==================== design 1
Design 1, metal 1:
Bar = 20 µm. Cells faint in the background.
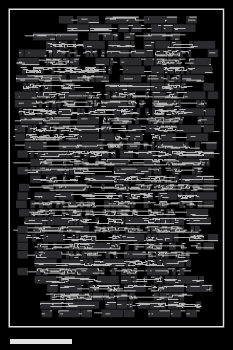

**src/rtl/seg7_hex_scan.sv**
```systemverilog
`default_nettype none
// ============================================================================
// Module   : seg7_hex_scan
// Function : Drives a 32-bit word as 8 hex digits on a multiplexed common-anode
//            7-segment display, latched once per frame.
// Revision : 1.0
// ============================================================================
module seg7_hex_scan #(
    parameter int SCAN_DIV = 50000,
    parameter int CNT_W    = 16
) (
    input  logic        clk,
    input  logic        rst,
    input  logic [31:0] data,
    input  logic        blank_lz,
    input  logic [7:0]  dp_mask,
    output logic [7:0]  an,
    output logic [7:0]  seg,
    output logic        frame_tick
);

    localparam logic [CNT_W-1:0] c_DIV_LAST = CNT_W'(SCAN_DIV - 1);

    logic [CNT_W-1:0] r_div_cnt;
    logic [2:0]       r_idx;
    logic [31:0]      r_sh_data;
    logic             r_sh_blank_lz;
    logic [7:0]       r_sh_dp_mask;
    logic             r_valid;
    logic [7:0]       r_an;
    logic [7:0]       r_seg;
    logic             r_frame_tick;

    logic             w_div_wrap;
    logic             w_load;
    logic             w_blank;
    logic [31:0]      w_upper;
    logic [3:0]       w_nib;
    logic [6:0]       w_hex;
    logic [7:0]       w_an;
    logic [7:0]       w_seg;

    always_comb begin
        w_div_wrap = (r_div_cnt == c_DIV_LAST);
        w_load     = (r_div_cnt == '0) && (r_idx == 3'd0);
        // Everything from the current digit upward; zero means this digit is a leading zero.
        w_upper    = r_sh_data >> {r_idx, 2'b00};
        w_nib      = w_upper[3:0];
        w_blank    = r_sh_blank_lz && (r_idx != 3'd0) && (w_upper == 32'd0);
        w_an       = ~(8'd1 << r_idx);

        w_hex = 7'h7F;
        case (w_nib)
            4'h0:    w_hex = 7'h40;
            4'h1:    w_hex = 7'h79;
            4'h2:    w_hex = 7'h24;
            4'h3:    w_hex = 7'h30;
            4'h4:    w_hex = 7'h19;
            4'h5:    w_hex = 7'h12;
            4'h6:    w_hex = 7'h02;
            4'h7:    w_hex = 7'h78;
            4'h8:    w_hex = 7'h00;
            4'h9:    w_hex = 7'h10;
            4'hA:    w_hex = 7'h08;
            4'hB:    w_hex = 7'h03;
            4'hC:    w_hex = 7'h46;
            4'hD:    w_hex = 7'h21;
            4'hE:    w_hex = 7'h06;
            default: w_hex = 7'h0E;
        endcase

        w_seg = {~r_sh_dp_mask[r_idx], (w_blank ? 7'h7F : w_hex)};
    end

    always_ff @(posedge clk) begin
        if (rst) begin
            r_div_cnt     <= '0;
            r_idx         <= 3'd0;
            r_sh_data     <= 32'd0;
            r_sh_blank_lz <= 1'b0;
            r_sh_dp_mask  <= 8'd0;
            r_valid       <= 1'b0;
            r_an          <= 8'hFF;
            r_seg         <= 8'hFF;
            r_frame_tick  <= 1'b0;
        end else begin
            r_div_cnt <= w_div_wrap ? '0 : r_div_cnt + CNT_W'(1);
            if (w_div_wrap) begin
                r_idx <= r_idx + 3'd1;
            end

            r_frame_tick <= w_load;
            if (w_load) begin
                r_sh_data     <= data;
                r_sh_blank_lz <= blank_lz;
                r_sh_dp_mask  <= dp_mask;
                r_valid       <= 1'b1;
            end

            // Decode uses the pre-edge shadow, so the load edge still shows the old frame.
            if (r_valid) begin
                r_an  <= w_an;
                r_seg <= w_seg;
            end else begin
                r_an  <= 8'hFF;
                r_seg <= 8'hFF;
            end
        end
    end

    assign an         = r_an;
    assign seg        = r_seg;
    assign frame_tick = r_frame_tick;

endmodule
`default_nettype wire
```
**config.mk**
```make
export PLATFORM = sky130hd
export DESIGN_NAME = seg7_hex_scan
export DESIGN_NICKNAME = d
export VERILOG_FILES = /design/src/rtl/seg7_hex_scan.sv
export SDC_FILE = /design/constraint.sdc
export NUM_CORES = 1
export LEC_CHECK = 0
export ABC_AREA = 1
export CORE_ASPECT_RATIO = 1.5
export CORE_UTILIZATION = 58
export CTS_CLUSTER_DIAMETER = 100
export DETAILED_ROUTE_END_ITERATION = 7
export HOLD_SLACK_MARGIN = 0.12
export PLACE_DENSITY = 0.85
export RECOVER_POWER = 50
export SLEW_MARGIN = 20
export SYNTH_ARGS = -nofsm -noshare
export SYNTH_HDL_FRONTEND = slang
export SYNTH_SLANG_ARGS = --single-unit
```
**constraint.sdc**
```tcl
create_clock -name clk -period 6.6 [get_ports clk]
set_input_delay 0.66 -clock clk [delete_from_list [all_inputs] [get_ports clk]]
set_output_delay 0.66 -clock clk [all_outputs]
set_load 0.02 [all_outputs]
```
==================== design 2
## config.mk

```make
export PLATFORM = sky130hd
export DESIGN_NAME = jt7759_rom_bridge
export DESIGN_NICKNAME = d
export VERILOG_FILES = /design/src/rtl/jt7759_rom_bridge.sv
export SDC_FILE = /design/constraint.sdc
export NUM_CORES = 1
export LEC_CHECK = 0
export CORE_MARGIN = 5
export CORE_UTILIZATION = 63
export DETAILED_ROUTE_END_ITERATION = 7
export PLACE_DENSITY = 0.86
export SETUP_SLACK_MARGIN = 0.2
export SYNTH_ARGS = -nofsm -noshare
export SYNTH_HDL_FRONTEND = slang
export SYNTH_SLANG_ARGS = --single-unit
```

## constraint.sdc

```tcl
create_clock -name clk -period 13.1 [get_ports clk]
set_clock_uncertainty 0.2 [all_clocks]
set_input_delay 3.275 -clock clk [delete_from_list [all_inputs] [get_ports clk]]
set_output_delay 3.275 -clock clk [all_outputs]
set_load 0.03 [all_outputs]
```

## src/rtl/jt7759_rom_bridge.sv

```systemverilog
// Byte-wide ROM responder for the JT7759 controller, backed by a 16-bit memory port.
// Two word entries: E0 holds the demand word, E1 the prefetched next word.
module jt7759_rom_bridge #(
  parameter int AW = 17
) (
  input  logic          clk,
  input  logic          rst,
  input  logic          rom_cs,
  input  logic [AW-1:0] rom_addr,
  output logic [7:0]    rom_data,
  output logic          rom_ok,
  input  logic          flush,
  output logic          mem_req,
  output logic [AW-2:0] mem_addr,
  input  logic          mem_ack,
  input  logic [15:0]   mem_dout
);
  localparam int TW = AW - 1;
  localparam logic [TW-1:0] TAG_ONE = TW'(1);

  typedef enum logic [1:0] {
    IDLE  = 2'd0,
    FETCH = 2'd1,
    PREF  = 2'd2
  } state_t;

  state_t          state_reg, state_next;
  logic            req_reg, req_next;
  logic [TW-1:0]   maddr_reg, maddr_next;
  logic            drop_reg, drop_next;

  logic [1:0]      ent_valid_reg, ent_valid_next;
  logic [TW-1:0]   ent_tag_reg  [2];
  logic [TW-1:0]   ent_tag_next [2];
  logic [15:0]     ent_data_reg [2];
  logic [15:0]     ent_data_next[2];

  logic            ok_r, ok_next;
  logic [AW-1:0]   addr_r, addr_next;
  logic [7:0]      data_r, rdata_next;

  logic [TW-1:0]   word;
  logic [1:0]      hit;
  logic [TW-1:0]   pref0, pref1, maddr_inc;

  assign word      = rom_addr[AW-1:1];
  assign pref0     = ent_tag_reg[0] + TAG_ONE;
  assign pref1     = ent_tag_reg[1] + TAG_ONE;
  assign maddr_inc = maddr_reg + TAG_ONE;

  generate
    for (genvar gi = 0; gi < 2; gi++) begin : g_hit
      assign hit[gi] = rom_cs & ent_valid_reg[gi] & (ent_tag_reg[gi] == word);
    end
  endgenerate

  function automatic logic [7:0] pick(input logic [15:0] w, input logic hi);
    return hi ? w[15:8] : w[7:0];
  endfunction

  assign rom_data = data_r;
  assign rom_ok   = ok_r & rom_cs & (rom_addr == addr_r);
  assign mem_req  = req_reg;
  assign mem_addr = maddr_reg;

  always_ff @(posedge clk or posedge rst) begin
    if (rst) begin
      state_reg     <= IDLE;
      req_reg       <= 1'b0;
      maddr_reg     <= '0;
      drop_reg      <= 1'b0;
      ent_valid_reg <= '0;
      for (int i = 0; i < 2; i++) begin
        ent_tag_reg[i]  <= '0;
        ent_data_reg[i] <= '0;
      end
      ok_r   <= 1'b0;
      addr_r <= '0;
      data_r <= '0;
    end else begin
      state_reg     <= state_next;
      req_reg       <= req_next;
      maddr_reg     <= maddr_next;
      drop_reg      <= drop_next;
      ent_valid_reg <= ent_valid_next;
      for (int i = 0; i < 2; i++) begin
        ent_tag_reg[i]  <= ent_tag_next[i];
        ent_data_reg[i] <= ent_data_next[i];
      end
      ok_r   <= ok_next;
      addr_r <= addr_next;
      data_r <= rdata_next;
    end
  end

  always_comb begin
    state_next     = state_reg;
    req_next       = req_reg;
    maddr_next     = maddr_reg;
    drop_next      = drop_reg;
    ent_valid_next = ent_valid_reg;
    ent_tag_next   = ent_tag_reg;
    ent_data_next  = ent_data_reg;
    ok_next        = ok_r;
    addr_next      = addr_r;
    rdata_next     = data_r;

    // E0 hits are served in every state; E0 is never rewritten while PREF is pending.
    if (hit[0] && !flush) begin
      ok_next    = 1'b1;
      addr_next  = rom_addr;
      rdata_next = pick(ent_data_reg[0], rom_addr[0]);
    end

    case (state_reg)
      IDLE: begin
        if (!hit[0] && !flush) begin
          if (hit[1]) begin
            ent_valid_next   = 2'b01;
            ent_tag_next[0]  = ent_tag_reg[1];
            ent_data_next[0] = ent_data_reg[1];
            ok_next          = 1'b1;
            addr_next        = rom_addr;
            rdata_next       = pick(ent_data_reg[1], rom_addr[0]);
            if (pref1 != ent_tag_reg[1]) begin
              state_next = PREF;
              req_next   = 1'b1;
              maddr_next = pref1;
            end
          end else if (rom_cs) begin
            state_next = FETCH;
            req_next   = 1'b1;
            maddr_next = word;
          end else if (ent_valid_reg == 2'b01 && pref0 != ent_tag_reg[0]) begin
            state_next = PREF;
            req_next   = 1'b1;
            maddr_next = pref0;
          end
        end
      end
      FETCH: begin
        if (mem_ack) begin
          if (flush || drop_reg) begin
            state_next = IDLE;
            req_next   = 1'b0;
            drop_next  = 1'b0;
          end else begin
            ent_valid_next[0] = 1'b1;
            ent_tag_next[0]   = maddr_reg;
            ent_data_next[0]  = mem_dout;
            // The controller may have moved on; only answer the address it shows now.
            if (rom_cs && word == maddr_reg) begin
              ok_next    = 1'b1;
              addr_next  = rom_addr;
              rdata_next = pick(mem_dout, rom_addr[0]);
            end
            if (maddr_inc != maddr_reg) begin
              state_next = PREF;
              req_next   = 1'b1;
              maddr_next = maddr_inc;
            end else begin
              state_next = IDLE;
              req_next   = 1'b0;
            end
          end
        end
      end
      PREF: begin
        if (mem_ack) begin
          state_next = IDLE;
          req_next   = 1'b0;
          if (flush || drop_reg) begin
            drop_next = 1'b0;
          end else begin
            ent_valid_next[1] = 1'b1;
            ent_tag_next[1]   = maddr_reg;
            ent_data_next[1]  = mem_dout;
          end
        end
      end
      default: begin
        state_next = IDLE;
        req_next   = 1'b0;
      end
    endcase

    // Bus requests cannot be withdrawn, so a flush marks the in-flight word for discard.
    if (flush) begin
      ent_valid_next = '0;
      ok_next        = 1'b0;
      if (state_reg != IDLE && !mem_ack) drop_next = 1'b1;
    end
  end
endmodule

```

==================== design 3
--- config.mk ---
export PLATFORM = sky130hd
export DESIGN_NAME = mem_port_arb
export DESIGN_NICKNAME = d
export VERILOG_FILES = /design/src/rtl/mem_port_arb.sv
export SDC_FILE = /design/constraint.sdc
export NUM_CORES = 1
export LEC_CHECK = 0
export ABC_AREA = 1
export CORE_MARGIN = 2
export CORE_UTILIZATION = 36
export CTS_CLUSTER_DIAMETER = 30
export DETAILED_ROUTE_END_ITERATION = 6
export PLACE_DENSITY_LB_ADDON = 0.3
export SLEW_MARGIN = 20
export SYNTH_ARGS = -nofsm -noshare
export SYNTH_HDL_FRONTEND = slang
export SYNTH_HIERARCHICAL = 1
export SYNTH_SLANG_ARGS = --single-unit
--- constraint.sdc ---
create_clock -name clk -period 3.2 [get_ports clk]
set_input_delay 0.48 -clock clk [delete_from_list [all_inputs] [get_ports clk]]
set_output_delay 0.48 -clock clk [all_outputs]
set_load 0.02 [all_outputs]
--- src/rtl/mem_port_arb.sv ---
// mem_port_arb: two-requester round-robin arbiter in front of one RAM port.
// Reads return one cycle after accept; the response is steered into a
// 2-entry FIFO owned by the requester that issued it. Read requests are
// gated by a credit, so a FIFO can never be overrun.
// Optional build macro MEM_PORT_ARB_CHECK_EN adds a sticky err_o output and
// simulation assertions on orphan responses, FIFO overflow and dropped
// request valids.

// Per-requester response path: 2-entry FIFO plus read-credit computation.
module mem_port_arb_lane (
  input  logic        clk,
  input  logic        rstf,
  input  logic        push,
  input  logic [31:0] push_data,
  input  logic        inflight_mine,
  input  logic        rsp_ready,
  output logic        rsp_valid,
  output logic [31:0] rsp_data,
  output logic        credit,
  output logic        ovf
);
  logic [1:0][31:0] mem;
  logic             wptr;
  logic             rptr;
  logic [1:0]       occ;
  logic             pop;
  logic             full;
  logic             push_ok;
  logic [2:0]       owed;

  assign rsp_valid = (occ != 2'd0);
  assign rsp_data  = mem[rptr];
  assign pop       = rsp_valid & rsp_ready;
  assign full      = (occ == 2'd2);
  // A push into a full FIFO that is not popping the same cycle is an overflow;
  // it is dropped rather than corrupting the head entry.
  assign ovf       = push & full & ~pop;
  assign push_ok   = push & ~ovf;
  // Slots already promised: stored entries plus the read whose data lands at
  // the end of this cycle, less the entry leaving this cycle.
  assign owed      = {1'b0, occ} + {2'b00, inflight_mine} - {2'b00, pop};
  assign credit    = (owed < 3'd2);

  // FIFO storage, pointers and occupancy.
  always_ff @(posedge clk or negedge rstf) begin
    if (!rstf) begin
      mem  <= '0;
      wptr <= 1'b0;
      rptr <= 1'b0;
      occ  <= 2'd0;
    end else begin
      if (push_ok) begin
        mem[wptr] <= push_data;
        wptr      <= ~wptr;
      end
      if (pop) rptr <= ~rptr;
      if (push_ok && !pop)      occ <= occ + 2'd1;
      else if (!push_ok && pop) occ <= occ - 2'd1;
    end
  end
endmodule

module mem_port_arb #(
  parameter int DEPTH  = 8192,
  parameter int ADDR_W = $clog2(DEPTH) + 2
) (
  input  logic              clk,
  input  logic              rstf,
  input  logic              t_r0_valid,
  output logic              t_r0_ready,
  input  logic              t_r0_we,
  input  logic [ADDR_W-1:0] t_r0_addr,
  input  logic [31:0]       t_r0_data,
  input  logic [3:0]        t_r0_mask,
  input  logic              t_r1_valid,
  output logic              t_r1_ready,
  input  logic              t_r1_we,
  input  logic [ADDR_W-1:0] t_r1_addr,
  input  logic [31:0]       t_r1_data,
  input  logic [3:0]        t_r1_mask,
  output logic              i_r0_valid,
  input  logic              i_r0_ready,
  output logic [31:0]       i_r0_data,
  output logic              i_r1_valid,
  input  logic              i_r1_ready,
  output logic [31:0]       i_r1_data,
  output logic              i_m_valid,
  input  logic              t_m_ready,
  output logic              i_m_we,
  output logic [ADDR_W-1:0] i_m_addr,
  output logic [31:0]       i_m_data,
  output logic [3:0]        i_m_mask,
  input  logic              t_m_rsp_valid,
  input  logic [31:0]       t_m_rsp_data
`ifdef MEM_PORT_ARB_CHECK_EN
  ,
  output logic              err_o
`endif
);
  localparam int NREQ = 2;

  logic [NREQ-1:0]             req_valid;
  logic [NREQ-1:0]             req_we;
  logic [NREQ-1:0]             req_ready;
  logic [NREQ-1:0][ADDR_W-1:0] req_addr;
  logic [NREQ-1:0][31:0]       req_data;
  logic [NREQ-1:0][3:0]        req_mask;
  logic [NREQ-1:0]             rsp_valid;
  logic [NREQ-1:0]             rsp_ready;
  logic [NREQ-1:0][31:0]       rsp_data;
  logic [NREQ-1:0]             credit;
  logic [NREQ-1:0]             ovf;
  logic [NREQ-1:0]             elig;
  logic [NREQ-1:0]             gnt;
  logic [NREQ-1:0]             mine;
  logic [NREQ-1:0]             push;

  // prio names the requester that wins a tie; it is the one not granted last.
  logic prio;
  logic inflight;
  logic inflight_id;
  logic gnt_id;
  logic accept;

  assign req_valid = {t_r1_valid, t_r0_valid};
  assign req_we    = {t_r1_we, t_r0_we};
  assign req_addr  = {t_r1_addr, t_r0_addr};
  assign req_data  = {t_r1_data, t_r0_data};
  assign req_mask  = {t_r1_mask, t_r0_mask};
  assign rsp_ready = {i_r1_ready, i_r0_ready};

  assign i_r0_valid = rsp_valid[0];
  assign i_r1_valid = rsp_valid[1];
  assign i_r0_data  = rsp_data[0];
  assign i_r1_data  = rsp_data[1];

  // Writes never wait for response space; reads need a credit.
  assign elig = req_valid & (req_we | credit);

  // Round-robin pick among eligible requesters.
  always_comb begin
    gnt_id = 1'b0;
    if (elig == 2'b11) gnt_id = prio;
    else if (elig[1])  gnt_id = 1'b1;
  end

  assign gnt       = (elig == 2'b00) ? 2'b00 : (gnt_id ? 2'b10 : 2'b01);
  assign req_ready = gnt & {NREQ{t_m_ready}};
  assign t_r0_ready = req_ready[0];
  assign t_r1_ready = req_ready[1];

  assign i_m_valid = |elig;
  assign i_m_we    = req_we[gnt_id];
  assign i_m_addr  = req_addr[gnt_id];
  assign i_m_data  = req_data[gnt_id];
  assign i_m_mask  = req_mask[gnt_id];
  assign accept    = i_m_valid & t_m_ready;

  // Returning RAM data belongs to whoever issued last cycle's read.
  assign mine = inflight ? (inflight_id ? 2'b10 : 2'b01) : 2'b00;
  assign push = mine & {NREQ{t_m_rsp_valid}};

  // Arbitration pointer and single outstanding-read tracker.
  always_ff @(posedge clk or negedge rstf) begin
    if (!rstf) begin
      prio        <= 1'b0;
      inflight    <= 1'b0;
      inflight_id <= 1'b0;
    end else begin
      inflight <= accept & ~i_m_we;
      if (accept) prio <= ~gnt_id;
      if (accept && !i_m_we) inflight_id <= gnt_id;
    end
  end

  for (genvar i = 0; i < NREQ; i++) begin : g_lane
    mem_port_arb_lane u_lane (
      .clk          (clk),
      .rstf         (rstf),
      .push         (push[i]),
      .push_data    (t_m_rsp_data),
      .inflight_mine(mine[i]),
      .rsp_ready    (rsp_ready[i]),
      .rsp_valid    (rsp_valid[i]),
      .rsp_data     (rsp_data[i]),
      .credit       (credit[i]),
      .ovf          (ovf[i])
    );
  end

`ifdef MEM_PORT_ARB_CHECK_EN
  // Sticky error: orphan RAM response or a push into a full FIFO.
  always_ff @(posedge clk or negedge rstf) begin
    if (!rstf) err_o <= 1'b0;
    else if ((t_m_rsp_valid && !inflight) || (ovf != 2'b00)) err_o <= 1'b1;
  end

  a_orphan_rsp: assert property (@(posedge clk) disable iff (!rstf)
    t_m_rsp_valid |-> inflight);
  a_fifo_ovf: assert property (@(posedge clk) disable iff (!rstf)
    ovf == 2'b00);
  for (genvar i = 0; i < NREQ; i++) begin : g_hold
    a_valid_hold: assert property (@(posedge clk) disable iff (!rstf)
      (req_valid[i] && gnt[i] && !req_ready[i]) |=> req_valid[i]);
  end
`else
  logic unused_ovf;
  assign unused_ovf = |ovf;
`endif
endmodule

==================== design 4
`src/rtl/fetch_pc_seq.sv`:
```
// -----------------------------------------------------------------------------
// fetch_pc_seq
//   Program-counter sequencer for the RISC-V core. It owns the PC register and
//   keeps at most one instruction-memory request in flight. It holds each
//   fetched word until the core retires it, then selects and fetches the next
//   PC.
//
//   Configuration macro:
//     FETCH_MISALIGN_TRAP_EN  when defined, a retire whose selected next PC has
//                             bit[1] set redirects to TRAP_VEC and pulses trap
//                             for one cycle. When undefined, the next PC is
//                             loaded unchanged and trap is constant 0.
//
//   Parameters:
//     RESET_PC    PC loaded on reset
//     TRAP_VEC    redirect address for a misaligned target (feature enabled)
//
//   Ports:
//     clk, reset_n            core clock, asynchronous active-low reset
//     PCSrc[1:0]              next-PC select (00 +4, 01 PCTarget, 1x jalr)
//     PCTarget[31:0]          PC+imm target (branches, jal)
//     ALUResult[31:0]         jalr target (bit 0 forced to 0)
//     pc_update               core retires the held instruction
//     imem_req / imem_addr    fetch request and address (imem_addr == PC)
//     imem_ack / imem_rdata   memory response; data sampled when ack=1
//     Instr / instr_valid     held instruction and its valid flag
//     PC / PCPlus4            current PC and PC+4 (combinational)
//     retire_cnt[31:0]        accepted pc_update events, wraps at 2^32
//     trap                    one-cycle misaligned-target pulse
// -----------------------------------------------------------------------------
module fetch_pc_seq #(
  parameter logic [31:0] RESET_PC = 32'h0000_0000,
  parameter logic [31:0] TRAP_VEC = 32'h0000_0100
) (
  input  logic        clk,
  input  logic        reset_n,
  input  logic [1:0]  PCSrc,
  input  logic [31:0] PCTarget,
  input  logic [31:0] ALUResult,
  input  logic        pc_update,
  output logic        imem_req,
  output logic [31:0] imem_addr,
  input  logic        imem_ack,
  input  logic [31:0] imem_rdata,
  output logic [31:0] Instr,
  output logic        instr_valid,
  output logic [31:0] PC,
  output logic [31:0] PCPlus4,
  output logic [31:0] retire_cnt,
  output logic        trap
);

  localparam logic [31:0] NOP = 32'h0000_0013;

  typedef enum logic [1:0] {
    BOOT = 2'd0,
    REQ  = 2'd1,
    HOLD = 2'd2
  } state_t;

  state_t      state, state_nxt;
  logic [31:0] next_pc;
  logic [31:0] load_pc;
  logic        misalign;
  logic        do_retire;
  logic        do_capture;

  // ---------------------------------------------------------------------------
  // Next-PC selection. PCSrc[1] selects jalr regardless of PCSrc[0].
  // ---------------------------------------------------------------------------
  assign PCPlus4 = PC + 32'd4;

  always_comb begin
    // NOTE: every variable assigned in always_comb gets a default first so no
    // path can leave it unassigned and infer a latch.
    next_pc = PCPlus4;
    if (PCSrc[1])
      next_pc = ALUResult & ~32'h1;
    else if (PCSrc[0])
      next_pc = PCTarget;
  end

`ifdef FETCH_MISALIGN_TRAP_EN
  assign misalign = next_pc[1];
`else
  assign misalign = 1'b0;
`endif

  assign load_pc = misalign ? TRAP_VEC : next_pc;

  // ---------------------------------------------------------------------------
  // FSM: next state and outputs decoded from the current state
  // ---------------------------------------------------------------------------
  always_comb begin
    state_nxt   = state;
    imem_req    = 1'b0;
    instr_valid = 1'b0;
    do_retire   = 1'b0;
    do_capture  = 1'b0;
    unique case (state)
      BOOT: state_nxt = REQ;
      REQ: begin
        imem_req = 1'b1;
        if (imem_ack) begin
          do_capture = 1'b1;
          state_nxt  = HOLD;
        end
      end
      HOLD: begin
        instr_valid = 1'b1;
        if (pc_update) begin
          do_retire = 1'b1;
          state_nxt = REQ;
        end
      end
      default: state_nxt = BOOT;
    endcase
  end

  assign imem_addr = PC;

  // ---------------------------------------------------------------------------
  // State register. An asynchronous reset forces BOOT immediately, so imem_req
  // falls in the same cycle that reset_n goes low.
  // ---------------------------------------------------------------------------
  always_ff @(posedge clk or negedge reset_n) begin
    // NOTE: sequential state uses non-blocking assignments so every register
    // samples pre-edge values, independent of statement order.
    if (!reset_n) state <= BOOT;
    else          state <= state_nxt;
  end

  always_ff @(posedge clk or negedge reset_n) begin
    // NOTE: Instr is a single architectural register and not a memory array,
    // so it is reset to a nop along with the rest of the state.
    if (!reset_n) begin
      PC         <= RESET_PC;
      Instr      <= NOP;
      retire_cnt <= '0;
      trap       <= 1'b0;
    end else begin
      trap <= do_retire & misalign;
      if (do_capture)
        Instr <= imem_rdata;
      if (do_retire) begin
        PC         <= load_pc;
        retire_cnt <= retire_cnt + 32'd1;
      end
    end
  end

endmodule

```
`config.mk`:
```
export PLATFORM = sky130hd
export DESIGN_NAME = fetch_pc_seq
export DESIGN_NICKNAME = d
export VERILOG_FILES = /design/src/rtl/fetch_pc_seq.sv
export SDC_FILE = /design/constraint.sdc
export NUM_CORES = 1
export LEC_CHECK = 0
export CAP_MARGIN = 20
export CELL_PAD_IN_SITES_DETAIL_PLACEMENT = 1
export CELL_PAD_IN_SITES_GLOBAL_PLACEMENT = 2
export CORE_MARGIN = 4
export CORE_UTILIZATION = 24
export CTS_BUF_LIST = sky130_fd_sc_hd__clkbuf_2
export DETAILED_ROUTE_END_ITERATION = 7
export PLACE_DENSITY = 0.94
export REMOVE_ABC_BUFFERS = 1
export SLEW_MARGIN = 20
export SYNTH_ARGS = -nofsm -noshare
export SYNTH_HDL_FRONTEND = slang
export SYNTH_SLANG_ARGS = --single-unit
```
`constraint.sdc`:
```
create_clock -name clk -period 3.31 [get_ports clk]
set_clock_uncertainty 0.15 [all_clocks]
set_input_delay 0.662 -clock clk [delete_from_list [all_inputs] [get_ports clk]]
set_output_delay 0.662 -clock clk [all_outputs]
set_load 0.05 [all_outputs]
```
==================== design 5
==> src/rtl/button_debounce.sv <==
// Push-button front end: two-flop synchroniser, consecutive-sample debounce,
// and a small FSM that publishes a clean level, press/release/long-press
// pulses and a wrapping press counter.
//
// Ports:
//   clk           system clock, all logic on posedge
//   rst_n         asynchronous active-low reset
//   btn_in        raw asynchronous button pin
//   pressed       debounced level, 1 while the button is accepted as held
//   press_pulse   one-cycle pulse on an accepted press
//   release_pulse one-cycle pulse on an accepted release
//   long_pulse    one-cycle pulse when a press has been held long enough
//   press_count   accepted presses, wraps 255 -> 0
module button_debounce #(
    parameter int unsigned DEBOUNCE_CYCLES   = 10,
    parameter int unsigned LONG_PRESS_CYCLES = 50,
    parameter bit          BTN_ACTIVE_LOW    = 1'b0
) (
    input  logic       clk,
    input  logic       rst_n,
    input  logic       btn_in,
    output logic       pressed,
    output logic       press_pulse,
    output logic       release_pulse,
    output logic       long_pulse,
    output logic [7:0] press_count
);

    typedef enum logic [1:0] {
        ST_RELEASED = 2'd0,
        ST_PRESSED  = 2'd1,
        ST_LONG     = 2'd2
    } state_t;

    localparam logic [31:0] DB_LAST   = DEBOUNCE_CYCLES - 1;
    localparam logic [31:0] LONG_LAST = LONG_PRESS_CYCLES - 1;

    logic        sync1;
    logic        sync2;
    logic        btn_s;

    state_t      state;
    state_t      state_d;
    logic [31:0] db_cnt;
    logic [31:0] db_cnt_d;
    logic [31:0] hold_cnt;
    logic [31:0] hold_cnt_d;
    logic [7:0]  cnt_q;
    logic [7:0]  cnt_d;
    logic        press_q;
    logic        press_d;
    logic        rel_q;
    logic        rel_d;
    logic        long_q;
    logic        long_d;

    logic        level;
    logic        diff;
    logic        acc;
    logic        long_hit;

    // Sync flops park at the pin's released level so reset never looks
    // like a press.
    always_ff @(posedge clk or negedge rst_n) begin
        if (!rst_n) begin
            sync1 <= BTN_ACTIVE_LOW;
            sync2 <= BTN_ACTIVE_LOW;
        end else begin
            sync1 <= btn_in;
            sync2 <= sync1;
        end
    end

    // Normalised so that 1 always means "pressed".
    assign btn_s = sync2 ^ BTN_ACTIVE_LOW;

    // State register plus counters and registered pulses.
    always_ff @(posedge clk or negedge rst_n) begin
        if (!rst_n) begin
            state    <= ST_RELEASED;
            db_cnt   <= '0;
            hold_cnt <= '0;
            cnt_q    <= '0;
            press_q  <= 1'b0;
            rel_q    <= 1'b0;
            long_q   <= 1'b0;
        end else begin
            state    <= state_d;
            db_cnt   <= db_cnt_d;
            hold_cnt <= hold_cnt_d;
            cnt_q    <= cnt_d;
            press_q  <= press_d;
            rel_q    <= rel_d;
            long_q   <= long_d;
        end
    end

    // Next-state logic. A release acceptance outranks the long-press
    // threshold when both land in the same cycle.
    always_comb begin
        level    = (state != ST_RELEASED);
        diff     = (btn_s != level);
        acc      = diff && (db_cnt == DB_LAST);
        long_hit = (state == ST_PRESSED) && (hold_cnt == LONG_LAST);

        state_d    = state;
        db_cnt_d   = '0;
        hold_cnt_d = hold_cnt;
        cnt_d      = cnt_q;
        press_d    = 1'b0;
        rel_d      = 1'b0;
        long_d     = 1'b0;

        // Any sample matching the accepted level restarts the count.
        if (diff && !acc) begin
            db_cnt_d = db_cnt + 32'd1;
        end

        // Hold time keeps running through release bounce.
        if (state == ST_PRESSED) begin
            hold_cnt_d = hold_cnt + 32'd1;
        end

        unique case (1'b1)
            acc && !level: begin
                state_d    = ST_PRESSED;
                hold_cnt_d = '0;
                cnt_d      = cnt_q + 8'd1;
                press_d    = 1'b1;
            end
            acc && level: begin
                state_d    = ST_RELEASED;
                hold_cnt_d = '0;
                rel_d      = 1'b1;
            end
            long_hit && !acc: begin
                state_d    = ST_LONG;
                hold_cnt_d = hold_cnt;
                long_d     = 1'b1;
            end
            default: begin
            end
        endcase
    end

    // Output decode.
    always_comb begin
        pressed       = (state != ST_RELEASED);
        press_pulse   = press_q;
        release_pulse = rel_q;
        long_pulse    = long_q;
        press_count   = cnt_q;
    end

endmodule
==> config.mk <==
export PLATFORM = sky130hd
export DESIGN_NAME = button_debounce
export DESIGN_NICKNAME = d
export VERILOG_FILES = /design/src/rtl/button_debounce.sv
export SDC_FILE = /design/constraint.sdc
export NUM_CORES = 1
export LEC_CHECK = 0
export CORE_ASPECT_RATIO = 0.6
export CORE_MARGIN = 5
export CORE_UTILIZATION = 55
export CTS_CLUSTER_SIZE = 30
export DETAILED_ROUTE_END_ITERATION = 10
export PLACE_DENSITY = 0.76
export SLEW_MARGIN = 20
export SYNTH_ARGS = -nofsm -noshare
export SYNTH_HDL_FRONTEND = slang
export SYNTH_SLANG_ARGS = --single-unit
export TNS_END_PERCENT = 20
==> constraint.sdc <==
create_clock -name clk -period 1.78 [get_ports clk]
set_input_delay 0.534 -clock clk [delete_from_list [all_inputs] [get_ports clk]]
set_output_delay 0.534 -clock clk [all_outputs]
set_load 0.01 [all_outputs]

## Gallery

Where the registers sit.
Other sequential cells in the stronger gray, the rest of the logic in the fainter gray.
Plate I
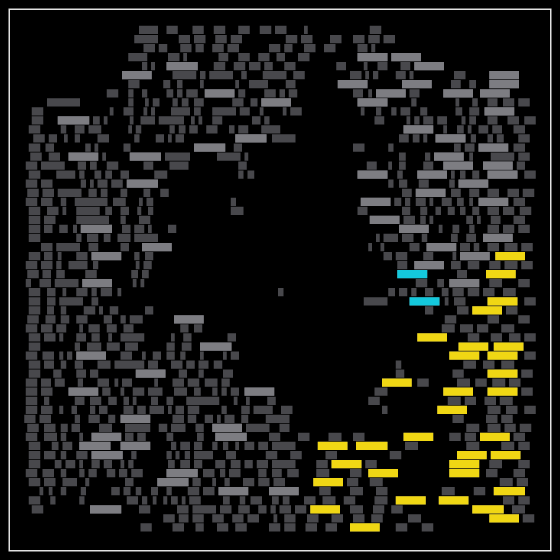
Plate II
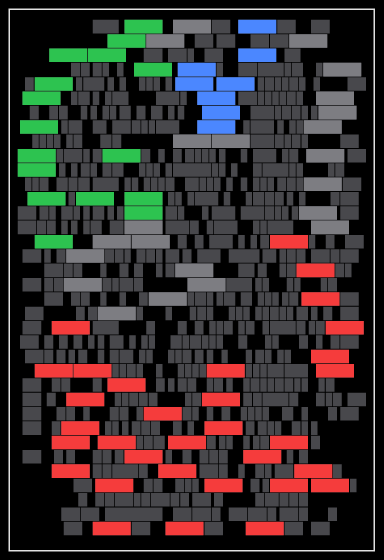
Plate III
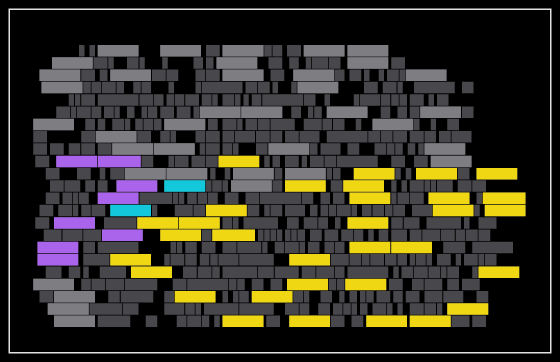
Plate IV
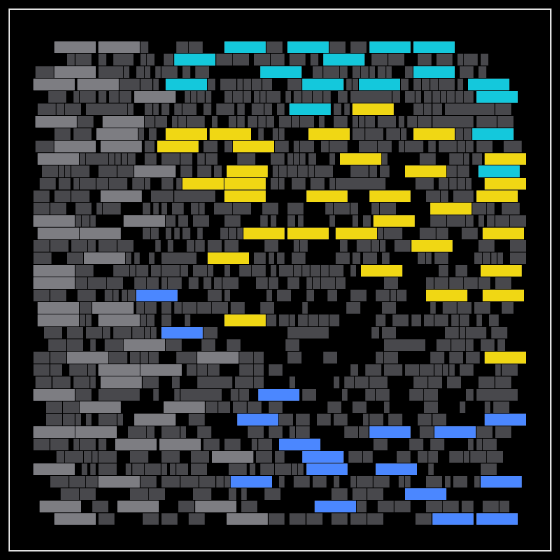
- Plate IV = design 2
- Plate III = design 5
- Plate I = design 4
- Plate II = design 1

Design 4, metal 1:
Bar = 50 µm. Cells faint in the background.
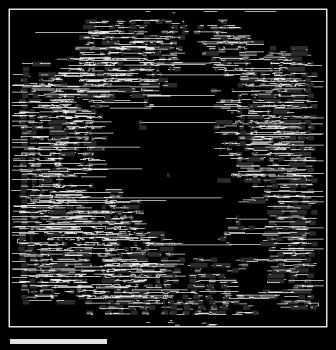
share of all routed wire: 43%
nets with wire on the layer: 852
wire length on this layer: 9530 µm

==> results.toml, design 4 <==
# flow metrics
[cells_and_area]
largest_class = "non-clock buffers"
final_cell_count_no_fill = 1179
flop-count = 98
n_all_inverters = 16

[pwr]
p_seq_mw = 2.02
powerClk_mw = 0.597
ir_drop_v = 0.000762

[critical_path]
cp_top_family = "simple AND/OR/NAND/NOR gates"
startpoint_type = "flip-flop"

[sta]
setup_violations = 2
max_freq_mhz = 299
layout_setup_ws_ns = -0.0294

[status]
violations = "setup timing"
status = "finished with violations"

[synth]
top_area_share_pct = 41.5
yosysSeqAreaShare_pct = 42.9

[cts]
post_cts_buffers = 19

[global_route]
met2_usage_pct = 28.8

[placed_design]
placedCellCount = 1136

[detailed_routing]
dr_wl_met3_um = 1410
dr_total_vias = 5689
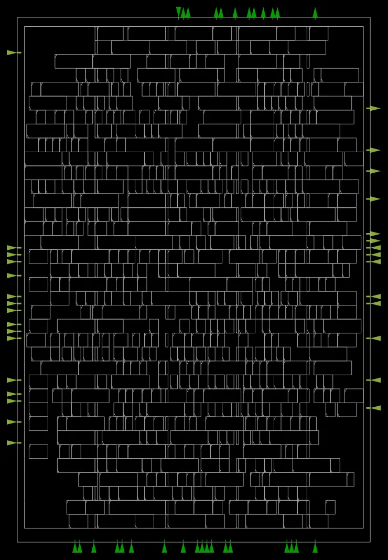
Design 1: placed standard cells
Flop Count: 78
# rows: 36
# fillers: 561
Core ar.: 6490 µm²

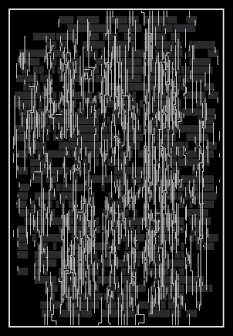
Design 1: met2 routing
Cells faint in the background.
wire length on this layer: 4310 µm
share of all routed wire: 51%
longest straight run: 27.5 µm
main direction: vertical
nets with wire on the layer: 533

About 'metal 1' of design 1:
main direction: horizontal
share of all routed wire: 41%
longest straight run: 16.8 µm
wire length on this layer: 3460 µm
nets with wire on the layer: 606

==> results.toml, design 1 <==
# flow metrics
[status]
status = "complete, no violations"

[cts]
cts_hold_buf = 0

[sta]
max_slew_margin_pct = 28.5
setup_violations = 0
drv_slew = 0

[cells_and_area]
area_growth_pct = 18.8
regArea_um2 = 1560
drive_above_1_share_pct = 5.60
final_cell_count_no_fill = 683
nonClkBufAreaFrac_pct = 12.8
finalCoreUtilization_pct = 71.4
comb_area_share_pct = 40.2
antennaDiodeCount = 0

[flow_run]
warning_count = 35

[detailed_routing]
viasPerCell = 5.31
wl_um = 8400

[synth]
synth_top_cell_by_area = "dfxtp_1"
synthAdderAreaFrac_pct = 4.17
synth.cell_area_um2 = 3900

[critical_path]
critPathSlowestCell = "clkbuf_1"
r2r-start = "r_idx[0]"
r2r_cells = 18
cp_max_fo = 25

[placed_design]
portBuffers = 59

[pwr]
p_switching_mw = 0.328

[global_route]
grt_use_met3_pct = 6.47

[worst_hold_path]
hold_class = "reg2reg"
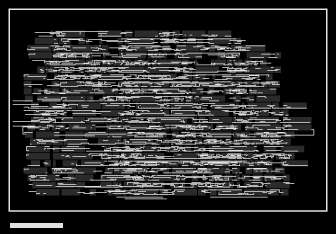
Design 5: metal 1
Bar = 20 µm. Cells faint in the background.
wire length on this layer: 4700 µm
main direction: horizontal
share of all routed wire: 46%
longest straight run: 30.4 µm

==> results.toml, design 5 <==
# flow metrics
[cts]
cts_resized = 34
numCtsBuffers = 9
post_cts_buffers = 10

[flow_run]
max_cap_violations = 0
warning_count = 31

[synth]
syn_area_per_cell_um2 = 10.0
area_leaders = "dfrtp_1, xor2_1, xnor2_1, nor2_1, nand4_1"
synth_cells = 394

[detailed_routing]
dr_wl_met3_um = 807

[sta]
layout_setup_ws_ns = -0.184
drv_slew = 0
setup_violations = 75

[critical_path]
worstPathArrival_ns = 2.21
path_depth = 5
startpoint_type = "flip-flop"

[pwr]
combPwrFrac_pct = 9.1
p_switching_mw = 0.917
pwr-share-seq_pct = 48.4
largestPowerGroup = "sequential cells"
p_int_mw = 2.94

[cells_and_area]
clkCellAreaFrac_pct = 4.82
lay_top_cells = "dfrtp_1, nor2_1, buf_4"
comb_area_um2 = 2050
nonClkBufAreaFrac_pct = 15.7

[global_route]
met2_usage_pct = 38.9
grt_max_degree = 35

[status]
violations = "setup timing"
status = "finished with violations"
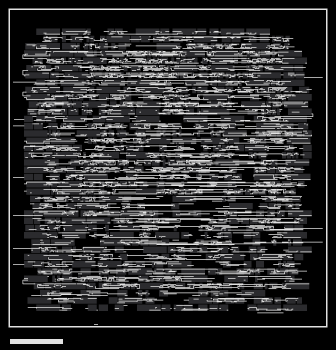
Design 2: metal 1
Bar = 20 µm. Cells faint in the background.
wire length on this layer: 8120 µm
longest straight run: 50.1 µm
main direction: horizontal
nets with wire on the layer: 790

==> results.toml, design 2 <==
# flow metrics
[pwr]
pwr-share-clk_pct = 18.3

[synth]
synth_cells = 803
edf_count = 0
syn_area_per_cell_um2 = 9.21
ys_types = 63
common_cells = "dfrtp_1, nand2_1, mux2_2"
synth-simple-area-share_pct = 16.4

[critical_path]
r2r-start = "state_reg[1]"
r2r_cells = 9
end_kind = "output port"
r2r_setup_slack_ns = 9.64

[detailed_routing]
dr_total_vias = 6209
wl_met2_um = 10900

[sta]
max_freq_mhz = 110
fin_crit_ns = 9.07
layout_setup_ws_ns = 4.03
setup_violations = 0
max_slew_margin_pct = 37.5
rsz0062_at_grt = "false"

[cts]
root_buffer = "clkbuf_16"
clkLatencyLatePin_ns = 0.37

[cells_and_area]
clkCellAreaFrac_pct = 4.06
drive_above_1_share_pct = 12.2
final_cell_count_no_fill = 963
num-clock-buffers = 11

[status]
status = "complete, no violations"

[worst_hold_path]
min_to = "ent_data_reg[23]"

[die]
fp_util_pct = 64.5

[placed_design]
place_area_um2 = 7980
dp_hpwl_um = 15300
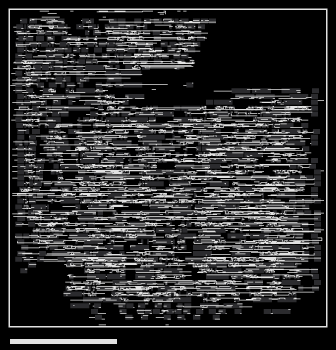
Design 3: metal 1
Bar = 50 µm. Cells faint in the background.
wire length on this layer: 10800 µm
nets with wire on the layer: 1271
longest straight run: 41.4 µm

==> results.toml, design 3 <==
# flow metrics
[status]
status = "complete, no violations"

[cts]
clk_path_buf_depth = 2
post_cts_buffers = 3
path_clk_slew_ns = 0.06
cts_hold_buf = 1
cts_max_level = 4

[pwr]
powerDensity_nw_per_um2 = 957
pwr-share-seq_pct = 27.2
p_comb_mw = 6.02
largestPowerGroup = "combinational cells"
pwr-share-clk_pct = 18.1
p_int_mw = 6.41

[cells_and_area]
flop-count = 139
lay_top_count = "nand2_1"
num-multi-input-gates = 802
antennaDiodeCount = 0
area_growth_pct = 54.5
sh_seq_area_pct = 30.2

[die]
core_um2 = 20300
chipArea_um2 = 21900
tapCellCount = 270

[flow_run]
warning_count = 28
max_cap_violations = 0

[sta]
hold_violations = 0
setup_violations = 0
tightest_slew_ns = 0.696

[critical_path]
crit_type = "reg2out"
r2r-end = "inflight_id"

[detailed_routing]
wl_um = 26000

[global_route]
met2_usage_pct = 38.0

==================== design 6
Design 6, the metal 3 layer:
Bar = 20 µm. Cells faint in the background.
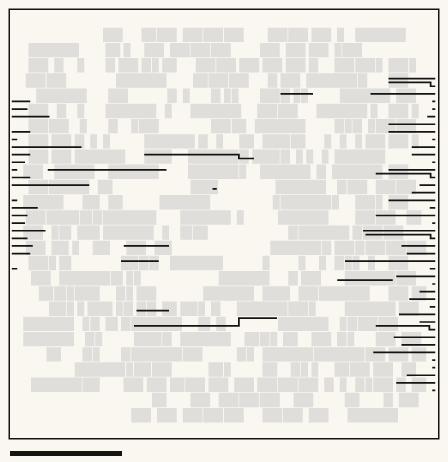

[src/rtl/regfile_wb_arbiter.sv]
// Write-port owner for the 32x32 register file: clears r1..r31 after reset or on
// request, then round-robins writeback requests from the ALU (A) and load unit (B).
module regfile_wb_arbiter #(
  parameter int CLEAR_ON_RESET = 1,
  parameter int DATA_WIDTH     = 32,
  parameter int ADDR_WIDTH     = 5
) (
  input  logic                  clk,
  input  logic                  reset_n,
  input  logic                  init_req,
  input  logic                  a_valid,
  input  logic [ADDR_WIDTH-1:0] a_reg,
  input  logic [DATA_WIDTH-1:0] a_data,
  output logic                  a_ready,
  input  logic                  b_valid,
  input  logic [ADDR_WIDTH-1:0] b_reg,
  input  logic [DATA_WIDTH-1:0] b_data,
  output logic                  b_ready,
  output logic                  reg_wren,
  output logic [ADDR_WIDTH-1:0] w_reg0,
  output logic [DATA_WIDTH-1:0] w_data,
  output logic                  init_done
);

  typedef enum logic {
    ST_INIT,
    ST_RUN
  } state_t;

  localparam logic [ADDR_WIDTH-1:0] CNT_FIRST = ADDR_WIDTH'(1);
  localparam logic [ADDR_WIDTH-1:0] CNT_LAST  = '1;
  localparam state_t RESET_STATE = (CLEAR_ON_RESET != 0) ? ST_INIT : ST_RUN;
  localparam logic   RESET_DONE  = (CLEAR_ON_RESET == 0);

  state_t                state, state_d;
  logic [ADDR_WIDTH-1:0] cnt, cnt_d;
  logic                  last_grant_b, last_grant_b_d;
  logic                  reg_wren_d;
  logic [ADDR_WIDTH-1:0] w_reg0_d;
  logic [DATA_WIDTH-1:0] w_data_d;
  logic                  init_done_d;
  logic                  grant_a, grant_b;
  logic                  init_pulse;

  assign init_pulse = (CLEAR_ON_RESET != 0) && init_req;
  assign a_ready    = grant_a;
  assign b_ready    = grant_b;

  // Next-state, arbitration and next write-port values; everything is registered below
  always_comb begin
    state_d        = state;
    cnt_d          = cnt;
    last_grant_b_d = last_grant_b;
    reg_wren_d     = 1'b0;
    w_reg0_d       = w_reg0;
    w_data_d       = w_data;
    init_done_d    = init_done;
    grant_a        = 1'b0;
    grant_b        = 1'b0;
    case (state)
      ST_INIT: begin
        reg_wren_d = 1'b1;
        w_reg0_d   = cnt;
        w_data_d   = '0;
        if (cnt == CNT_LAST) begin
          state_d     = ST_RUN;
          init_done_d = 1'b1;
          cnt_d       = CNT_FIRST;
        end else begin
          cnt_d = cnt + CNT_FIRST;
        end
      end
      ST_RUN: begin
        if (init_pulse) begin
          state_d     = ST_INIT;
          init_done_d = 1'b0;
          cnt_d       = CNT_FIRST;
        end else begin
          // On contention the requester that did not win last time gets the port
          if (a_valid && (!b_valid || last_grant_b)) begin
            grant_a = 1'b1;
          end else if (b_valid) begin
            grant_b = 1'b1;
          end
          if (grant_a) begin
            w_reg0_d       = a_reg;
            w_data_d       = a_data;
            reg_wren_d     = (a_reg != '0);
            last_grant_b_d = 1'b0;
          end else if (grant_b) begin
            w_reg0_d       = b_reg;
            w_data_d       = b_data;
            reg_wren_d     = (b_reg != '0);
            last_grant_b_d = 1'b1;
          end
        end
      end
      default: begin
        state_d = RESET_STATE;
      end
    endcase
  end

  always_ff @(posedge clk or negedge reset_n) begin
    if (!reset_n) begin
      state        <= RESET_STATE;
      cnt          <= CNT_FIRST;
      last_grant_b <= 1'b1;
      reg_wren     <= 1'b0;
      w_reg0       <= '0;
      w_data       <= '0;
      init_done    <= RESET_DONE;
    end else begin
      state        <= state_d;
      cnt          <= cnt_d;
      last_grant_b <= last_grant_b_d;
      reg_wren     <= reg_wren_d;
      w_reg0       <= w_reg0_d;
      w_data       <= w_data_d;
      init_done    <= init_done_d;
    end
  end

endmodule

[config.mk]
export PLATFORM = sky130hd
export DESIGN_NAME = regfile_wb_arbiter
export DESIGN_NICKNAME = d
export VERILOG_FILES = /design/src/rtl/regfile_wb_arbiter.sv
export SDC_FILE = /design/constraint.sdc
export NUM_CORES = 1
export LEC_CHECK = 0
export CORE_MARGIN = 2
export CORE_UTILIZATION = 42
export DETAILED_ROUTE_END_ITERATION = 10
export MAX_ROUTING_LAYER = met4
export PLACE_DENSITY = 0.83
export RECOVER_POWER = 50
export SYNTH_ARGS = -nofsm -noshare
export SYNTH_HDL_FRONTEND = slang
export SYNTH_SLANG_ARGS = --single-unit
[constraint.sdc]
create_clock -name clk -period 2.7 [get_ports clk]
set_input_delay 0.54 -clock clk [delete_from_list [all_inputs] [get_ports clk]]
set_output_delay 0.54 -clock clk [all_outputs]
set_load 0.1 [all_outputs]
==================== design 7
--- src/rtl/mips_mem_pkg.sv ---
// Shared constants for the load/store request unit: op codes, FSM state encoding,
// lane widths and the natural-alignment test.
`timescale 1ns/1ps
package mips_mem_pkg;

  localparam int WORD_W = 32;
  localparam int HALF_W = 16;
  localparam int BYTE_W = 8;

  localparam logic [3:0] OP_LW  = 4'h0;
  localparam logic [3:0] OP_LH  = 4'h1;
  localparam logic [3:0] OP_LHU = 4'h2;
  localparam logic [3:0] OP_LB  = 4'h3;
  localparam logic [3:0] OP_LBU = 4'h4;
  localparam logic [3:0] OP_SW  = 4'h8;
  localparam logic [3:0] OP_SH  = 4'h9;
  localparam logic [3:0] OP_SB  = 4'hA;

  typedef enum logic [1:0] {
    ST_IDLE   = 2'd0,
    ST_ACCESS = 2'd1,
    ST_MERGE  = 2'd2,
    ST_RESP   = 2'd3
  } state_e;

  function automatic logic is_misaligned(input logic [3:0] op, input logic [1:0] lo);
    case (op)
      OP_LW, OP_SW:         return (lo != 2'b00);
      OP_LH, OP_LHU, OP_SH: return lo[0];
      default:              return 1'b0;
    endcase
  endfunction

endpackage

--- src/rtl/lsu_lane.sv ---
// Combinational lane logic: extracts and extends load lanes, and builds the
// write word for SW (whole word) or SB/SH (one lane replaced in word_i).
`timescale 1ns/1ps
module lsu_lane
  import mips_mem_pkg::*;
(
  input  logic [3:0]        op_i,
  input  logic [1:0]        addr_lo_i,
  input  logic [WORD_W-1:0] word_i,
  input  logic [WORD_W-1:0] wdata_i,
  output logic [WORD_W-1:0] load_o,
  output logic [WORD_W-1:0] merge_o
);

  logic [BYTE_W-1:0] byte_s;
  logic [HALF_W-1:0] half_s;

  // Load lane selection and sign/zero extension
  always_comb begin
    byte_s = word_i[{addr_lo_i, 3'b000} +: BYTE_W];
    half_s = addr_lo_i[1] ? word_i[WORD_W-1:HALF_W] : word_i[HALF_W-1:0];
    case (op_i)
      OP_LW:   load_o = word_i;
      OP_LH:   load_o = {{(WORD_W-HALF_W){half_s[HALF_W-1]}}, half_s};
      OP_LHU:  load_o = {{(WORD_W-HALF_W){1'b0}}, half_s};
      OP_LB:   load_o = {{(WORD_W-BYTE_W){byte_s[BYTE_W-1]}}, byte_s};
      OP_LBU:  load_o = {{(WORD_W-BYTE_W){1'b0}}, byte_s};
      default: load_o = {WORD_W{1'b0}};
    endcase
  end

  // Store word: only the addressed lane of the old word is replaced
  always_comb begin
    merge_o = word_i;
    case (op_i)
      OP_SW: merge_o = wdata_i;
      OP_SH: begin
        if (addr_lo_i[1]) merge_o[WORD_W-1:HALF_W] = wdata_i[HALF_W-1:0];
        else              merge_o[HALF_W-1:0]      = wdata_i[HALF_W-1:0];
      end
      OP_SB:   merge_o[{addr_lo_i, 3'b000} +: BYTE_W] = wdata_i[BYTE_W-1:0];
      default: merge_o = word_i;
    endcase
  end

endmodule

--- src/rtl/lsu_req.sv ---
// MEM-stage load/store request FSM (IDLE/ACCESS/MERGE/RESP), sub-word stores by
// read-modify-write. Define LSU_ALIGN_CHECK_EN to report misaligned accesses.
`timescale 1ns/1ps
module lsu_req
  import mips_mem_pkg::*;
#(
  parameter int ADDR_W = 32,
  parameter int DATA_W = 32
) (
  input  logic              clk,
  input  logic              rst,
  input  logic              req_valid,
  output logic              req_ready,
  input  logic [3:0]        req_op,
  input  logic [ADDR_W-1:0] req_addr,
  input  logic [DATA_W-1:0] req_wdata,
  output logic              resp_valid,
  output logic [DATA_W-1:0] resp_rdata,
  output logic              resp_err,
  output logic [ADDR_W-3:0] mem_addr,
  output logic [DATA_W-1:0] mem_wdata,
  output logic              mem_we,
  input  logic [DATA_W-1:0] mem_rdata
);

  state_e            state_q, state_d;
  logic [3:0]        op_q, op_d;
  logic [ADDR_W-1:0] addr_q, addr_d;
  logic [DATA_W-1:0] wdata_q, wdata_d;
  logic [DATA_W-1:0] word_q, word_d;
  logic [DATA_W-1:0] rdata_q, rdata_d;
  logic [DATA_W-1:0] lane_word_s, load_s, merge_s;
  logic              mis_s, sub_store_s;

`ifdef LSU_ALIGN_CHECK_EN
  logic err_q, err_d;
  assign mis_s    = is_misaligned(op_q, addr_q[1:0]);
  assign resp_err = err_q;

  // Misalignment flag captured in ACCESS, presented with the response
  always_comb begin
    err_d = err_q;
    if (state_q == ST_ACCESS) err_d = mis_s;
    else                      err_d = err_q;
  end

  // Error flag register
  always_ff @(posedge clk or posedge rst) begin
    if (rst) err_q <= 1'b0;
    else     err_q <= err_d;
  end
`else
  assign mis_s    = 1'b0;
  assign resp_err = 1'b0;
`endif

  assign sub_store_s = (op_q == OP_SB) || (op_q == OP_SH);
  assign lane_word_s = (state_q == ST_MERGE) ? word_q : mem_rdata;
  assign mem_addr    = addr_q[ADDR_W-1:2];
  assign resp_rdata  = rdata_q;

  lsu_lane u_lane (
    .op_i      (op_q),
    .addr_lo_i (addr_q[1:0]),
    .word_i    (lane_word_s),
    .wdata_i   (wdata_q),
    .load_o    (load_s),
    .merge_o   (merge_s)
  );

  // State register
  always_ff @(posedge clk or posedge rst) begin
    if (rst) state_q <= ST_IDLE;
    else     state_q <= state_d;
  end

  // Next-state logic
  always_comb begin
    state_d = state_q;
    case (state_q)
      ST_IDLE: begin
        if (req_valid) state_d = ST_ACCESS;
        else           state_d = ST_IDLE;
      end
      ST_ACCESS: begin
        if (sub_store_s && !mis_s) state_d = ST_MERGE;
        else                       state_d = ST_RESP;
      end
      ST_MERGE: state_d = ST_RESP;
      ST_RESP:  state_d = ST_IDLE;
      default:  state_d = ST_IDLE;
    endcase
  end

  // Output decode; writes happen only in ACCESS (SW) or MERGE (SB/SH)
  always_comb begin
    req_ready  = 1'b0;
    resp_valid = 1'b0;
    mem_we     = 1'b0;
    mem_wdata  = {DATA_W{1'b0}};
    case (state_q)
      ST_IDLE: req_ready = 1'b1;
      ST_ACCESS: begin
        if ((op_q == OP_SW) && !mis_s) begin
          mem_we    = 1'b1;
          mem_wdata = merge_s;
        end else begin
          mem_we    = 1'b0;
        end
      end
      ST_MERGE: begin
        mem_we    = 1'b1;
        mem_wdata = merge_s;
      end
      ST_RESP: resp_valid = 1'b1;
      default: req_ready  = 1'b0;
    endcase
  end

  // Request capture on accept, memory word and load result capture in ACCESS
  always_comb begin
    op_d    = op_q;
    addr_d  = addr_q;
    wdata_d = wdata_q;
    word_d  = word_q;
    rdata_d = rdata_q;
    if ((state_q == ST_IDLE) && req_valid) begin
      op_d    = req_op;
      addr_d  = req_addr;
      wdata_d = req_wdata;
    end else if (state_q == ST_ACCESS) begin
      word_d  = mem_rdata;
      rdata_d = mis_s ? {DATA_W{1'b0}} : load_s;
    end else begin
      word_d  = word_q;
    end
  end

  // Datapath registers
  always_ff @(posedge clk or posedge rst) begin
    if (rst) begin
      op_q    <= 4'h0;
      addr_q  <= {ADDR_W{1'b0}};
      wdata_q <= {DATA_W{1'b0}};
      word_q  <= {DATA_W{1'b0}};
      rdata_q <= {DATA_W{1'b0}};
    end else begin
      op_q    <= op_d;
      addr_q  <= addr_d;
      wdata_q <= wdata_d;
      word_q  <= word_d;
      rdata_q <= rdata_d;
    end
  end

endmodule

--- config.mk ---
export PLATFORM = sky130hd
export DESIGN_NAME = lsu_req
export DESIGN_NICKNAME = d
export VERILOG_FILES = /design/src/rtl/mips_mem_pkg.sv /design/src/rtl/lsu_lane.sv /design/src/rtl/lsu_req.sv
export SDC_FILE = /design/constraint.sdc
export NUM_CORES = 1
export LEC_CHECK = 0
export ABC_AREA = 0
export CORE_MARGIN = 5
export CORE_UTILIZATION = 49
export DETAILED_ROUTE_END_ITERATION = 10
export PLACE_DENSITY = 0.8
export SYNTH_ARGS = -nofsm -noshare
export SYNTH_HDL_FRONTEND = slang
export SYNTH_SLANG_ARGS = --single-unit
--- constraint.sdc ---
create_clock -name clk -period 5.7 [get_ports clk]
set_input_delay 0.855 -clock clk [delete_from_list [all_inputs] [get_ports clk]]
set_output_delay 0.855 -clock clk [all_outputs]
set_load 0.02 [all_outputs]
==================== design 8
File: src/rtl/apb_logic_unit_mc.sv
// Multi-channel APB logic unit: per-channel OPA/OPB/CTRL/RESULT with a
// multi-cycle bitwise compute and wait-state insertion on busy channels.
module apb_logic_unit_mc #(
    parameter int DATA_W  = 32,
    parameter int ADDR_W  = 12,
    parameter int NUM_CH  = 4,
    parameter int LATENCY = 2
) (
    input  logic                pclk,
    input  logic                reset,
    input  logic                psel,
    input  logic                penable,
    input  logic                pwrite,
    input  logic [ADDR_W-1:0]   paddr,
    input  logic [DATA_W-1:0]   pwdata,
    input  logic [DATA_W/8-1:0] pstrb,
    output logic [DATA_W-1:0]   prdata,
    output logic                pready,
    output logic                pslverr,
    output logic [NUM_CH-1:0]   busy
);
    localparam int NB    = DATA_W / 8;
    localparam int CH_W  = (NUM_CH > 1) ? $clog2(NUM_CH) : 1;
    localparam int CNT_W = $clog2(LATENCY + 1);
    localparam logic [ADDR_W-4:0] NUM_CH_L = (ADDR_W-3)'(NUM_CH);
    localparam logic [CNT_W-1:0]  LAT_L    = CNT_W'(LATENCY);

    function automatic logic [DATA_W-1:0] alu_op(input logic [2:0] op,
                                                  input logic [DATA_W-1:0] a,
                                                  input logic [DATA_W-1:0] b);
        case (op)
            3'd0:    return a;
            3'd1:    return a & b;
            3'd2:    return a | b;
            3'd3:    return a ^ b;
            3'd4:    return ~(a & b);
            3'd5:    return ~(a | b);
            3'd6:    return ~(a ^ b);
            3'd7:    return ~a;
            default: return a;
        endcase
    endfunction

    logic [DATA_W-1:0] opa_q    [NUM_CH];
    logic [DATA_W-1:0] opa_d    [NUM_CH];
    logic [DATA_W-1:0] opb_q    [NUM_CH];
    logic [DATA_W-1:0] opb_d    [NUM_CH];
    logic [DATA_W-1:0] result_q [NUM_CH];
    logic [DATA_W-1:0] result_d [NUM_CH];
    logic [2:0]        ctrl_q   [NUM_CH];
    logic [2:0]        ctrl_d   [NUM_CH];
    logic [CNT_W-1:0]  cnt_q    [NUM_CH];
    logic [CNT_W-1:0]  cnt_d    [NUM_CH];

    logic [ADDR_W-5:0] ch_full;
    logic [CH_W-1:0]   ch_sel;
    logic [1:0]        off;
    logic              access;
    logic              err;
    logic              stall;
    logic              fire;

    genvar g;
    for (g = 0; g < NUM_CH; g++) begin : g_busy
        assign busy[g] = (cnt_q[g] != CNT_W'(0));
    end

    // Address decode, error/stall classification and handshake outputs
    always_comb begin
        ch_full = paddr[ADDR_W-1:4];
        ch_sel  = ch_full[CH_W-1:0];
        off     = paddr[3:2];
        access  = psel & penable & ~reset;
        err     = ({1'b0, ch_full} >= NUM_CH_L) | (paddr[1:0] != 2'b00) |
                  (pwrite & (off == 2'd3));
        // Only writes and RESULT reads race an in-flight compute
        stall   = ~err & busy[ch_sel] & (pwrite | (off == 2'd3));
        pready  = access & (err | ~stall);
        pslverr = access & err;
        fire    = pready & pwrite & ~err;
    end

    // Read data mux, gated to completed error-free reads
    always_comb begin
        prdata = {DATA_W{1'b0}};
        if (pready & ~pwrite & ~err) begin
            case (off)
                2'd0:    prdata = opa_q[ch_sel];
                2'd1:    prdata = opb_q[ch_sel];
                2'd2:    prdata = {{(DATA_W-3){1'b0}}, ctrl_q[ch_sel]};
                2'd3:    prdata = result_q[ch_sel];
                default: prdata = {DATA_W{1'b0}};
            endcase
        end else begin
            prdata = {DATA_W{1'b0}};
        end
    end

    // Per-channel register writes, compute countdown and result capture
    always_comb begin
        opa_d    = opa_q;
        opb_d    = opb_q;
        ctrl_d   = ctrl_q;
        cnt_d    = cnt_q;
        result_d = result_q;
        for (int c = 0; c < NUM_CH; c++) begin
            for (int b = 0; b < NB; b++) begin
                opa_d[c][8*b +: 8] = (fire && ch_sel == CH_W'(c) && off == 2'd0 && pstrb[b]) ?
                                     pwdata[8*b +: 8] : opa_q[c][8*b +: 8];
                opb_d[c][8*b +: 8] = (fire && ch_sel == CH_W'(c) && off == 2'd1 && pstrb[b]) ?
                                     pwdata[8*b +: 8] : opb_q[c][8*b +: 8];
            end
            if (fire && ch_sel == CH_W'(c) && off == 2'd2) begin
                ctrl_d[c] = pwdata[2:0];
                cnt_d[c]  = LAT_L;
            end else if (cnt_q[c] != CNT_W'(0)) begin
                cnt_d[c]  = cnt_q[c] - CNT_W'(1);
            end else begin
                cnt_d[c]  = cnt_q[c];
            end
            result_d[c] = (cnt_q[c] == CNT_W'(1)) ?
                          alu_op(ctrl_q[c], opa_q[c], opb_q[c]) : result_q[c];
        end
    end

    // State registers with asynchronous clear
    always_ff @(posedge pclk or posedge reset) begin
        if (reset) begin
            for (int c = 0; c < NUM_CH; c++) begin
                opa_q[c]    <= {DATA_W{1'b0}};
                opb_q[c]    <= {DATA_W{1'b0}};
                result_q[c] <= {DATA_W{1'b0}};
                ctrl_q[c]   <= 3'd0;
                cnt_q[c]    <= CNT_W'(0);
            end
        end else begin
            opa_q    <= opa_d;
            opb_q    <= opb_d;
            result_q <= result_d;
            ctrl_q   <= ctrl_d;
            cnt_q    <= cnt_d;
        end
    end
endmodule

File: config.mk
export PLATFORM = sky130hd
export DESIGN_NAME = apb_logic_unit_mc
export DESIGN_NICKNAME = d
export VERILOG_FILES = /design/src/rtl/apb_logic_unit_mc.sv
export SDC_FILE = /design/constraint.sdc
export NUM_CORES = 1
export LEC_CHECK = 0
export CAP_MARGIN = 20
export CORE_ASPECT_RATIO = 0.7
export CORE_MARGIN = 2
export CORE_UTILIZATION = 40
export CTS_BUF_LIST = sky130_fd_sc_hd__clkbuf_8 sky130_fd_sc_hd__clkbuf_16
export DETAILED_ROUTE_END_ITERATION = 16
export PLACE_DENSITY_LB_ADDON = 0.05
export SLEW_MARGIN = 20
export SYNTH_ARGS = -nofsm -noshare
export SYNTH_HDL_FRONTEND = slang
export SYNTH_SLANG_ARGS = --single-unit
export TNS_END_PERCENT = 50
File: constraint.sdc
create_clock -name pclk -period 15.4 [get_ports pclk]
set_input_delay 3.08 -clock pclk [delete_from_list [all_inputs] [get_ports pclk]]
set_output_delay 3.08 -clock pclk [all_outputs]
set_load 0.01 [all_outputs]
==================== design 9
$ cat config.mk
export PLATFORM = sky130hd
export DESIGN_NAME = sap_control_sequencer
export DESIGN_NICKNAME = d
export VERILOG_FILES = /design/src/rtl/sap_pkg.sv /design/src/rtl/sap_microcode_rom.sv /design/src/rtl/sap_control_sequencer.sv
export SDC_FILE = /design/constraint.sdc
export NUM_CORES = 1
export LEC_CHECK = 0
export ABC_AREA = 1
export CAP_MARGIN = 5
export CELL_PAD_IN_SITES_DETAIL_PLACEMENT = 0
export CELL_PAD_IN_SITES_GLOBAL_PLACEMENT = 2
export CORE_MARGIN = 3
export CORE_UTILIZATION = 30
export DETAILED_ROUTE_END_ITERATION = 12
export DONT_BUFFER_PORTS = 1
export PLACE_DENSITY_LB_ADDON = 0.1
export SETUP_SLACK_MARGIN = 0.2
export SYNTH_ARGS = -nofsm -noshare
export SYNTH_HDL_FRONTEND = slang
export SYNTH_SLANG_ARGS = --single-unit
$ cat constraint.sdc
create_clock -name CLOCK_50 -period 2.45 [get_ports CLOCK_50]
set_input_delay 0.49 -clock CLOCK_50 [delete_from_list [all_inputs] [get_ports CLOCK_50]]
set_output_delay 0.49 -clock CLOCK_50 [all_outputs]
set_load 0.01 [all_outputs]
$ cat src/rtl/sap_pkg.sv
// rtl/sap_pkg.sv - Shared types and constants for the SAP control sequencer.
package sap_pkg;

    typedef struct packed {
        logic hlt;
        logic mi;
        logic ri;
        logic ro;
        logic io;
        logic ii;
        logic ai;
        logic ao;
        logic eo;
        logic su;
        logic bi;
        logic oi;
        logic ce;
        logic co;
        logic j;
        logic fi;
    } ctrl_t;

    typedef enum logic [3:0] {
        OP_NOP = 4'd0,
        OP_LDA = 4'd1,
        OP_ADD = 4'd2,
        OP_SUB = 4'd3,
        OP_STA = 4'd4,
        OP_LDI = 4'd5,
        OP_JMP = 4'd6,
        OP_JC  = 4'd7,
        OP_JZ  = 4'd8,
        OP_OUT = 4'd14,
        OP_HLT = 4'd15
    } opcode_e;

    typedef enum logic [1:0] {
        IDLE = 2'd0,
        RUN  = 2'd1,
        HALT = 2'd2
    } state_e;

    // Fetch: MI|CO, then RO|II|CE
    localparam ctrl_t CTRL_FETCH0 = ctrl_t'(16'h4004);
    localparam ctrl_t CTRL_FETCH1 = ctrl_t'(16'h1408);

endpackage

$ cat src/rtl/sap_microcode_rom.sv
// rtl/sap_microcode_rom.sv - Combinational microcode decode; EARLY_FETCH_EN selects per-opcode last step.
module sap_microcode_rom
    import sap_pkg::*;
#(
    parameter int STEPS = 5,
    localparam int SW = $clog2(STEPS)
) (
    input  logic [3:0]    opcode,
    input  logic [SW-1:0] step,
    input  logic          flag_c,
    input  logic          flag_z,
    output ctrl_t         ctrl,
    output logic [SW-1:0] last_step
);

    opcode_e    op;
    logic [7:0] s;

    assign op = opcode_e'(opcode);
    assign s  = 8'(step);

    always_comb begin
        ctrl = '0;
        case (s)
            8'd0: ctrl = CTRL_FETCH0;
            8'd1: ctrl = CTRL_FETCH1;
            8'd2: begin
                case (op)
                    OP_LDA, OP_ADD, OP_SUB, OP_STA: begin
                        ctrl.io = 1'b1;
                        ctrl.mi = 1'b1;
                    end
                    OP_LDI: begin
                        ctrl.io = 1'b1;
                        ctrl.ai = 1'b1;
                    end
                    OP_JMP: begin
                        ctrl.io = 1'b1;
                        ctrl.j  = 1'b1;
                    end
                    OP_JC: begin
                        ctrl.io = flag_c;
                        ctrl.j  = flag_c;
                    end
                    OP_JZ: begin
                        ctrl.io = flag_z;
                        ctrl.j  = flag_z;
                    end
                    OP_OUT: begin
                        ctrl.ao = 1'b1;
                        ctrl.oi = 1'b1;
                    end
                    OP_HLT:  ctrl.hlt = 1'b1;
                    default: ctrl = '0;
                endcase
            end
            8'd3: begin
                case (op)
                    OP_LDA: begin
                        ctrl.ro = 1'b1;
                        ctrl.ai = 1'b1;
                    end
                    OP_ADD, OP_SUB: begin
                        ctrl.ro = 1'b1;
                        ctrl.bi = 1'b1;
                    end
                    OP_STA: begin
                        ctrl.ao = 1'b1;
                        ctrl.ri = 1'b1;
                    end
                    default: ctrl = '0;
                endcase
            end
            8'd4: begin
                if (op == OP_ADD || op == OP_SUB) begin
                    ctrl.eo = 1'b1;
                    ctrl.ai = 1'b1;
                    ctrl.fi = 1'b1;
                    ctrl.su = (op == OP_SUB);
                end
            end
            default: ctrl = '0;
        endcase
    end

`ifdef EARLY_FETCH_EN
    // Conditional jumps keep last=2 even when not taken so timing is flag-independent
    always_comb begin
        case (op)
            OP_LDA, OP_STA: last_step = SW'(3);
            OP_ADD, OP_SUB: last_step = SW'(4);
            OP_LDI, OP_JMP, OP_JC, OP_JZ, OP_OUT, OP_HLT: last_step = SW'(2);
            default: last_step = SW'(1);
        endcase
    end
`else
    assign last_step = SW'(STEPS - 1);
`endif

endmodule

$ cat src/rtl/sap_control_sequencer.sv
// rtl/sap_control_sequencer.sv - T-state FSM and step counter driving the SAP control word.
module sap_control_sequencer
    import sap_pkg::*;
#(
    parameter int STEPS = 5,
    localparam int SW = $clog2(STEPS)
) (
    input  logic          CLOCK_50,
    input  logic          rst_n,
    input  logic          run_en,
    input  logic [3:0]    opcode,
    input  logic          flag_c,
    input  logic          flag_z,
    output ctrl_t         ctrl,
    output logic [SW-1:0] step,
    output logic          cycle_end,
    output logic          halted
);

    state_e        state_q, state_d;
    logic [SW-1:0] step_q, step_d;
    ctrl_t         rom_ctrl;
    logic [SW-1:0] last_step;

    sap_microcode_rom #(.STEPS(STEPS)) u_rom (
        .opcode    (opcode),
        .step      (step_q),
        .flag_c    (flag_c),
        .flag_z    (flag_z),
        .ctrl      (rom_ctrl),
        .last_step (last_step)
    );

    always_ff @(posedge CLOCK_50 or negedge rst_n) begin
        if (!rst_n) begin
            state_q <= IDLE;
            step_q  <= '0;
        end else begin
            state_q <= state_d;
            step_q  <= step_d;
        end
    end

    always_comb begin
        state_d   = state_q;
        step_d    = step_q;
        ctrl      = '0;
        cycle_end = 1'b0;
        halted    = 1'b0;
        case (state_q)
            IDLE: begin
                if (run_en) begin
                    state_d = RUN;
                    step_d  = '0;
                end
            end
            RUN: begin
                ctrl      = rom_ctrl;
                cycle_end = (step_q == last_step);
                // Step holds on the halting tick so the frozen state shows where HLT hit
                if (run_en) begin
                    if (rom_ctrl.hlt) begin
                        state_d = HALT;
                    end else if (step_q == last_step) begin
                        step_d = '0;
                    end else begin
                        step_d = step_q + SW'(1);
                    end
                end
            end
            HALT: halted = 1'b1;
            default: state_d = IDLE;
        endcase
    end

    assign step = step_q;

endmodule


==> gallery <==
Where the registers sit.
shot_01.png
Other cells in gray.
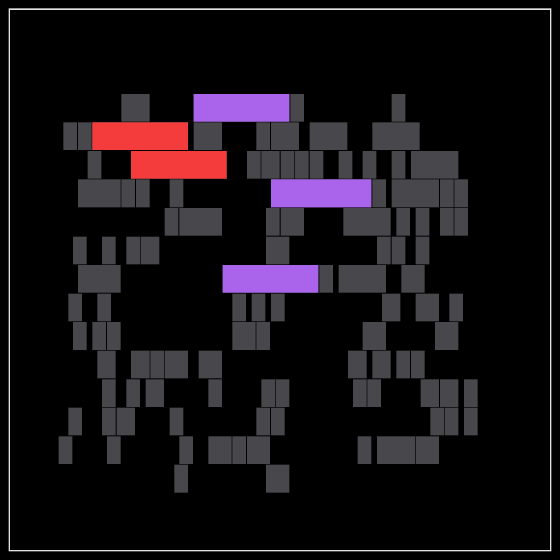
shot_02.png
Other sequential cells in the stronger gray, the rest of the logic in the fainter gray.
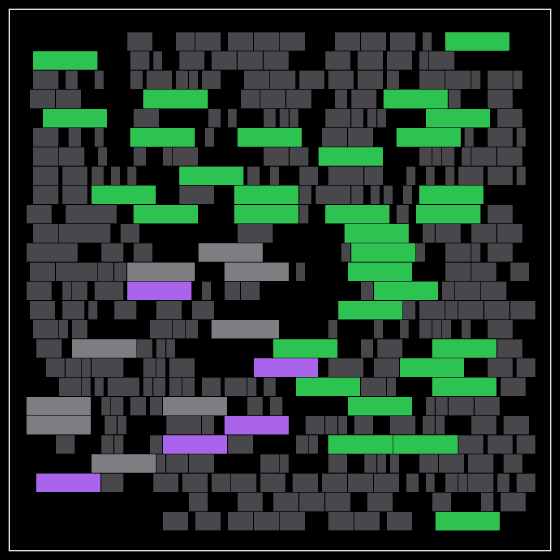
shot_03.png
Other sequential cells in the stronger gray, the rest of the logic in the fainter gray.
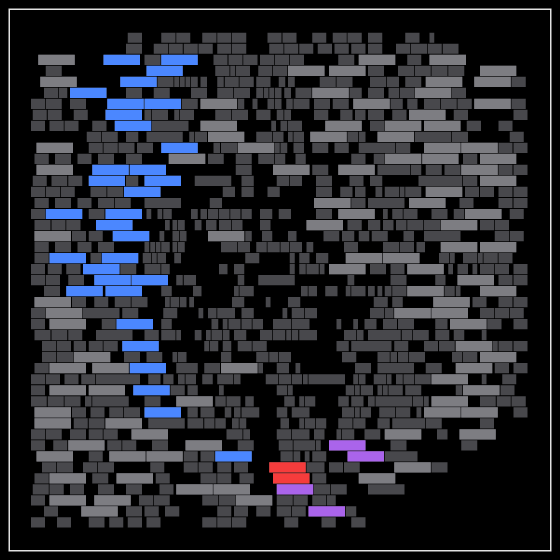
shot_04.png
Other sequential cells in the stronger gray, the rest of the logic in the fainter gray.
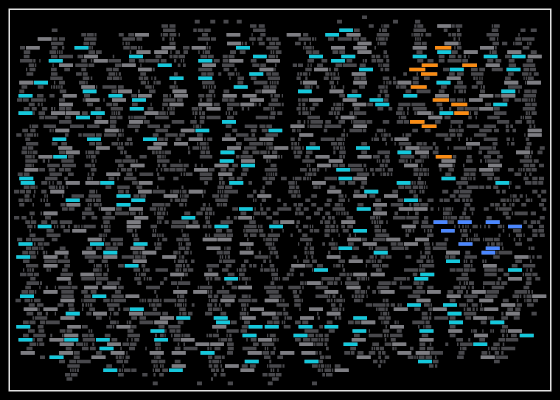
shot_03.png: design 7
shot_02.png: design 6
shot_04.png: design 8
shot_01.png: design 9

Design 7, met2 routing:
Cells faint in the background.
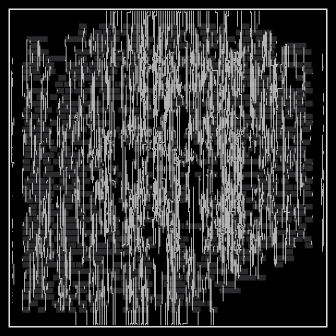
longest straight run: 61.5 µm
main direction: vertical

==> results.toml, design 7 <==
# flow metrics
[global_route]
track_usage_pct = 26.9

[worst_hold_path]
hold_depth = 2

[cells_and_area]
area_growth_pct = 33.3
lay_top_count = "clkdlybuf4s50_1"
comb_area_um2 = 3630

[detailed_routing]
dr.pass1.iters = 6
viasPerCell = 6.21
dr_total_vias = 6246

[critical_path]
r2r-end = "resp_rdata[17]"
cp_max_fo = 43
path_buffers = 3

[status]
status = "complete, no violations"

[placed_design]
place_congestion = 0.935
place_area_um2 = 9350

[cts]
post_cts_buffers = 0
cts_tree = "yes"
cts_max_level = 4

[sta]
setup_violations = 0
layout_setup_ws_ns = 1.20
hold_violations = 0
finalCritPeriodShare_pct = 78.9

[pwr]
p_comb_mw = 3.37

[die]
fp_util_pct = 49.6
die_w_um = 133
ios = 201
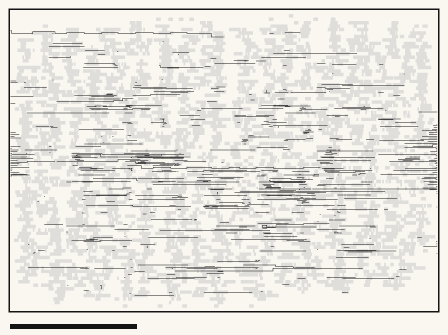
Design 8: the metal 3 layer
Bar = 100 µm. Cells faint in the background.
main direction: horizontal
longest straight run: 97.5 µm
share of all routed wire: 7.0%
nets with wire on the layer: 299
wire length on this layer: 7720 µm

==> results.toml, design 8 <==
# flow metrics
[detailed_routing]
route.detailed.drc = 0
wl_met1_um = 49900

[critical_path]
critical_path.endpoint = "prdata[31]"
r2r-end = "result_q[42]"

[worst_hold_path]
min_to = "result_q[64]"

[pwr]
switching_share_pct = 30.5
powerClk_mw = 1.15
p_switching_mw = 0.831
pwr-share-clk_pct = 42.3
ir_drop_v = 0.0000714
p_leak_nw = 14.4

[cells_and_area]
sh_seq_area_pct = 29.5
nonClkBufAreaFrac_pct = 3.64
fillers = 7229

[status]
status = "complete, no violations"

[global_route]
grt_first_pass_wirelength_um = 164000

[placed_design]
placedCellCount = 3808
place_ws_ns = 5.75

[cts]
cts_hold_buf = 0

[sta]
fin_crit_ns = 9.67
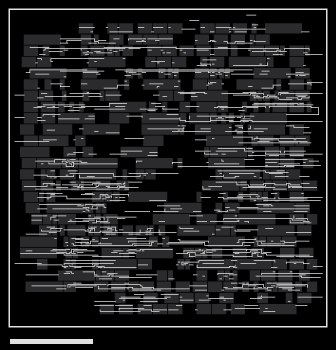
Design 6: metal 1
Bar = 20 µm. Cells faint in the background.
share of all routed wire: 42%
longest straight run: 33.1 µm
main direction: horizontal
nets with wire on the layer: 350

Notes on 'the metal 3 layer' of design 6 above:
main direction: horizontal
wire length on this layer: 400 µm
nets with wire on the layer: 68
share of all routed wire: 6.8%
longest straight run: 20.9 µm

==> results.toml, design 6 <==
# flow metrics
[cells_and_area]
antennaDiodeCount = 0
buffers = 125
comb_area_um2 = 953
top_regs = "w_data (32), cnt (5), w_reg0 (5)"
final_cell_count_no_fill = 403
nNetsFinal = 413
top_register = "w_data"

[sta]
rsz0062_at_grt = "false"
layout_setup_ws_ns = 0.317

[critical_path]
end_kind = "output port"
worstPathArrival_ns = 1.84
crit_type = "in2out"
cp_max_fo = 6
critPathSlowestCell = "clkdlybuf4s50_1"

[detailed_routing]
dr_wl_met3_um = 399

[die]
fp_util_pct = 43.3
rows = 26
die_w_um = 76.5

[global_route]
grt_overflow = 0
met2_usage_pct = 36.1

[pwr]
p_comb_mw = 1.10

[synth]
top_area_share_pct = 49.8
mux_share_pct = 17.2

[status]
status = "complete, no violations"

[cts]
cts_tree = "yes"
cts_resized = 0
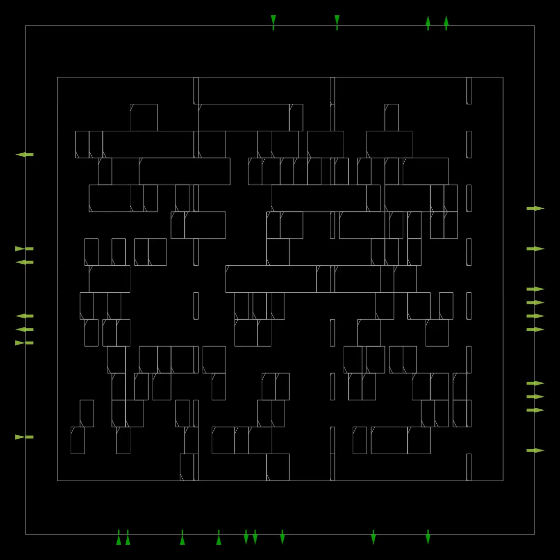
Design 9: placed standard cells
Util after Layout: 37.2%
# rows: 15

==> results.toml, design 9 <==
# flow metrics
[status]
status = "complete, no violations"

[cells_and_area]
regArea_um2 = 126
nNetsFinal = 124
clkCellAreaFrac_pct = 3.84

[critical_path]
cp_max_fo = 5

[synth]
synth_top_cell_by_area = "dfrtp_1"
synth_flops = 5
synthTopLogicFamily = "simple AND/OR/NAND/NOR gates"

[placed_design]
dp_hpwl_um = 1380

[sta]
fin_setup_tns_ns = 0

[global_route]
grt_pass1_vias = 614

[pwr]
largestPowerGroup = "clock"

[cts]
cts_tree = "yes"
numCtsBuffers = 3

[worst_hold_path]
hold_class = "in2reg"

==================== design 10
## config.mk

```make
export PLATFORM = sky130hd
export DESIGN_NAME = sipo
export DESIGN_NICKNAME = d
export VERILOG_FILES = /design/src/rtl/sipo.sv
export SDC_FILE = /design/constraint.sdc
export NUM_CORES = 1
export LEC_CHECK = 0
export CAP_MARGIN = 20
export CORE_MARGIN = 5
export CORE_UTILIZATION = 42
export CTS_BUF_LIST = sky130_fd_sc_hd__clkbuf_16
export DETAILED_ROUTE_END_ITERATION = 10
export PLACE_DENSITY = 0.78
export SYNTH_ARGS = -nofsm -noshare
export SYNTH_HDL_FRONTEND = slang
export SYNTH_SLANG_ARGS = --single-unit
```

## constraint.sdc

```tcl
create_clock -name clk -period 2.7 [get_ports clk]
set_clock_uncertainty 0.15 [all_clocks]
set_input_delay 0.405 -clock clk [delete_from_list [all_inputs] [get_ports clk]]
set_output_delay 0.405 -clock clk [all_outputs]
set_load 0.01 [all_outputs]
```

## src/rtl/sipo.sv

```systemverilog
// Serial-in/parallel-out packer: gathers 32-bit words from a show-ahead FIFO into
// 512-bit beats of 16 words, with a flush path that emits a zero-padded partial beat.
module sipo (
  input  logic         clk,
  input  logic         rst,
  input  logic         rd_empty,
  output logic         rd_en,
  input  logic [31:0]  rd_data,
  input  logic         wr_full,
  output logic         wr_en,
  output logic [511:0] wr_data,
  output logic [4:0]   wr_count,
  input  logic         flush,
  output logic         flush_busy
);

  logic [15:0][31:0] r_buf;
  logic [3:0]        r_cnt;
  logic              r_beat_valid;
  logic              r_flush_pend;
  logic [4:0]        r_wr_count;

  logic              w_rd_en;
  logic              w_wr_en;
  logic              w_last_lane;
  logic              w_flush_fire;
  logic              w_flush_drop;
  logic [15:0][31:0] w_buf_next;

  // A waiting flush or a stalled full beat blocks further pops.
  assign w_rd_en      = ~rd_empty & ~r_flush_pend & (~r_beat_valid | ~wr_full) & ~rst;
  assign w_wr_en      = r_beat_valid & ~wr_full & ~rst;
  assign w_last_lane  = (r_cnt == 4'd15);
  assign w_flush_fire = r_flush_pend & ~r_beat_valid & (r_cnt != 4'd0);
  assign w_flush_drop = r_flush_pend & ~r_beat_valid & (r_cnt == 4'd0);

  genvar gi;
  generate
    for (gi = 0; gi < 16; gi++) begin : g_lane
      localparam logic [3:0] LANE = 4'(gi);
      // Lanes at or above the fill point are cleared when a partial beat is flushed.
      assign w_buf_next[gi] = (w_rd_en && (r_cnt == LANE))      ? rd_data :
                              (w_flush_fire && (LANE >= r_cnt)) ? 32'd0   :
                                                                  r_buf[gi];
    end
  endgenerate

  always_ff @(posedge clk) begin
    if (rst) begin
      r_buf        <= '0;
      r_cnt        <= 4'd0;
      r_beat_valid <= 1'b0;
      r_flush_pend <= 1'b0;
      r_wr_count   <= 5'd0;
    end else begin
      r_buf <= w_buf_next;

      if (w_rd_en) begin
        r_cnt <= r_cnt + 4'd1;
      end else if (w_flush_fire) begin
        r_cnt <= 4'd0;
      end

      if (w_rd_en && w_last_lane) begin
        r_beat_valid <= 1'b1;
        r_wr_count   <= 5'd16;
      end else if (w_flush_fire) begin
        r_beat_valid <= 1'b1;
        r_wr_count   <= {1'b0, r_cnt};
      end else if (w_wr_en) begin
        r_beat_valid <= 1'b0;
      end

      if (r_flush_pend) begin
        if (w_flush_fire || w_flush_drop) begin
          r_flush_pend <= 1'b0;
        end
      end else if (flush) begin
        r_flush_pend <= 1'b1;
      end
    end
  end

  assign rd_en      = w_rd_en;
  assign wr_en      = w_wr_en;
  assign wr_data    = r_buf;
  assign wr_count   = r_wr_count;
  assign flush_busy = r_flush_pend;

endmodule

```

==================== design 11
===== config.mk =====
export PLATFORM = sky130hd
export DESIGN_NAME = apb_req_arbiter_flat
export DESIGN_NICKNAME = d
export VERILOG_FILES = /design/src/rtl/apb_req_arbiter_if.sv /design/src/rtl/apb_req_arbiter.sv /design/src/flat_wrapper.sv
export SDC_FILE = /design/constraint.sdc
export NUM_CORES = 1
export LEC_CHECK = 0
export CORE_AREA = 2 2 115 117
export DETAILED_ROUTE_END_ITERATION = 6
export DIE_AREA = 0 0 117 119
export PLACE_DENSITY = 0.84
export SLEW_MARGIN = 0
export SYNTH_ARGS = -nofsm -noshare
export SYNTH_HDL_FRONTEND = slang
export SYNTH_SLANG_ARGS = --single-unit

===== constraint.sdc =====
create_clock -name PCLK -period 2.3 [get_ports PCLK]
set_input_delay 0.575 -clock PCLK [delete_from_list [all_inputs] [get_ports PCLK]]
set_output_delay 0.575 -clock PCLK [all_outputs]
set_load 0.02 [all_outputs]

===== src/rtl/apb_req_arbiter_if.sv =====
// ============================================================================
//  Module      : apb_req_arbiter_if
//  Description : Bundles the requester FIFO, response FIFO, APB-master packet
//                port and APB bus-monitor signals of apb_req_arbiter.
//                The master modport is the arbiter's view. The slave modport
//                is the environment's view (requesters, APB master, bus).
//  Revision    : 1.0 - initial release
// ============================================================================
`default_nettype none

interface apb_req_arbiter_if #(
  parameter int NREQ   = 4,
  parameter int PKT_W  = 41,
  parameter int DATA_W = 32
);
  // Requester side
  logic [NREQ-1:0]       req_valid;
  logic [NREQ*PKT_W-1:0] req_packet;
  logic [NREQ-1:0]       req_read_en;
  logic [NREQ-1:0]       rsp_full;
  logic [NREQ-1:0]       rsp_valid;
  logic [DATA_W-1:0]     rsp_data;
  // APB master packet port
  logic [PKT_W-1:0]      Packet_IN;
  logic                  P_Valid;
  logic                  Packet_Read_en;
  logic                  Data_Write_en;
  logic [DATA_W-1:0]     Data_Out;
  logic                  Read_fifo_full;
  // APB bus monitor
  logic                  PSEL;
  logic                  PENABLE;
  logic                  PREADY;
  // Debug / status
  logic [2:0]            grant_id;
  logic                  busy;

  modport master (
    input  req_valid, req_packet, rsp_full,
    input  Packet_Read_en, Data_Write_en, Data_Out,
    input  PSEL, PENABLE, PREADY,
    output req_read_en, rsp_valid, rsp_data,
    output Packet_IN, P_Valid, Read_fifo_full,
    output grant_id, busy
  );

  modport slave (
    output req_valid, req_packet, rsp_full,
    output Packet_Read_en, Data_Write_en, Data_Out,
    output PSEL, PENABLE, PREADY,
    input  req_read_en, rsp_valid, rsp_data,
    input  Packet_IN, P_Valid, Read_fifo_full,
    input  grant_id, busy
  );
endinterface

`default_nettype wire


===== src/rtl/apb_req_arbiter.sv =====
// ============================================================================
//  Module      : apb_req_arbiter
//  Description : Shares one APB master between NREQ packet requesters.
//                It grants one eligible requester and holds that requester's
//                packet stable for the whole APB transfer. Read data is routed
//                back to the owning requester's response FIFO.
//                The default build uses round-robin arbitration.
//                Defining APB_ARB_FIXED_PRIO_EN selects fixed priority: the
//                lowest eligible index wins, and the rotation pointer is held
//                at 0.
//  Revision    : 1.0 - initial release
// ============================================================================
`default_nettype none

module apb_req_arbiter #(
  parameter int NREQ   = 4,
  parameter int PKT_W  = 41,
  parameter int DATA_W = 32
) (
  input  wire logic           PCLK,
  input  wire logic           RESETn,
  apb_req_arbiter_if.master   bus
);

  localparam logic [1:0] c_ARB   = 2'b00;
  localparam logic [1:0] c_GRANT = 2'b01;
  localparam logic [1:0] c_BUSY  = 2'b10;

  logic [1:0]       state_q, state_d;
  logic [2:0]       grant_id_q, grant_id_d;
  logic [PKT_W-1:0] hold_q, hold_d;
  logic [2:0]       rr_ptr_q;

  logic [PKT_W-1:0] pkt [NREQ];
  logic [NREQ-1:0]  eligible;

  logic [NREQ-1:0]  owner_oh;
  logic [PKT_W-1:0] owner_pkt;
  logic             owner_valid;
  logic             owner_full;

  logic             pick_found;
  logic [2:0]       pick_idx;
  logic             xfer_done;

  // A write packet never needs the response FIFO. A read packet waits until
  // the response FIFO has room.
  generate
    for (genvar gi = 0; gi < NREQ; gi++) begin : g_req
      assign pkt[gi]      = bus.req_packet[gi*PKT_W +: PKT_W];
      assign eligible[gi] = bus.req_valid[gi] & (pkt[gi][PKT_W-1] | ~bus.rsp_full[gi]);
    end
  endgenerate

  assign xfer_done = bus.PSEL & bus.PENABLE & bus.PREADY;

  // Decode the current owner into a one-hot mask and its per-requester signals
  always_comb begin
    owner_oh    = '0;
    owner_pkt   = '0;
    owner_valid = 1'b0;
    owner_full  = 1'b0;
    for (int i = 0; i < NREQ; i++) begin
      if (grant_id_q == 3'(i)) begin
        owner_oh[i] = 1'b1;
        owner_pkt   = pkt[i];
        owner_valid = bus.req_valid[i];
        owner_full  = bus.rsp_full[i];
      end
    end
  end

  // Pick the first eligible requester at or after rr_ptr, wrapping around
  always_comb begin : p_pick
    int idx;
    idx        = 0;
    pick_found = 1'b0;
    pick_idx   = '0;
    for (int k = 0; k < NREQ; k++) begin
      idx = int'(rr_ptr_q) + k;
      if (idx >= NREQ) idx = idx - NREQ;
      for (int i = 0; i < NREQ; i++) begin
        if (!pick_found && (i == idx) && eligible[i]) begin
          pick_found = 1'b1;
          pick_idx   = 3'(i);
        end
      end
    end
  end

  // Arbitration FSM next-state logic
  always_comb begin
    state_d    = state_q;
    grant_id_d = grant_id_q;
    hold_d     = hold_q;
    case (state_q)
      c_ARB: begin
        if (pick_found) begin
          grant_id_d = pick_idx;
          state_d    = c_GRANT;
        end
      end
      c_GRANT: begin
        // If the requester FIFO was flushed under us, give up the grant
        // without popping.
        if (!owner_valid) begin
          state_d = c_ARB;
        end else if (bus.Packet_Read_en) begin
          hold_d  = owner_pkt;
          state_d = c_BUSY;
        end
      end
      c_BUSY: begin
        if (xfer_done) state_d = c_ARB;
      end
      default: state_d = c_ARB;
    endcase
  end

  // FSM, owner and held-packet registers
  always_ff @(posedge PCLK or negedge RESETn) begin
    if (!RESETn) begin
      state_q    <= c_ARB;
      grant_id_q <= '0;
      hold_q     <= '0;
    end else begin
      state_q    <= state_d;
      grant_id_q <= grant_id_d;
      hold_q     <= hold_d;
    end
  end

`ifdef APB_ARB_FIXED_PRIO_EN
  // Fixed priority: the search always starts at requester 0
  assign rr_ptr_q = '0;
`else
  logic [2:0] rr_ptr_d;

  // On each completed transfer, move the pointer past the owner
  always_comb begin
    rr_ptr_d = rr_ptr_q;
    if ((state_q == c_BUSY) && xfer_done) begin
      rr_ptr_d = (grant_id_q == 3'(NREQ - 1)) ? 3'd0 : grant_id_q + 3'd1;
    end
  end

  // Round-robin pointer register
  always_ff @(posedge PCLK or negedge RESETn) begin
    if (!RESETn) rr_ptr_q <= '0;
    else         rr_ptr_q <= rr_ptr_d;
  end
`endif

  // Output decode, gated by state so that nothing leaks while idle
  always_comb begin
    bus.P_Valid        = (state_q == c_GRANT);
    bus.Packet_IN      = (state_q == c_GRANT) ? owner_pkt :
                         (state_q == c_BUSY)  ? hold_q    : '0;
    bus.req_read_en    = ((state_q == c_GRANT) && owner_valid && bus.Packet_Read_en) ? owner_oh : '0;
    bus.rsp_valid      = ((state_q == c_BUSY) && bus.Data_Write_en) ? owner_oh : '0;
    bus.rsp_data       = (state_q == c_BUSY) ? bus.Data_Out : '0;
    bus.Read_fifo_full = (state_q == c_BUSY) & owner_full;
    bus.busy           = (state_q != c_ARB);
    bus.grant_id       = grant_id_q;
  end

endmodule

`default_nettype wire


===== src/flat_wrapper.sv =====
// flat-port wrapper written by rule: the top's interface ports become plain ports
module apb_req_arbiter_flat 
#(
  parameter int NREQ   = 4,
  parameter int PKT_W  = 41,
  parameter int DATA_W = 32
)
  (PCLK, RESETn, bus_req_valid, bus_req_packet, bus_rsp_full, bus_Packet_Read_en, bus_Data_Write_en, bus_Data_Out, bus_PSEL, bus_PENABLE, bus_PREADY, bus_req_read_en, bus_rsp_valid, bus_rsp_data, bus_Packet_IN, bus_P_Valid, bus_Read_fifo_full, bus_grant_id, bus_busy);
  apb_req_arbiter_if #(.NREQ(NREQ), .PKT_W(PKT_W), .DATA_W(DATA_W)) bus_i ();
  input  wire logic PCLK;
  input  wire logic RESETn;
  input wire logic [$bits(bus_i.req_valid)-1:0] bus_req_valid;
  input wire logic [$bits(bus_i.req_packet)-1:0] bus_req_packet;
  input wire logic [$bits(bus_i.rsp_full)-1:0] bus_rsp_full;
  input wire logic [$bits(bus_i.Packet_Read_en)-1:0] bus_Packet_Read_en;
  input wire logic [$bits(bus_i.Data_Write_en)-1:0] bus_Data_Write_en;
  input wire logic [$bits(bus_i.Data_Out)-1:0] bus_Data_Out;
  input wire logic [$bits(bus_i.PSEL)-1:0] bus_PSEL;
  input wire logic [$bits(bus_i.PENABLE)-1:0] bus_PENABLE;
  input wire logic [$bits(bus_i.PREADY)-1:0] bus_PREADY;
  output wire logic [$bits(bus_i.req_read_en)-1:0] bus_req_read_en;
  output wire logic [$bits(bus_i.rsp_valid)-1:0] bus_rsp_valid;
  output wire logic [$bits(bus_i.rsp_data)-1:0] bus_rsp_data;
  output wire logic [$bits(bus_i.Packet_IN)-1:0] bus_Packet_IN;
  output wire logic [$bits(bus_i.P_Valid)-1:0] bus_P_Valid;
  output wire logic [$bits(bus_i.Read_fifo_full)-1:0] bus_Read_fifo_full;
  output wire logic [$bits(bus_i.grant_id)-1:0] bus_grant_id;
  output wire logic [$bits(bus_i.busy)-1:0] bus_busy;
  assign bus_i.req_valid = bus_req_valid;
  assign bus_i.req_packet = bus_req_packet;
  assign bus_i.rsp_full = bus_rsp_full;
  assign bus_i.Packet_Read_en = bus_Packet_Read_en;
  assign bus_i.Data_Write_en = bus_Data_Write_en;
  assign bus_i.Data_Out = bus_Data_Out;
  assign bus_i.PSEL = bus_PSEL;
  assign bus_i.PENABLE = bus_PENABLE;
  assign bus_i.PREADY = bus_PREADY;
  assign bus_req_read_en = bus_i.req_read_en;
  assign bus_rsp_valid = bus_i.rsp_valid;
  assign bus_rsp_data = bus_i.rsp_data;
  assign bus_Packet_IN = bus_i.Packet_IN;
  assign bus_P_Valid = bus_i.P_Valid;
  assign bus_Read_fifo_full = bus_i.Read_fifo_full;
  assign bus_grant_id = bus_i.grant_id;
  assign bus_busy = bus_i.busy;
  apb_req_arbiter #(.NREQ(NREQ), .PKT_W(PKT_W), .DATA_W(DATA_W)) u_core (.PCLK(PCLK), .RESETn(RESETn), .bus(bus_i));
endmodule


==> gallery <==
Placed standard cells.
panel A
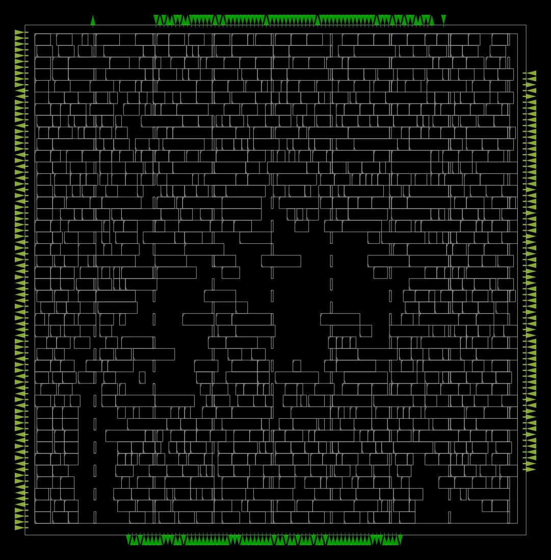
panel B
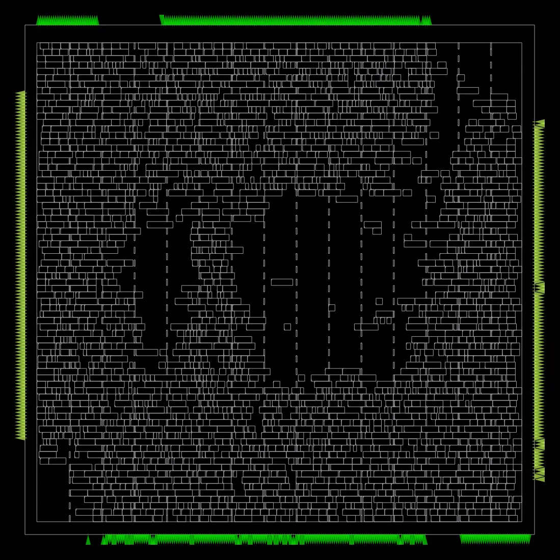
- most cells: panel B
- highest utilization: panel A
| from | picture |
|---|---|
| design 11 | panel A |
| design 10 | panel B |

Design 10, metal 1:
Bar = 50 µm. Cells faint in the background.
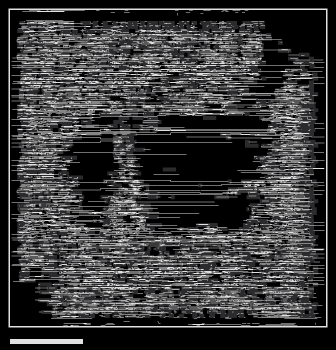
main direction: horizontal
longest straight run: 72.0 µm
nets with wire on the layer: 2211

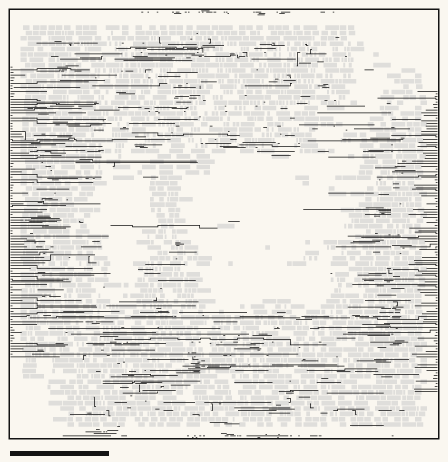
Design 10: the metal 3 layer
Bar = 50 µm. Cells faint in the background.
share of all routed wire: 10%
longest straight run: 135 µm
nets with wire on the layer: 463
wire length on this layer: 7640 µm
main direction: horizontal

==> results.toml, design 10 <==
# flow metrics
[status]
status = "complete, no violations"

[die]
core_um2 = 42100
tapCellCount = 539
die_w_um = 217

[pwr]
total_power_mw = 15.3

[critical_path]
r2r_setup_slack_ns = 0.13
cp.required_ns = 3.09
crit_path_cell_trace = "inv_1 -> ha_1 -> or3b_1 -> a22o_1 -> a21oi_4 -> a32o_1"

[global_route]
grt_overflow = 0
busiest_layer = "met2"
track_usage_pct = 29.9

[cts]
clk_path_buf_depth = 3
path_clk_slew_ns = 0.06
clkLatencyLatePin_ns = 0.59

[sta]
hold-worst-slack_ns = 0.257

[cells_and_area]
largest_class = "registers"
lay_top_count = "clkdlybuf4s50_1"

[flow_run]
warning_count = 31

[worst_hold_path]
hold_depth = 3

[detailed_routing]
avgRoutedWirePerCell_um = 25.4

[placed_design]
placedCellCount = 2854
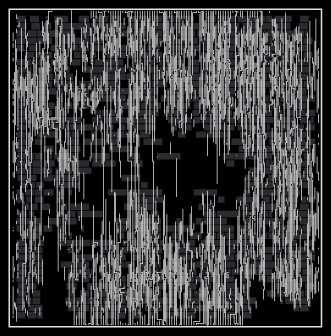
Design 11: met2 routing
Cells faint in the background.
wire length on this layer: 11400 µm
nets with wire on the layer: 1008

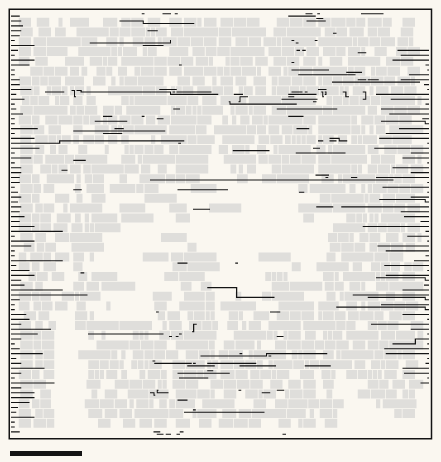
Design 11: the metal 3 layer
Bar = 20 µm. Cells faint in the background.
longest straight run: 67.4 µm
nets with wire on the layer: 228
wire length on this layer: 1560 µm
main direction: horizontal

==> results.toml, design 11 <==
# flow metrics
[critical_path]
cp.required_ns = 1.73

[synth]
top_cell = "nand2_1"
synth.cellmix.compoundShare_pct = 31.8
area_leaders = "dfrtp_1, a221oi_1, nand2_1, o21ai_0, and2_1"
ys_types = 40
synthTopLogicFamily = "AND-OR/OR-AND gates"
synth_nets = 743
synthFlopType = "dfrtp_1"

[status]
status = "finished with violations"
violations = "setup timing"

[sta]
setup_violations = 49
finalCritPeriodShare_pct = 120
rsz0062_at_grt = "true"
layout_setup_ws_ns = -0.465

[cells_and_area]
area_growth_pct = 149
finalCoreUtilization_pct = 72.4
final_cell_count_no_fill = 1091
regArea_um2 = 1180
num-clock-buffers = 7
nonClkBufAreaFrac_pct = 46.0

[cts]
clk_path_buf_depth = 2
cts_tree = "yes"

[detailed_routing]
viasPerCell = 5.33

[global_route]
grtUsageMet1_pct = 29.9

==================== design 12
Design 12, the metal 3 layer:
Bar = 20 µm. Cells faint in the background.
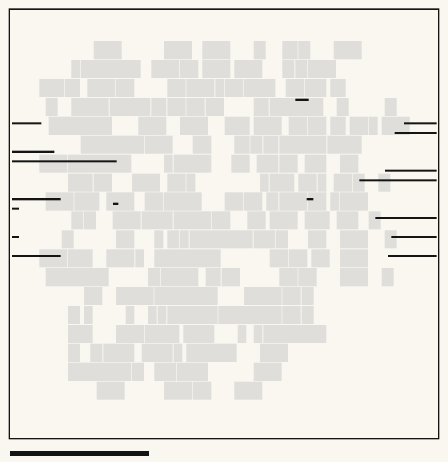

<file path="src/rtl/sap1_pkg.sv">
// Shared SAP-1 controller definitions: opcodes, one-hot T-states and the 12-bit control word layout.
package sap1_pkg;

   localparam logic [3:0] OP_LDA = 4'b0000;
   localparam logic [3:0] OP_ADD = 4'b0001;
   localparam logic [3:0] OP_SUB = 4'b0010;
   localparam logic [3:0] OP_OUT = 4'b1110;
   localparam logic [3:0] OP_HLT = 4'b1111;

   typedef enum logic [5:0] {
      T1 = 6'b000001,
      T2 = 6'b000010,
      T3 = 6'b000100,
      T4 = 6'b001000,
      T5 = 6'b010000,
      T6 = 6'b100000
   } tstate_e;

   typedef logic [11:0] cw_t;

   // Bit order matches the classic SAP-1 control word: Cp Ep nLm nCE nLi nEi nLa Ea Su Eu nLb nLo
   localparam int CW_CP  = 11;
   localparam int CW_EP  = 10;
   localparam int CW_NLM = 9;
   localparam int CW_NCE = 8;
   localparam int CW_NLI = 7;
   localparam int CW_NEI = 6;
   localparam int CW_NLA = 5;
   localparam int CW_EA  = 4;
   localparam int CW_SU  = 3;
   localparam int CW_EU  = 2;
   localparam int CW_NLB = 1;
   localparam int CW_NLO = 0;

   localparam cw_t CW_IDLE = 12'b0011_1110_0011;

   // Drive one control bit to its active level, whichever polarity it has.
   function automatic cw_t cw_on(input cw_t cw, input int pos);
      cw_t r;
      r      = cw;
      r[pos] = ~CW_IDLE[pos];
      return r;
   endfunction

endpackage

</file>
<file path="src/rtl/sap1_ring_counter.sv">
// One-hot T-state ring advancing on the falling clock edge; holds while frozen,
// and any non-one-hot value (including all-zero) recovers to T1 on the next edge.
module sap1_ring_counter
   import sap1_pkg::*;
#(
   parameter int NUM_T = 6
) (
   input  logic             i_clk,
   input  logic             i_rst_n,
   input  logic             i_freeze,
   output logic [NUM_T-1:0] o_state
);

   localparam logic [NUM_T-1:0] ST_FIRST = NUM_T'(T1);

   logic [NUM_T-1:0] r_state;
   logic [NUM_T-1:0] w_next;

   always_ff @(negedge i_clk or negedge i_rst_n) begin
      if (!i_rst_n) begin
         r_state <= ST_FIRST;
      end else begin
         r_state <= w_next;
      end
   end

   always_comb begin
      w_next = r_state;
      if (!$onehot(r_state)) begin
         w_next = ST_FIRST;
      end else if (!i_freeze) begin
         w_next = {r_state[NUM_T-2:0], r_state[NUM_T-1]};
      end
   end

   assign o_state = r_state;

endmodule

</file>
<file path="src/rtl/sap1_controller.sv">
// SAP-1 controller-sequencer: negedge T-state ring plus combinational control-word decode,
// so every control line is settled for the half cycle before the datapath posedge.
module sap1_controller
   import sap1_pkg::*;
#(
   parameter int OP_W  = 4,
   parameter int NUM_T = 6
) (
   input  logic             CLK,
   input  logic             nCLR,
   input  logic [OP_W-1:0]  OPCODE,
   output logic             Cp,
   output logic             Ep,
   output logic             nLm,
   output logic             nCE,
   output logic             nLi,
   output logic             nEi,
   output logic             nLa,
   output logic             Ea,
   output logic             Su,
   output logic             Eu,
   output logic             nLb,
   output logic             nLo,
   output logic             HLT,
   output logic [NUM_T-1:0] TSTATE
);

   logic r_halt;
   logic w_hlt_now;
   logic w_halted;
   cw_t  w_cw;

   sap1_ring_counter #(
      .NUM_T (NUM_T)
   ) u_ring (
      .i_clk    (CLK),
      .i_rst_n  (nCLR),
      .i_freeze (w_halted),
      .o_state  (TSTATE)
   );

   // Halt is visible combinationally in T4 so the ring never leaves T4; the flag then
   // latches it so later opcode changes cannot restart the machine.
   assign w_hlt_now = (TSTATE == T4) && (OPCODE == OP_HLT);
   assign w_halted  = r_halt | w_hlt_now;

   always_ff @(negedge CLK or negedge nCLR) begin
      if (!nCLR) begin
         r_halt <= 1'b0;
      end else if (w_hlt_now) begin
         r_halt <= 1'b1;
      end
   end

   always_comb begin
      w_cw = CW_IDLE;
      if (nCLR && !w_halted) begin
         case (TSTATE)
            T1: w_cw = cw_on(cw_on(CW_IDLE, CW_EP), CW_NLM);
            T2: w_cw = cw_on(CW_IDLE, CW_CP);
            T3: w_cw = cw_on(cw_on(CW_IDLE, CW_NCE), CW_NLI);
            T4: begin
               case (OPCODE)
                  OP_LDA, OP_ADD, OP_SUB: w_cw = cw_on(cw_on(CW_IDLE, CW_NEI), CW_NLM);
                  OP_OUT:                 w_cw = cw_on(cw_on(CW_IDLE, CW_EA), CW_NLO);
                  default:                w_cw = CW_IDLE;
               endcase
            end
            T5: begin
               // Su comes up here, a full state before Eu drives the difference onto the bus.
               case (OPCODE)
                  OP_LDA:  w_cw = cw_on(cw_on(CW_IDLE, CW_NCE), CW_NLA);
                  OP_ADD:  w_cw = cw_on(cw_on(CW_IDLE, CW_NCE), CW_NLB);
                  OP_SUB:  w_cw = cw_on(cw_on(cw_on(CW_IDLE, CW_NCE), CW_NLB), CW_SU);
                  default: w_cw = CW_IDLE;
               endcase
            end
            T6: begin
               case (OPCODE)
                  OP_ADD:  w_cw = cw_on(cw_on(CW_IDLE, CW_EU), CW_NLA);
                  OP_SUB:  w_cw = cw_on(cw_on(cw_on(CW_IDLE, CW_EU), CW_NLA), CW_SU);
                  default: w_cw = CW_IDLE;
               endcase
            end
            default: w_cw = CW_IDLE;
         endcase
      end
   end

   assign Cp  = w_cw[CW_CP];
   assign Ep  = w_cw[CW_EP];
   assign nLm = w_cw[CW_NLM];
   assign nCE = w_cw[CW_NCE];
   assign nLi = w_cw[CW_NLI];
   assign nEi = w_cw[CW_NEI];
   assign nLa = w_cw[CW_NLA];
   assign Ea  = w_cw[CW_EA];
   assign Su  = w_cw[CW_SU];
   assign Eu  = w_cw[CW_EU];
   assign nLb = w_cw[CW_NLB];
   assign nLo = w_cw[CW_NLO];
   assign HLT = nCLR & w_halted;

endmodule

</file>
<file path="config.mk">
export PLATFORM = sky130hd
export DESIGN_NAME = sap1_controller
export DESIGN_NICKNAME = d
export VERILOG_FILES = /design/src/rtl/sap1_pkg.sv /design/src/rtl/sap1_ring_counter.sv /design/src/rtl/sap1_controller.sv
export SDC_FILE = /design/constraint.sdc
export NUM_CORES = 1
export LEC_CHECK = 0
export ABC_AREA = 0
export CORE_MARGIN = 4
export CORE_UTILIZATION = 30
export CTS_CLUSTER_DIAMETER = 120
export DETAILED_ROUTE_END_ITERATION = 6
export PLACE_DENSITY = 0.52
export SETUP_SLACK_MARGIN = 0.5
export SLEW_MARGIN = 20
export SYNTH_ARGS = -nofsm -noshare
export SYNTH_HDL_FRONTEND = slang
export SYNTH_SLANG_ARGS = --single-unit
</file>
<file path="constraint.sdc">
create_clock -name CLK -period 3.8 [get_ports CLK]
set_input_delay 0.76 -clock CLK [delete_from_list [all_inputs] [get_ports CLK]]
set_output_delay 0.76 -clock CLK [all_outputs]
set_load 0.005 [all_outputs]
</file>
==================== design 13
===== src/rtl/switches_debounce_wb8_pkg.sv =====
// Shared definitions for the switches_debounce_wb8 Wishbone switch reader:
// register addresses and the maximum channel count.
package switches_debounce_wb8_pkg;

    // Widest channel count the 8-bit data bus can carry.
    localparam int SW_MAX_CHANNELS = 8;

    // Register select values on I_wb_adr.
    typedef enum logic [1:0] {
        SW_REG_STATE = 2'd0,  // debounced levels, read-only
        SW_REG_EVENT = 2'd1,  // sticky edge flags, write-1-to-clear
        SW_REG_EDGE  = 2'd2,  // per-channel edge select: 0 rising, 1 falling
        SW_REG_MASK  = 2'd3   // interrupt mask
    } sw_reg_e;

endpackage


===== src/rtl/switches_debounce_wb8_switch_debounce.sv =====
// One switch channel: 2-flop synchroniser, optional inversion, counter-based
// debouncer and a stable-level flop. rise/fall are single-cycle strobes that
// coincide with the clock edge at which the stable level changes.
module switch_debounce #(
    parameter int DEBOUNCE_CYCLES = 16,
    parameter bit ACTIVE_LOW      = 1'b0
) (
    input  logic clk,
    input  logic rst,
    input  logic raw,
    output logic stable,
    output logic rise,
    output logic fall
);

    localparam int                CNT_W    = $clog2(DEBOUNCE_CYCLES + 1);
    localparam logic [CNT_W-1:0]  CNT_LAST = CNT_W'(DEBOUNCE_CYCLES - 1);

    logic [1:0]       sync_q, sync_d;
    logic [CNT_W-1:0] cnt_q, cnt_d;
    logic             stable_q, stable_d;
    logic             level;

    // Next-state: shift the synchroniser, count disagreement, accept a new level.
    always_comb begin
        // NOTE: every signal gets a default first so no path leaves it unassigned (no latch).
        sync_d   = {sync_q[0], raw};
        level    = sync_q[1] ^ ACTIVE_LOW;
        cnt_d    = '0;
        stable_d = stable_q;
        if (level != stable_q) begin
            if (cnt_q == CNT_LAST) begin
                stable_d = level;
            end else begin
                cnt_d = cnt_q + 1'b1;
            end
        end
        rise = stable_d & ~stable_q;
        fall = ~stable_d & stable_q;
    end

    // Channel state registers; reset discards any partial count.
    always_ff @(posedge clk or posedge rst) begin
        // NOTE: sequential state uses non-blocking assignments so all flops update together.
        if (rst) begin
            sync_q   <= '0;
            cnt_q    <= '0;
            stable_q <= 1'b0;
        end else begin
            sync_q   <= sync_d;
            cnt_q    <= cnt_d;
            stable_q <= stable_d;
        end
    end

    assign stable = stable_q;

endmodule


===== src/rtl/switches_debounce_wb8.sv =====
// 8-bit Wishbone slave reading up to 8 debounced switches with sticky edge
// events. Define SWITCHES_IRQ_EN to implement IRQ_MASK and drive O_irq;
// otherwise address 3 reads 0, its writes are dropped and O_irq is held low.
module switches_debounce_wb8
    import switches_debounce_wb8_pkg::*;
#(
    parameter int NUM_SWITCHES    = 2,
    parameter int DEBOUNCE_CYCLES = 16,
    parameter bit ACTIVE_LOW      = 1'b0
) (
    input  logic                    I_wb_clk,
    input  logic                    I_reset,
    input  logic                    I_wb_stb,
    input  logic                    I_wb_we,
    input  logic [1:0]              I_wb_adr,
    input  logic [7:0]              I_wb_dat,
    output logic                    O_wb_ack,
    output logic [7:0]              O_wb_dat,
    input  logic [NUM_SWITCHES-1:0] I_switches,
    output logic                    O_irq
);

    localparam int N = NUM_SWITCHES;

    logic [N-1:0] stable, rise, fall, hit, wdat;
    logic [N-1:0] event_q, event_d, edge_q, edge_d;
    logic         ack_q, ack_d;
    logic [7:0]   dat_q, dat_d;
    logic [SW_MAX_CHANNELS-1:0] rd_val;
    logic         accept, wr, rd;
    logic         unused_dat;

`ifdef SWITCHES_IRQ_EN
    logic [N-1:0] mask_q, mask_d;
    logic         irq_q, irq_d;
`endif

    for (genvar i = 0; i < N; i++) begin : g_ch
        switch_debounce #(
            .DEBOUNCE_CYCLES (DEBOUNCE_CYCLES),
            .ACTIVE_LOW      (ACTIVE_LOW)
        ) u_ch (
            .clk    (I_wb_clk),
            .rst    (I_reset),
            .raw    (I_switches[i]),
            .stable (stable[i]),
            .rise   (rise[i]),
            .fall   (fall[i])
        );
    end

    // Upper write-data bits have no storage when fewer than 8 channels exist.
    assign unused_dat = ^I_wb_dat;

    // Bus decode, register next-state and read mux.
    always_comb begin
        accept = I_wb_stb && !ack_q;
        wr     = accept && I_wb_we;
        rd     = accept && !I_wb_we;
        wdat   = I_wb_dat[N-1:0];
        // Edge selection uses the pre-write EDGE_CFG, so a write applies from the next clock.
        hit    = (rise & ~edge_q) | (fall & edge_q);

        edge_d  = edge_q;
        event_d = event_q;
        if (wr && sw_reg_e'(I_wb_adr) == SW_REG_EDGE)  edge_d  = wdat;
        if (wr && sw_reg_e'(I_wb_adr) == SW_REG_EVENT) event_d = event_q & ~wdat;
        // A new edge wins over a simultaneous clear.
        event_d = event_d | hit;

`ifdef SWITCHES_IRQ_EN
        mask_d = mask_q;
        if (wr && sw_reg_e'(I_wb_adr) == SW_REG_MASK) mask_d = wdat;
        irq_d  = |(event_q & mask_q);
`endif

        rd_val = '0;
        case (sw_reg_e'(I_wb_adr))
            SW_REG_STATE: rd_val[N-1:0] = stable;
            SW_REG_EVENT: rd_val[N-1:0] = event_q;
            SW_REG_EDGE:  rd_val[N-1:0] = edge_q;
`ifdef SWITCHES_IRQ_EN
            SW_REG_MASK:  rd_val[N-1:0] = mask_q;
`endif
            default:      rd_val = '0;
        endcase

        ack_d = accept;
        dat_d = rd ? rd_val : dat_q;
    end

    // Bus and event registers.
    always_ff @(posedge I_wb_clk or posedge I_reset) begin
        if (I_reset) begin
            ack_q   <= 1'b0;
            dat_q   <= '0;
            event_q <= '0;
            edge_q  <= '0;
        end else begin
            ack_q   <= ack_d;
            dat_q   <= dat_d;
            event_q <= event_d;
            edge_q  <= edge_d;
        end
    end

`ifdef SWITCHES_IRQ_EN
    // Interrupt mask and registered level interrupt.
    always_ff @(posedge I_wb_clk or posedge I_reset) begin
        if (I_reset) begin
            mask_q <= '0;
            irq_q  <= 1'b0;
        end else begin
            mask_q <= mask_d;
            irq_q  <= irq_d;
        end
    end

    assign O_irq = irq_q;
`else
    assign O_irq = 1'b0;
`endif

    assign O_wb_ack = ack_q;
    assign O_wb_dat = dat_q;

endmodule


===== config.mk =====
export PLATFORM = sky130hd
export DESIGN_NAME = switches_debounce_wb8
export DESIGN_NICKNAME = d
export VERILOG_FILES = /design/src/rtl/switches_debounce_wb8_pkg.sv /design/src/rtl/switches_debounce_wb8_switch_debounce.sv /design/src/rtl/switches_debounce_wb8.sv
export SDC_FILE = /design/constraint.sdc
export NUM_CORES = 1
export LEC_CHECK = 0
export CAP_MARGIN = 20
export CELL_PAD_IN_SITES_DETAIL_PLACEMENT = 0
export CELL_PAD_IN_SITES_GLOBAL_PLACEMENT = 1
export CORE_MARGIN = 1.5
export CORE_UTILIZATION = 34
export DETAILED_ROUTE_END_ITERATION = 12
export GPL_TIMING_DRIVEN = 0
export PLACE_DENSITY_LB_ADDON = 0.1
export REMOVE_ABC_BUFFERS = 1
export SYNTH_ARGS = -nofsm -noshare
export SYNTH_HDL_FRONTEND = slang
export SYNTH_HIERARCHICAL = 1
export SYNTH_SLANG_ARGS = --single-unit

===== constraint.sdc =====
create_clock -name I_wb_clk -period 1.1 [get_ports I_wb_clk]
set_input_delay 0.11 -clock I_wb_clk [delete_from_list [all_inputs] [get_ports I_wb_clk]]
set_output_delay 0.11 -clock I_wb_clk [all_outputs]
set_load 0.005 [all_outputs]

Design 13, placed standard cells:
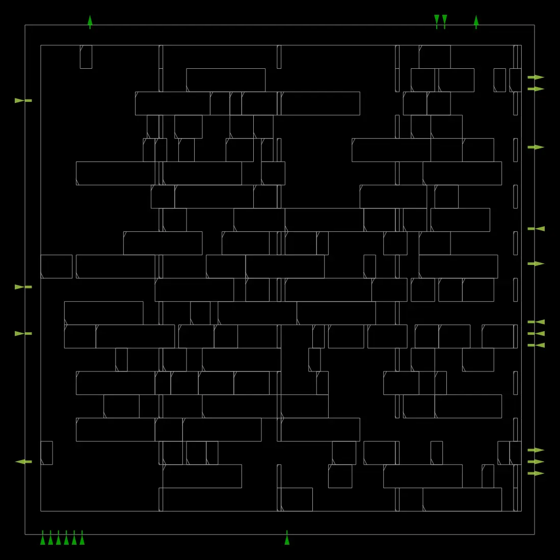
# fillers: 299
Core ar.: 3050 µm²

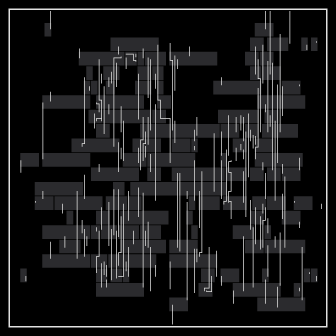
Design 13: met2 routing
Cells faint in the background.
wire length on this layer: 945 µm
share of all routed wire: 48%
main direction: vertical
nets with wire on the layer: 112

==> results.toml, design 13 <==
# flow metrics
[detailed_routing]
wl_met2_um = 944
wl_um = 1980
dr.pass1.iters = 4

[placed_design]
dp_hpwl_um = 1310

[synth]
async_flop_share_pct = 100
synth_top_cell_by_area = "dfrtp_1"
synth.cellmix.compoundShare_pct = 5.31
mux_share_pct = 8.54

[pwr]
pwr-share-clk_pct = 23.1
p_seq_mw = 0.997
switching_share_pct = 25.9

[cells_and_area]
post-route-cell-area_um2 = 1450
clkCellAreaFrac_pct = 1.81
drive_above_1_share_pct = 29.2
sh_seq_area_pct = 39.7
nonClkBufAreaFrac_pct = 14.6
finalCoreUtilization_pct = 47.5
antennaDiodeCount = 0

[sta]
max_freq_mhz = 753
setup_violations = 10
layout_setup_ws_ns = -0.229
fin_crit_ns = 1.33

[die]
rows = 20
tapCellCount = 44

[critical_path]
cp_max_fo = 3

[status]
violations = "setup timing"
status = "finished with violations"

[global_route]
grt_use_met3_pct = 2.84
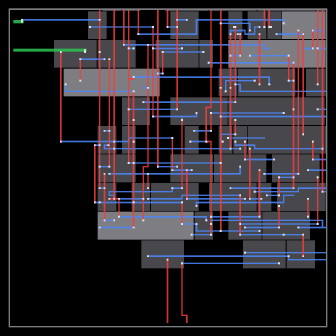
Design 12: zoomed window
Window x 0 to 30, y 0 to 30 µm. Cells in gray, sequential cells in the stronger gray; small squares are vias.
| layer | color |
|---|---|
| M2 | red |
| M3 | green |
| M1 | blue |
most frequent: nand3_1 (6), inv_1 (6)
netlist names of flops here include: `u_ring.o_state` (3)
sequential cells in the window: 3
cells with their middle in the window: 40

## Picture notes: 'the metal 3 layer' of design 12
share of all routed wire: 3.4%
wire length on this layer: 91.1 µm

==> results.toml, design 12 <==
# flow metrics
[synth]
synth.cell_area_um2 = 860
synthAdderAreaFrac_pct = 23.6
yosys_area_um2 = 860
edf_count = 0
top_area_share_pct = 18.9

[placed_design]
placedCellCount = 176

[status]
status = "finished with violations"
violations = "setup timing"

[detailed_routing]
wl_um = 2710
avgRoutedWirePerCell_um = 13.5

[die]
die_h_um = 61.5

[critical_path]
cp_max_fo = 3
cp_top_family = "buffers and inverters"

[cells_and_area]
finalCoreUtilization_pct = 60.4
post-route-cell-area_um2 = 1670
num-multi-input-gates = 75

[sta]
layout_setup_ws_ns = -0.880
setup_violations = 14

[cts]
post_cts_buffers = 17
cts_resized = 116

[flow_run]
max_cap_violations = 0

[global_route]
grtUsageMet1_pct = 20.1

==> layout pictures side by side <==
Metal 1.
Bar = 20 µm. Cells faint in the background.
picture 1
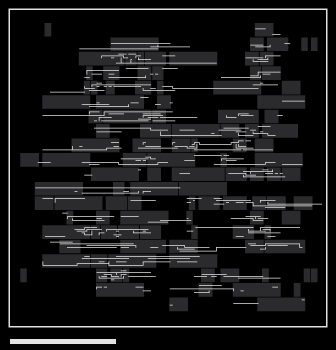
picture 2
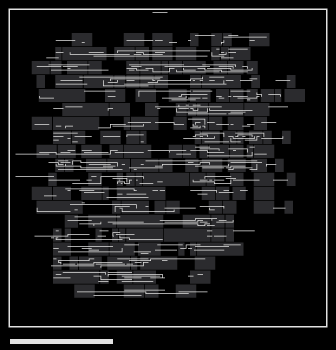
picture 1 -> design 13
picture 2 -> design 12



==> gallery <==
Metal 1.
image #1
Bar = 20 µm. Cells faint in the background.
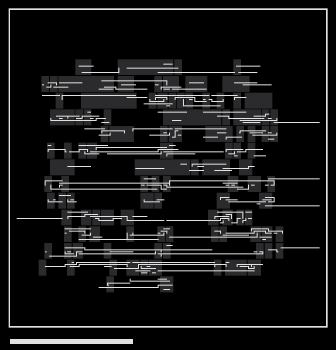
image #2
Bar = 20 µm. Cells faint in the background.
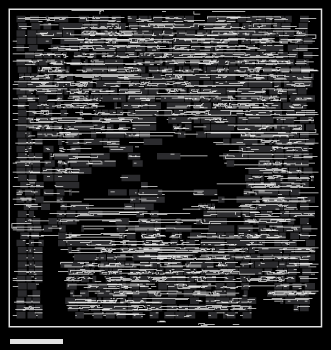
image #3
Bar = 50 µm. Cells faint in the background.
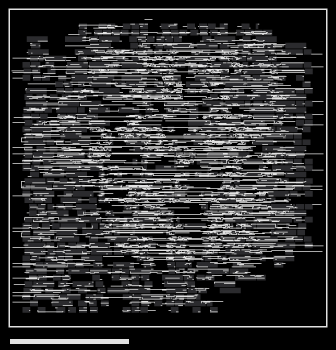
image #4
Bar = 100 µm. Cells faint in the background.
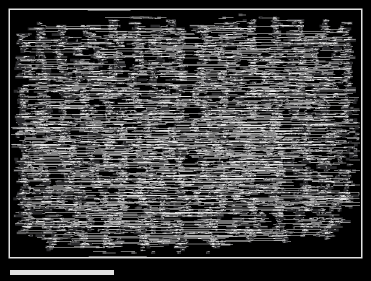
For design 9, see image #1.
For design 8, see image #4.
For design 7, see image #3.
For design 11, see image #2.


==> gallery <==
Met2 routing.
Cells faint in the background.
(a)
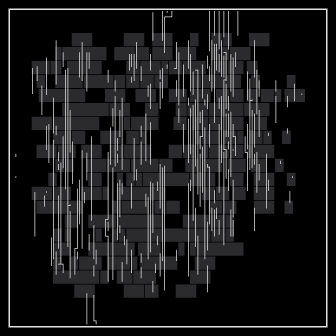
(b)
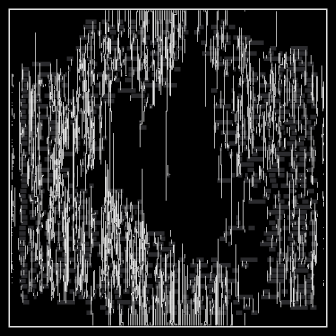
(c)
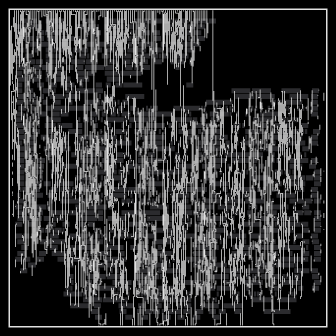
(d)
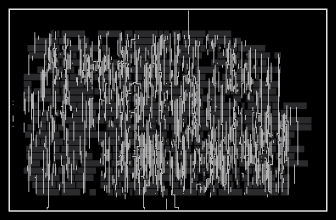
(e)
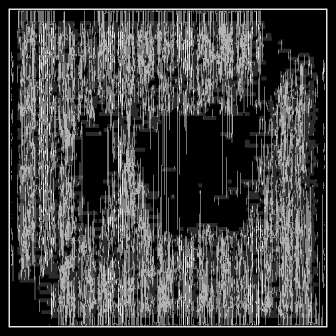
(f)
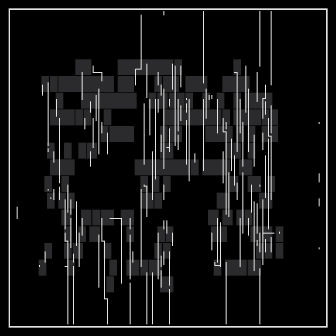
design 12 -> (a)
design 4 -> (b)
design 3 -> (c)
design 5 -> (d)
design 9 -> (f)
design 10 -> (e)

Key to (b):
wire length on this layer: 11200 µm
nets with wire on the layer: 889
main direction: vertical
share of all routed wire: 50%
longest straight run: 73.1 µm

Power is estimated from default activity; no workload was simulated.
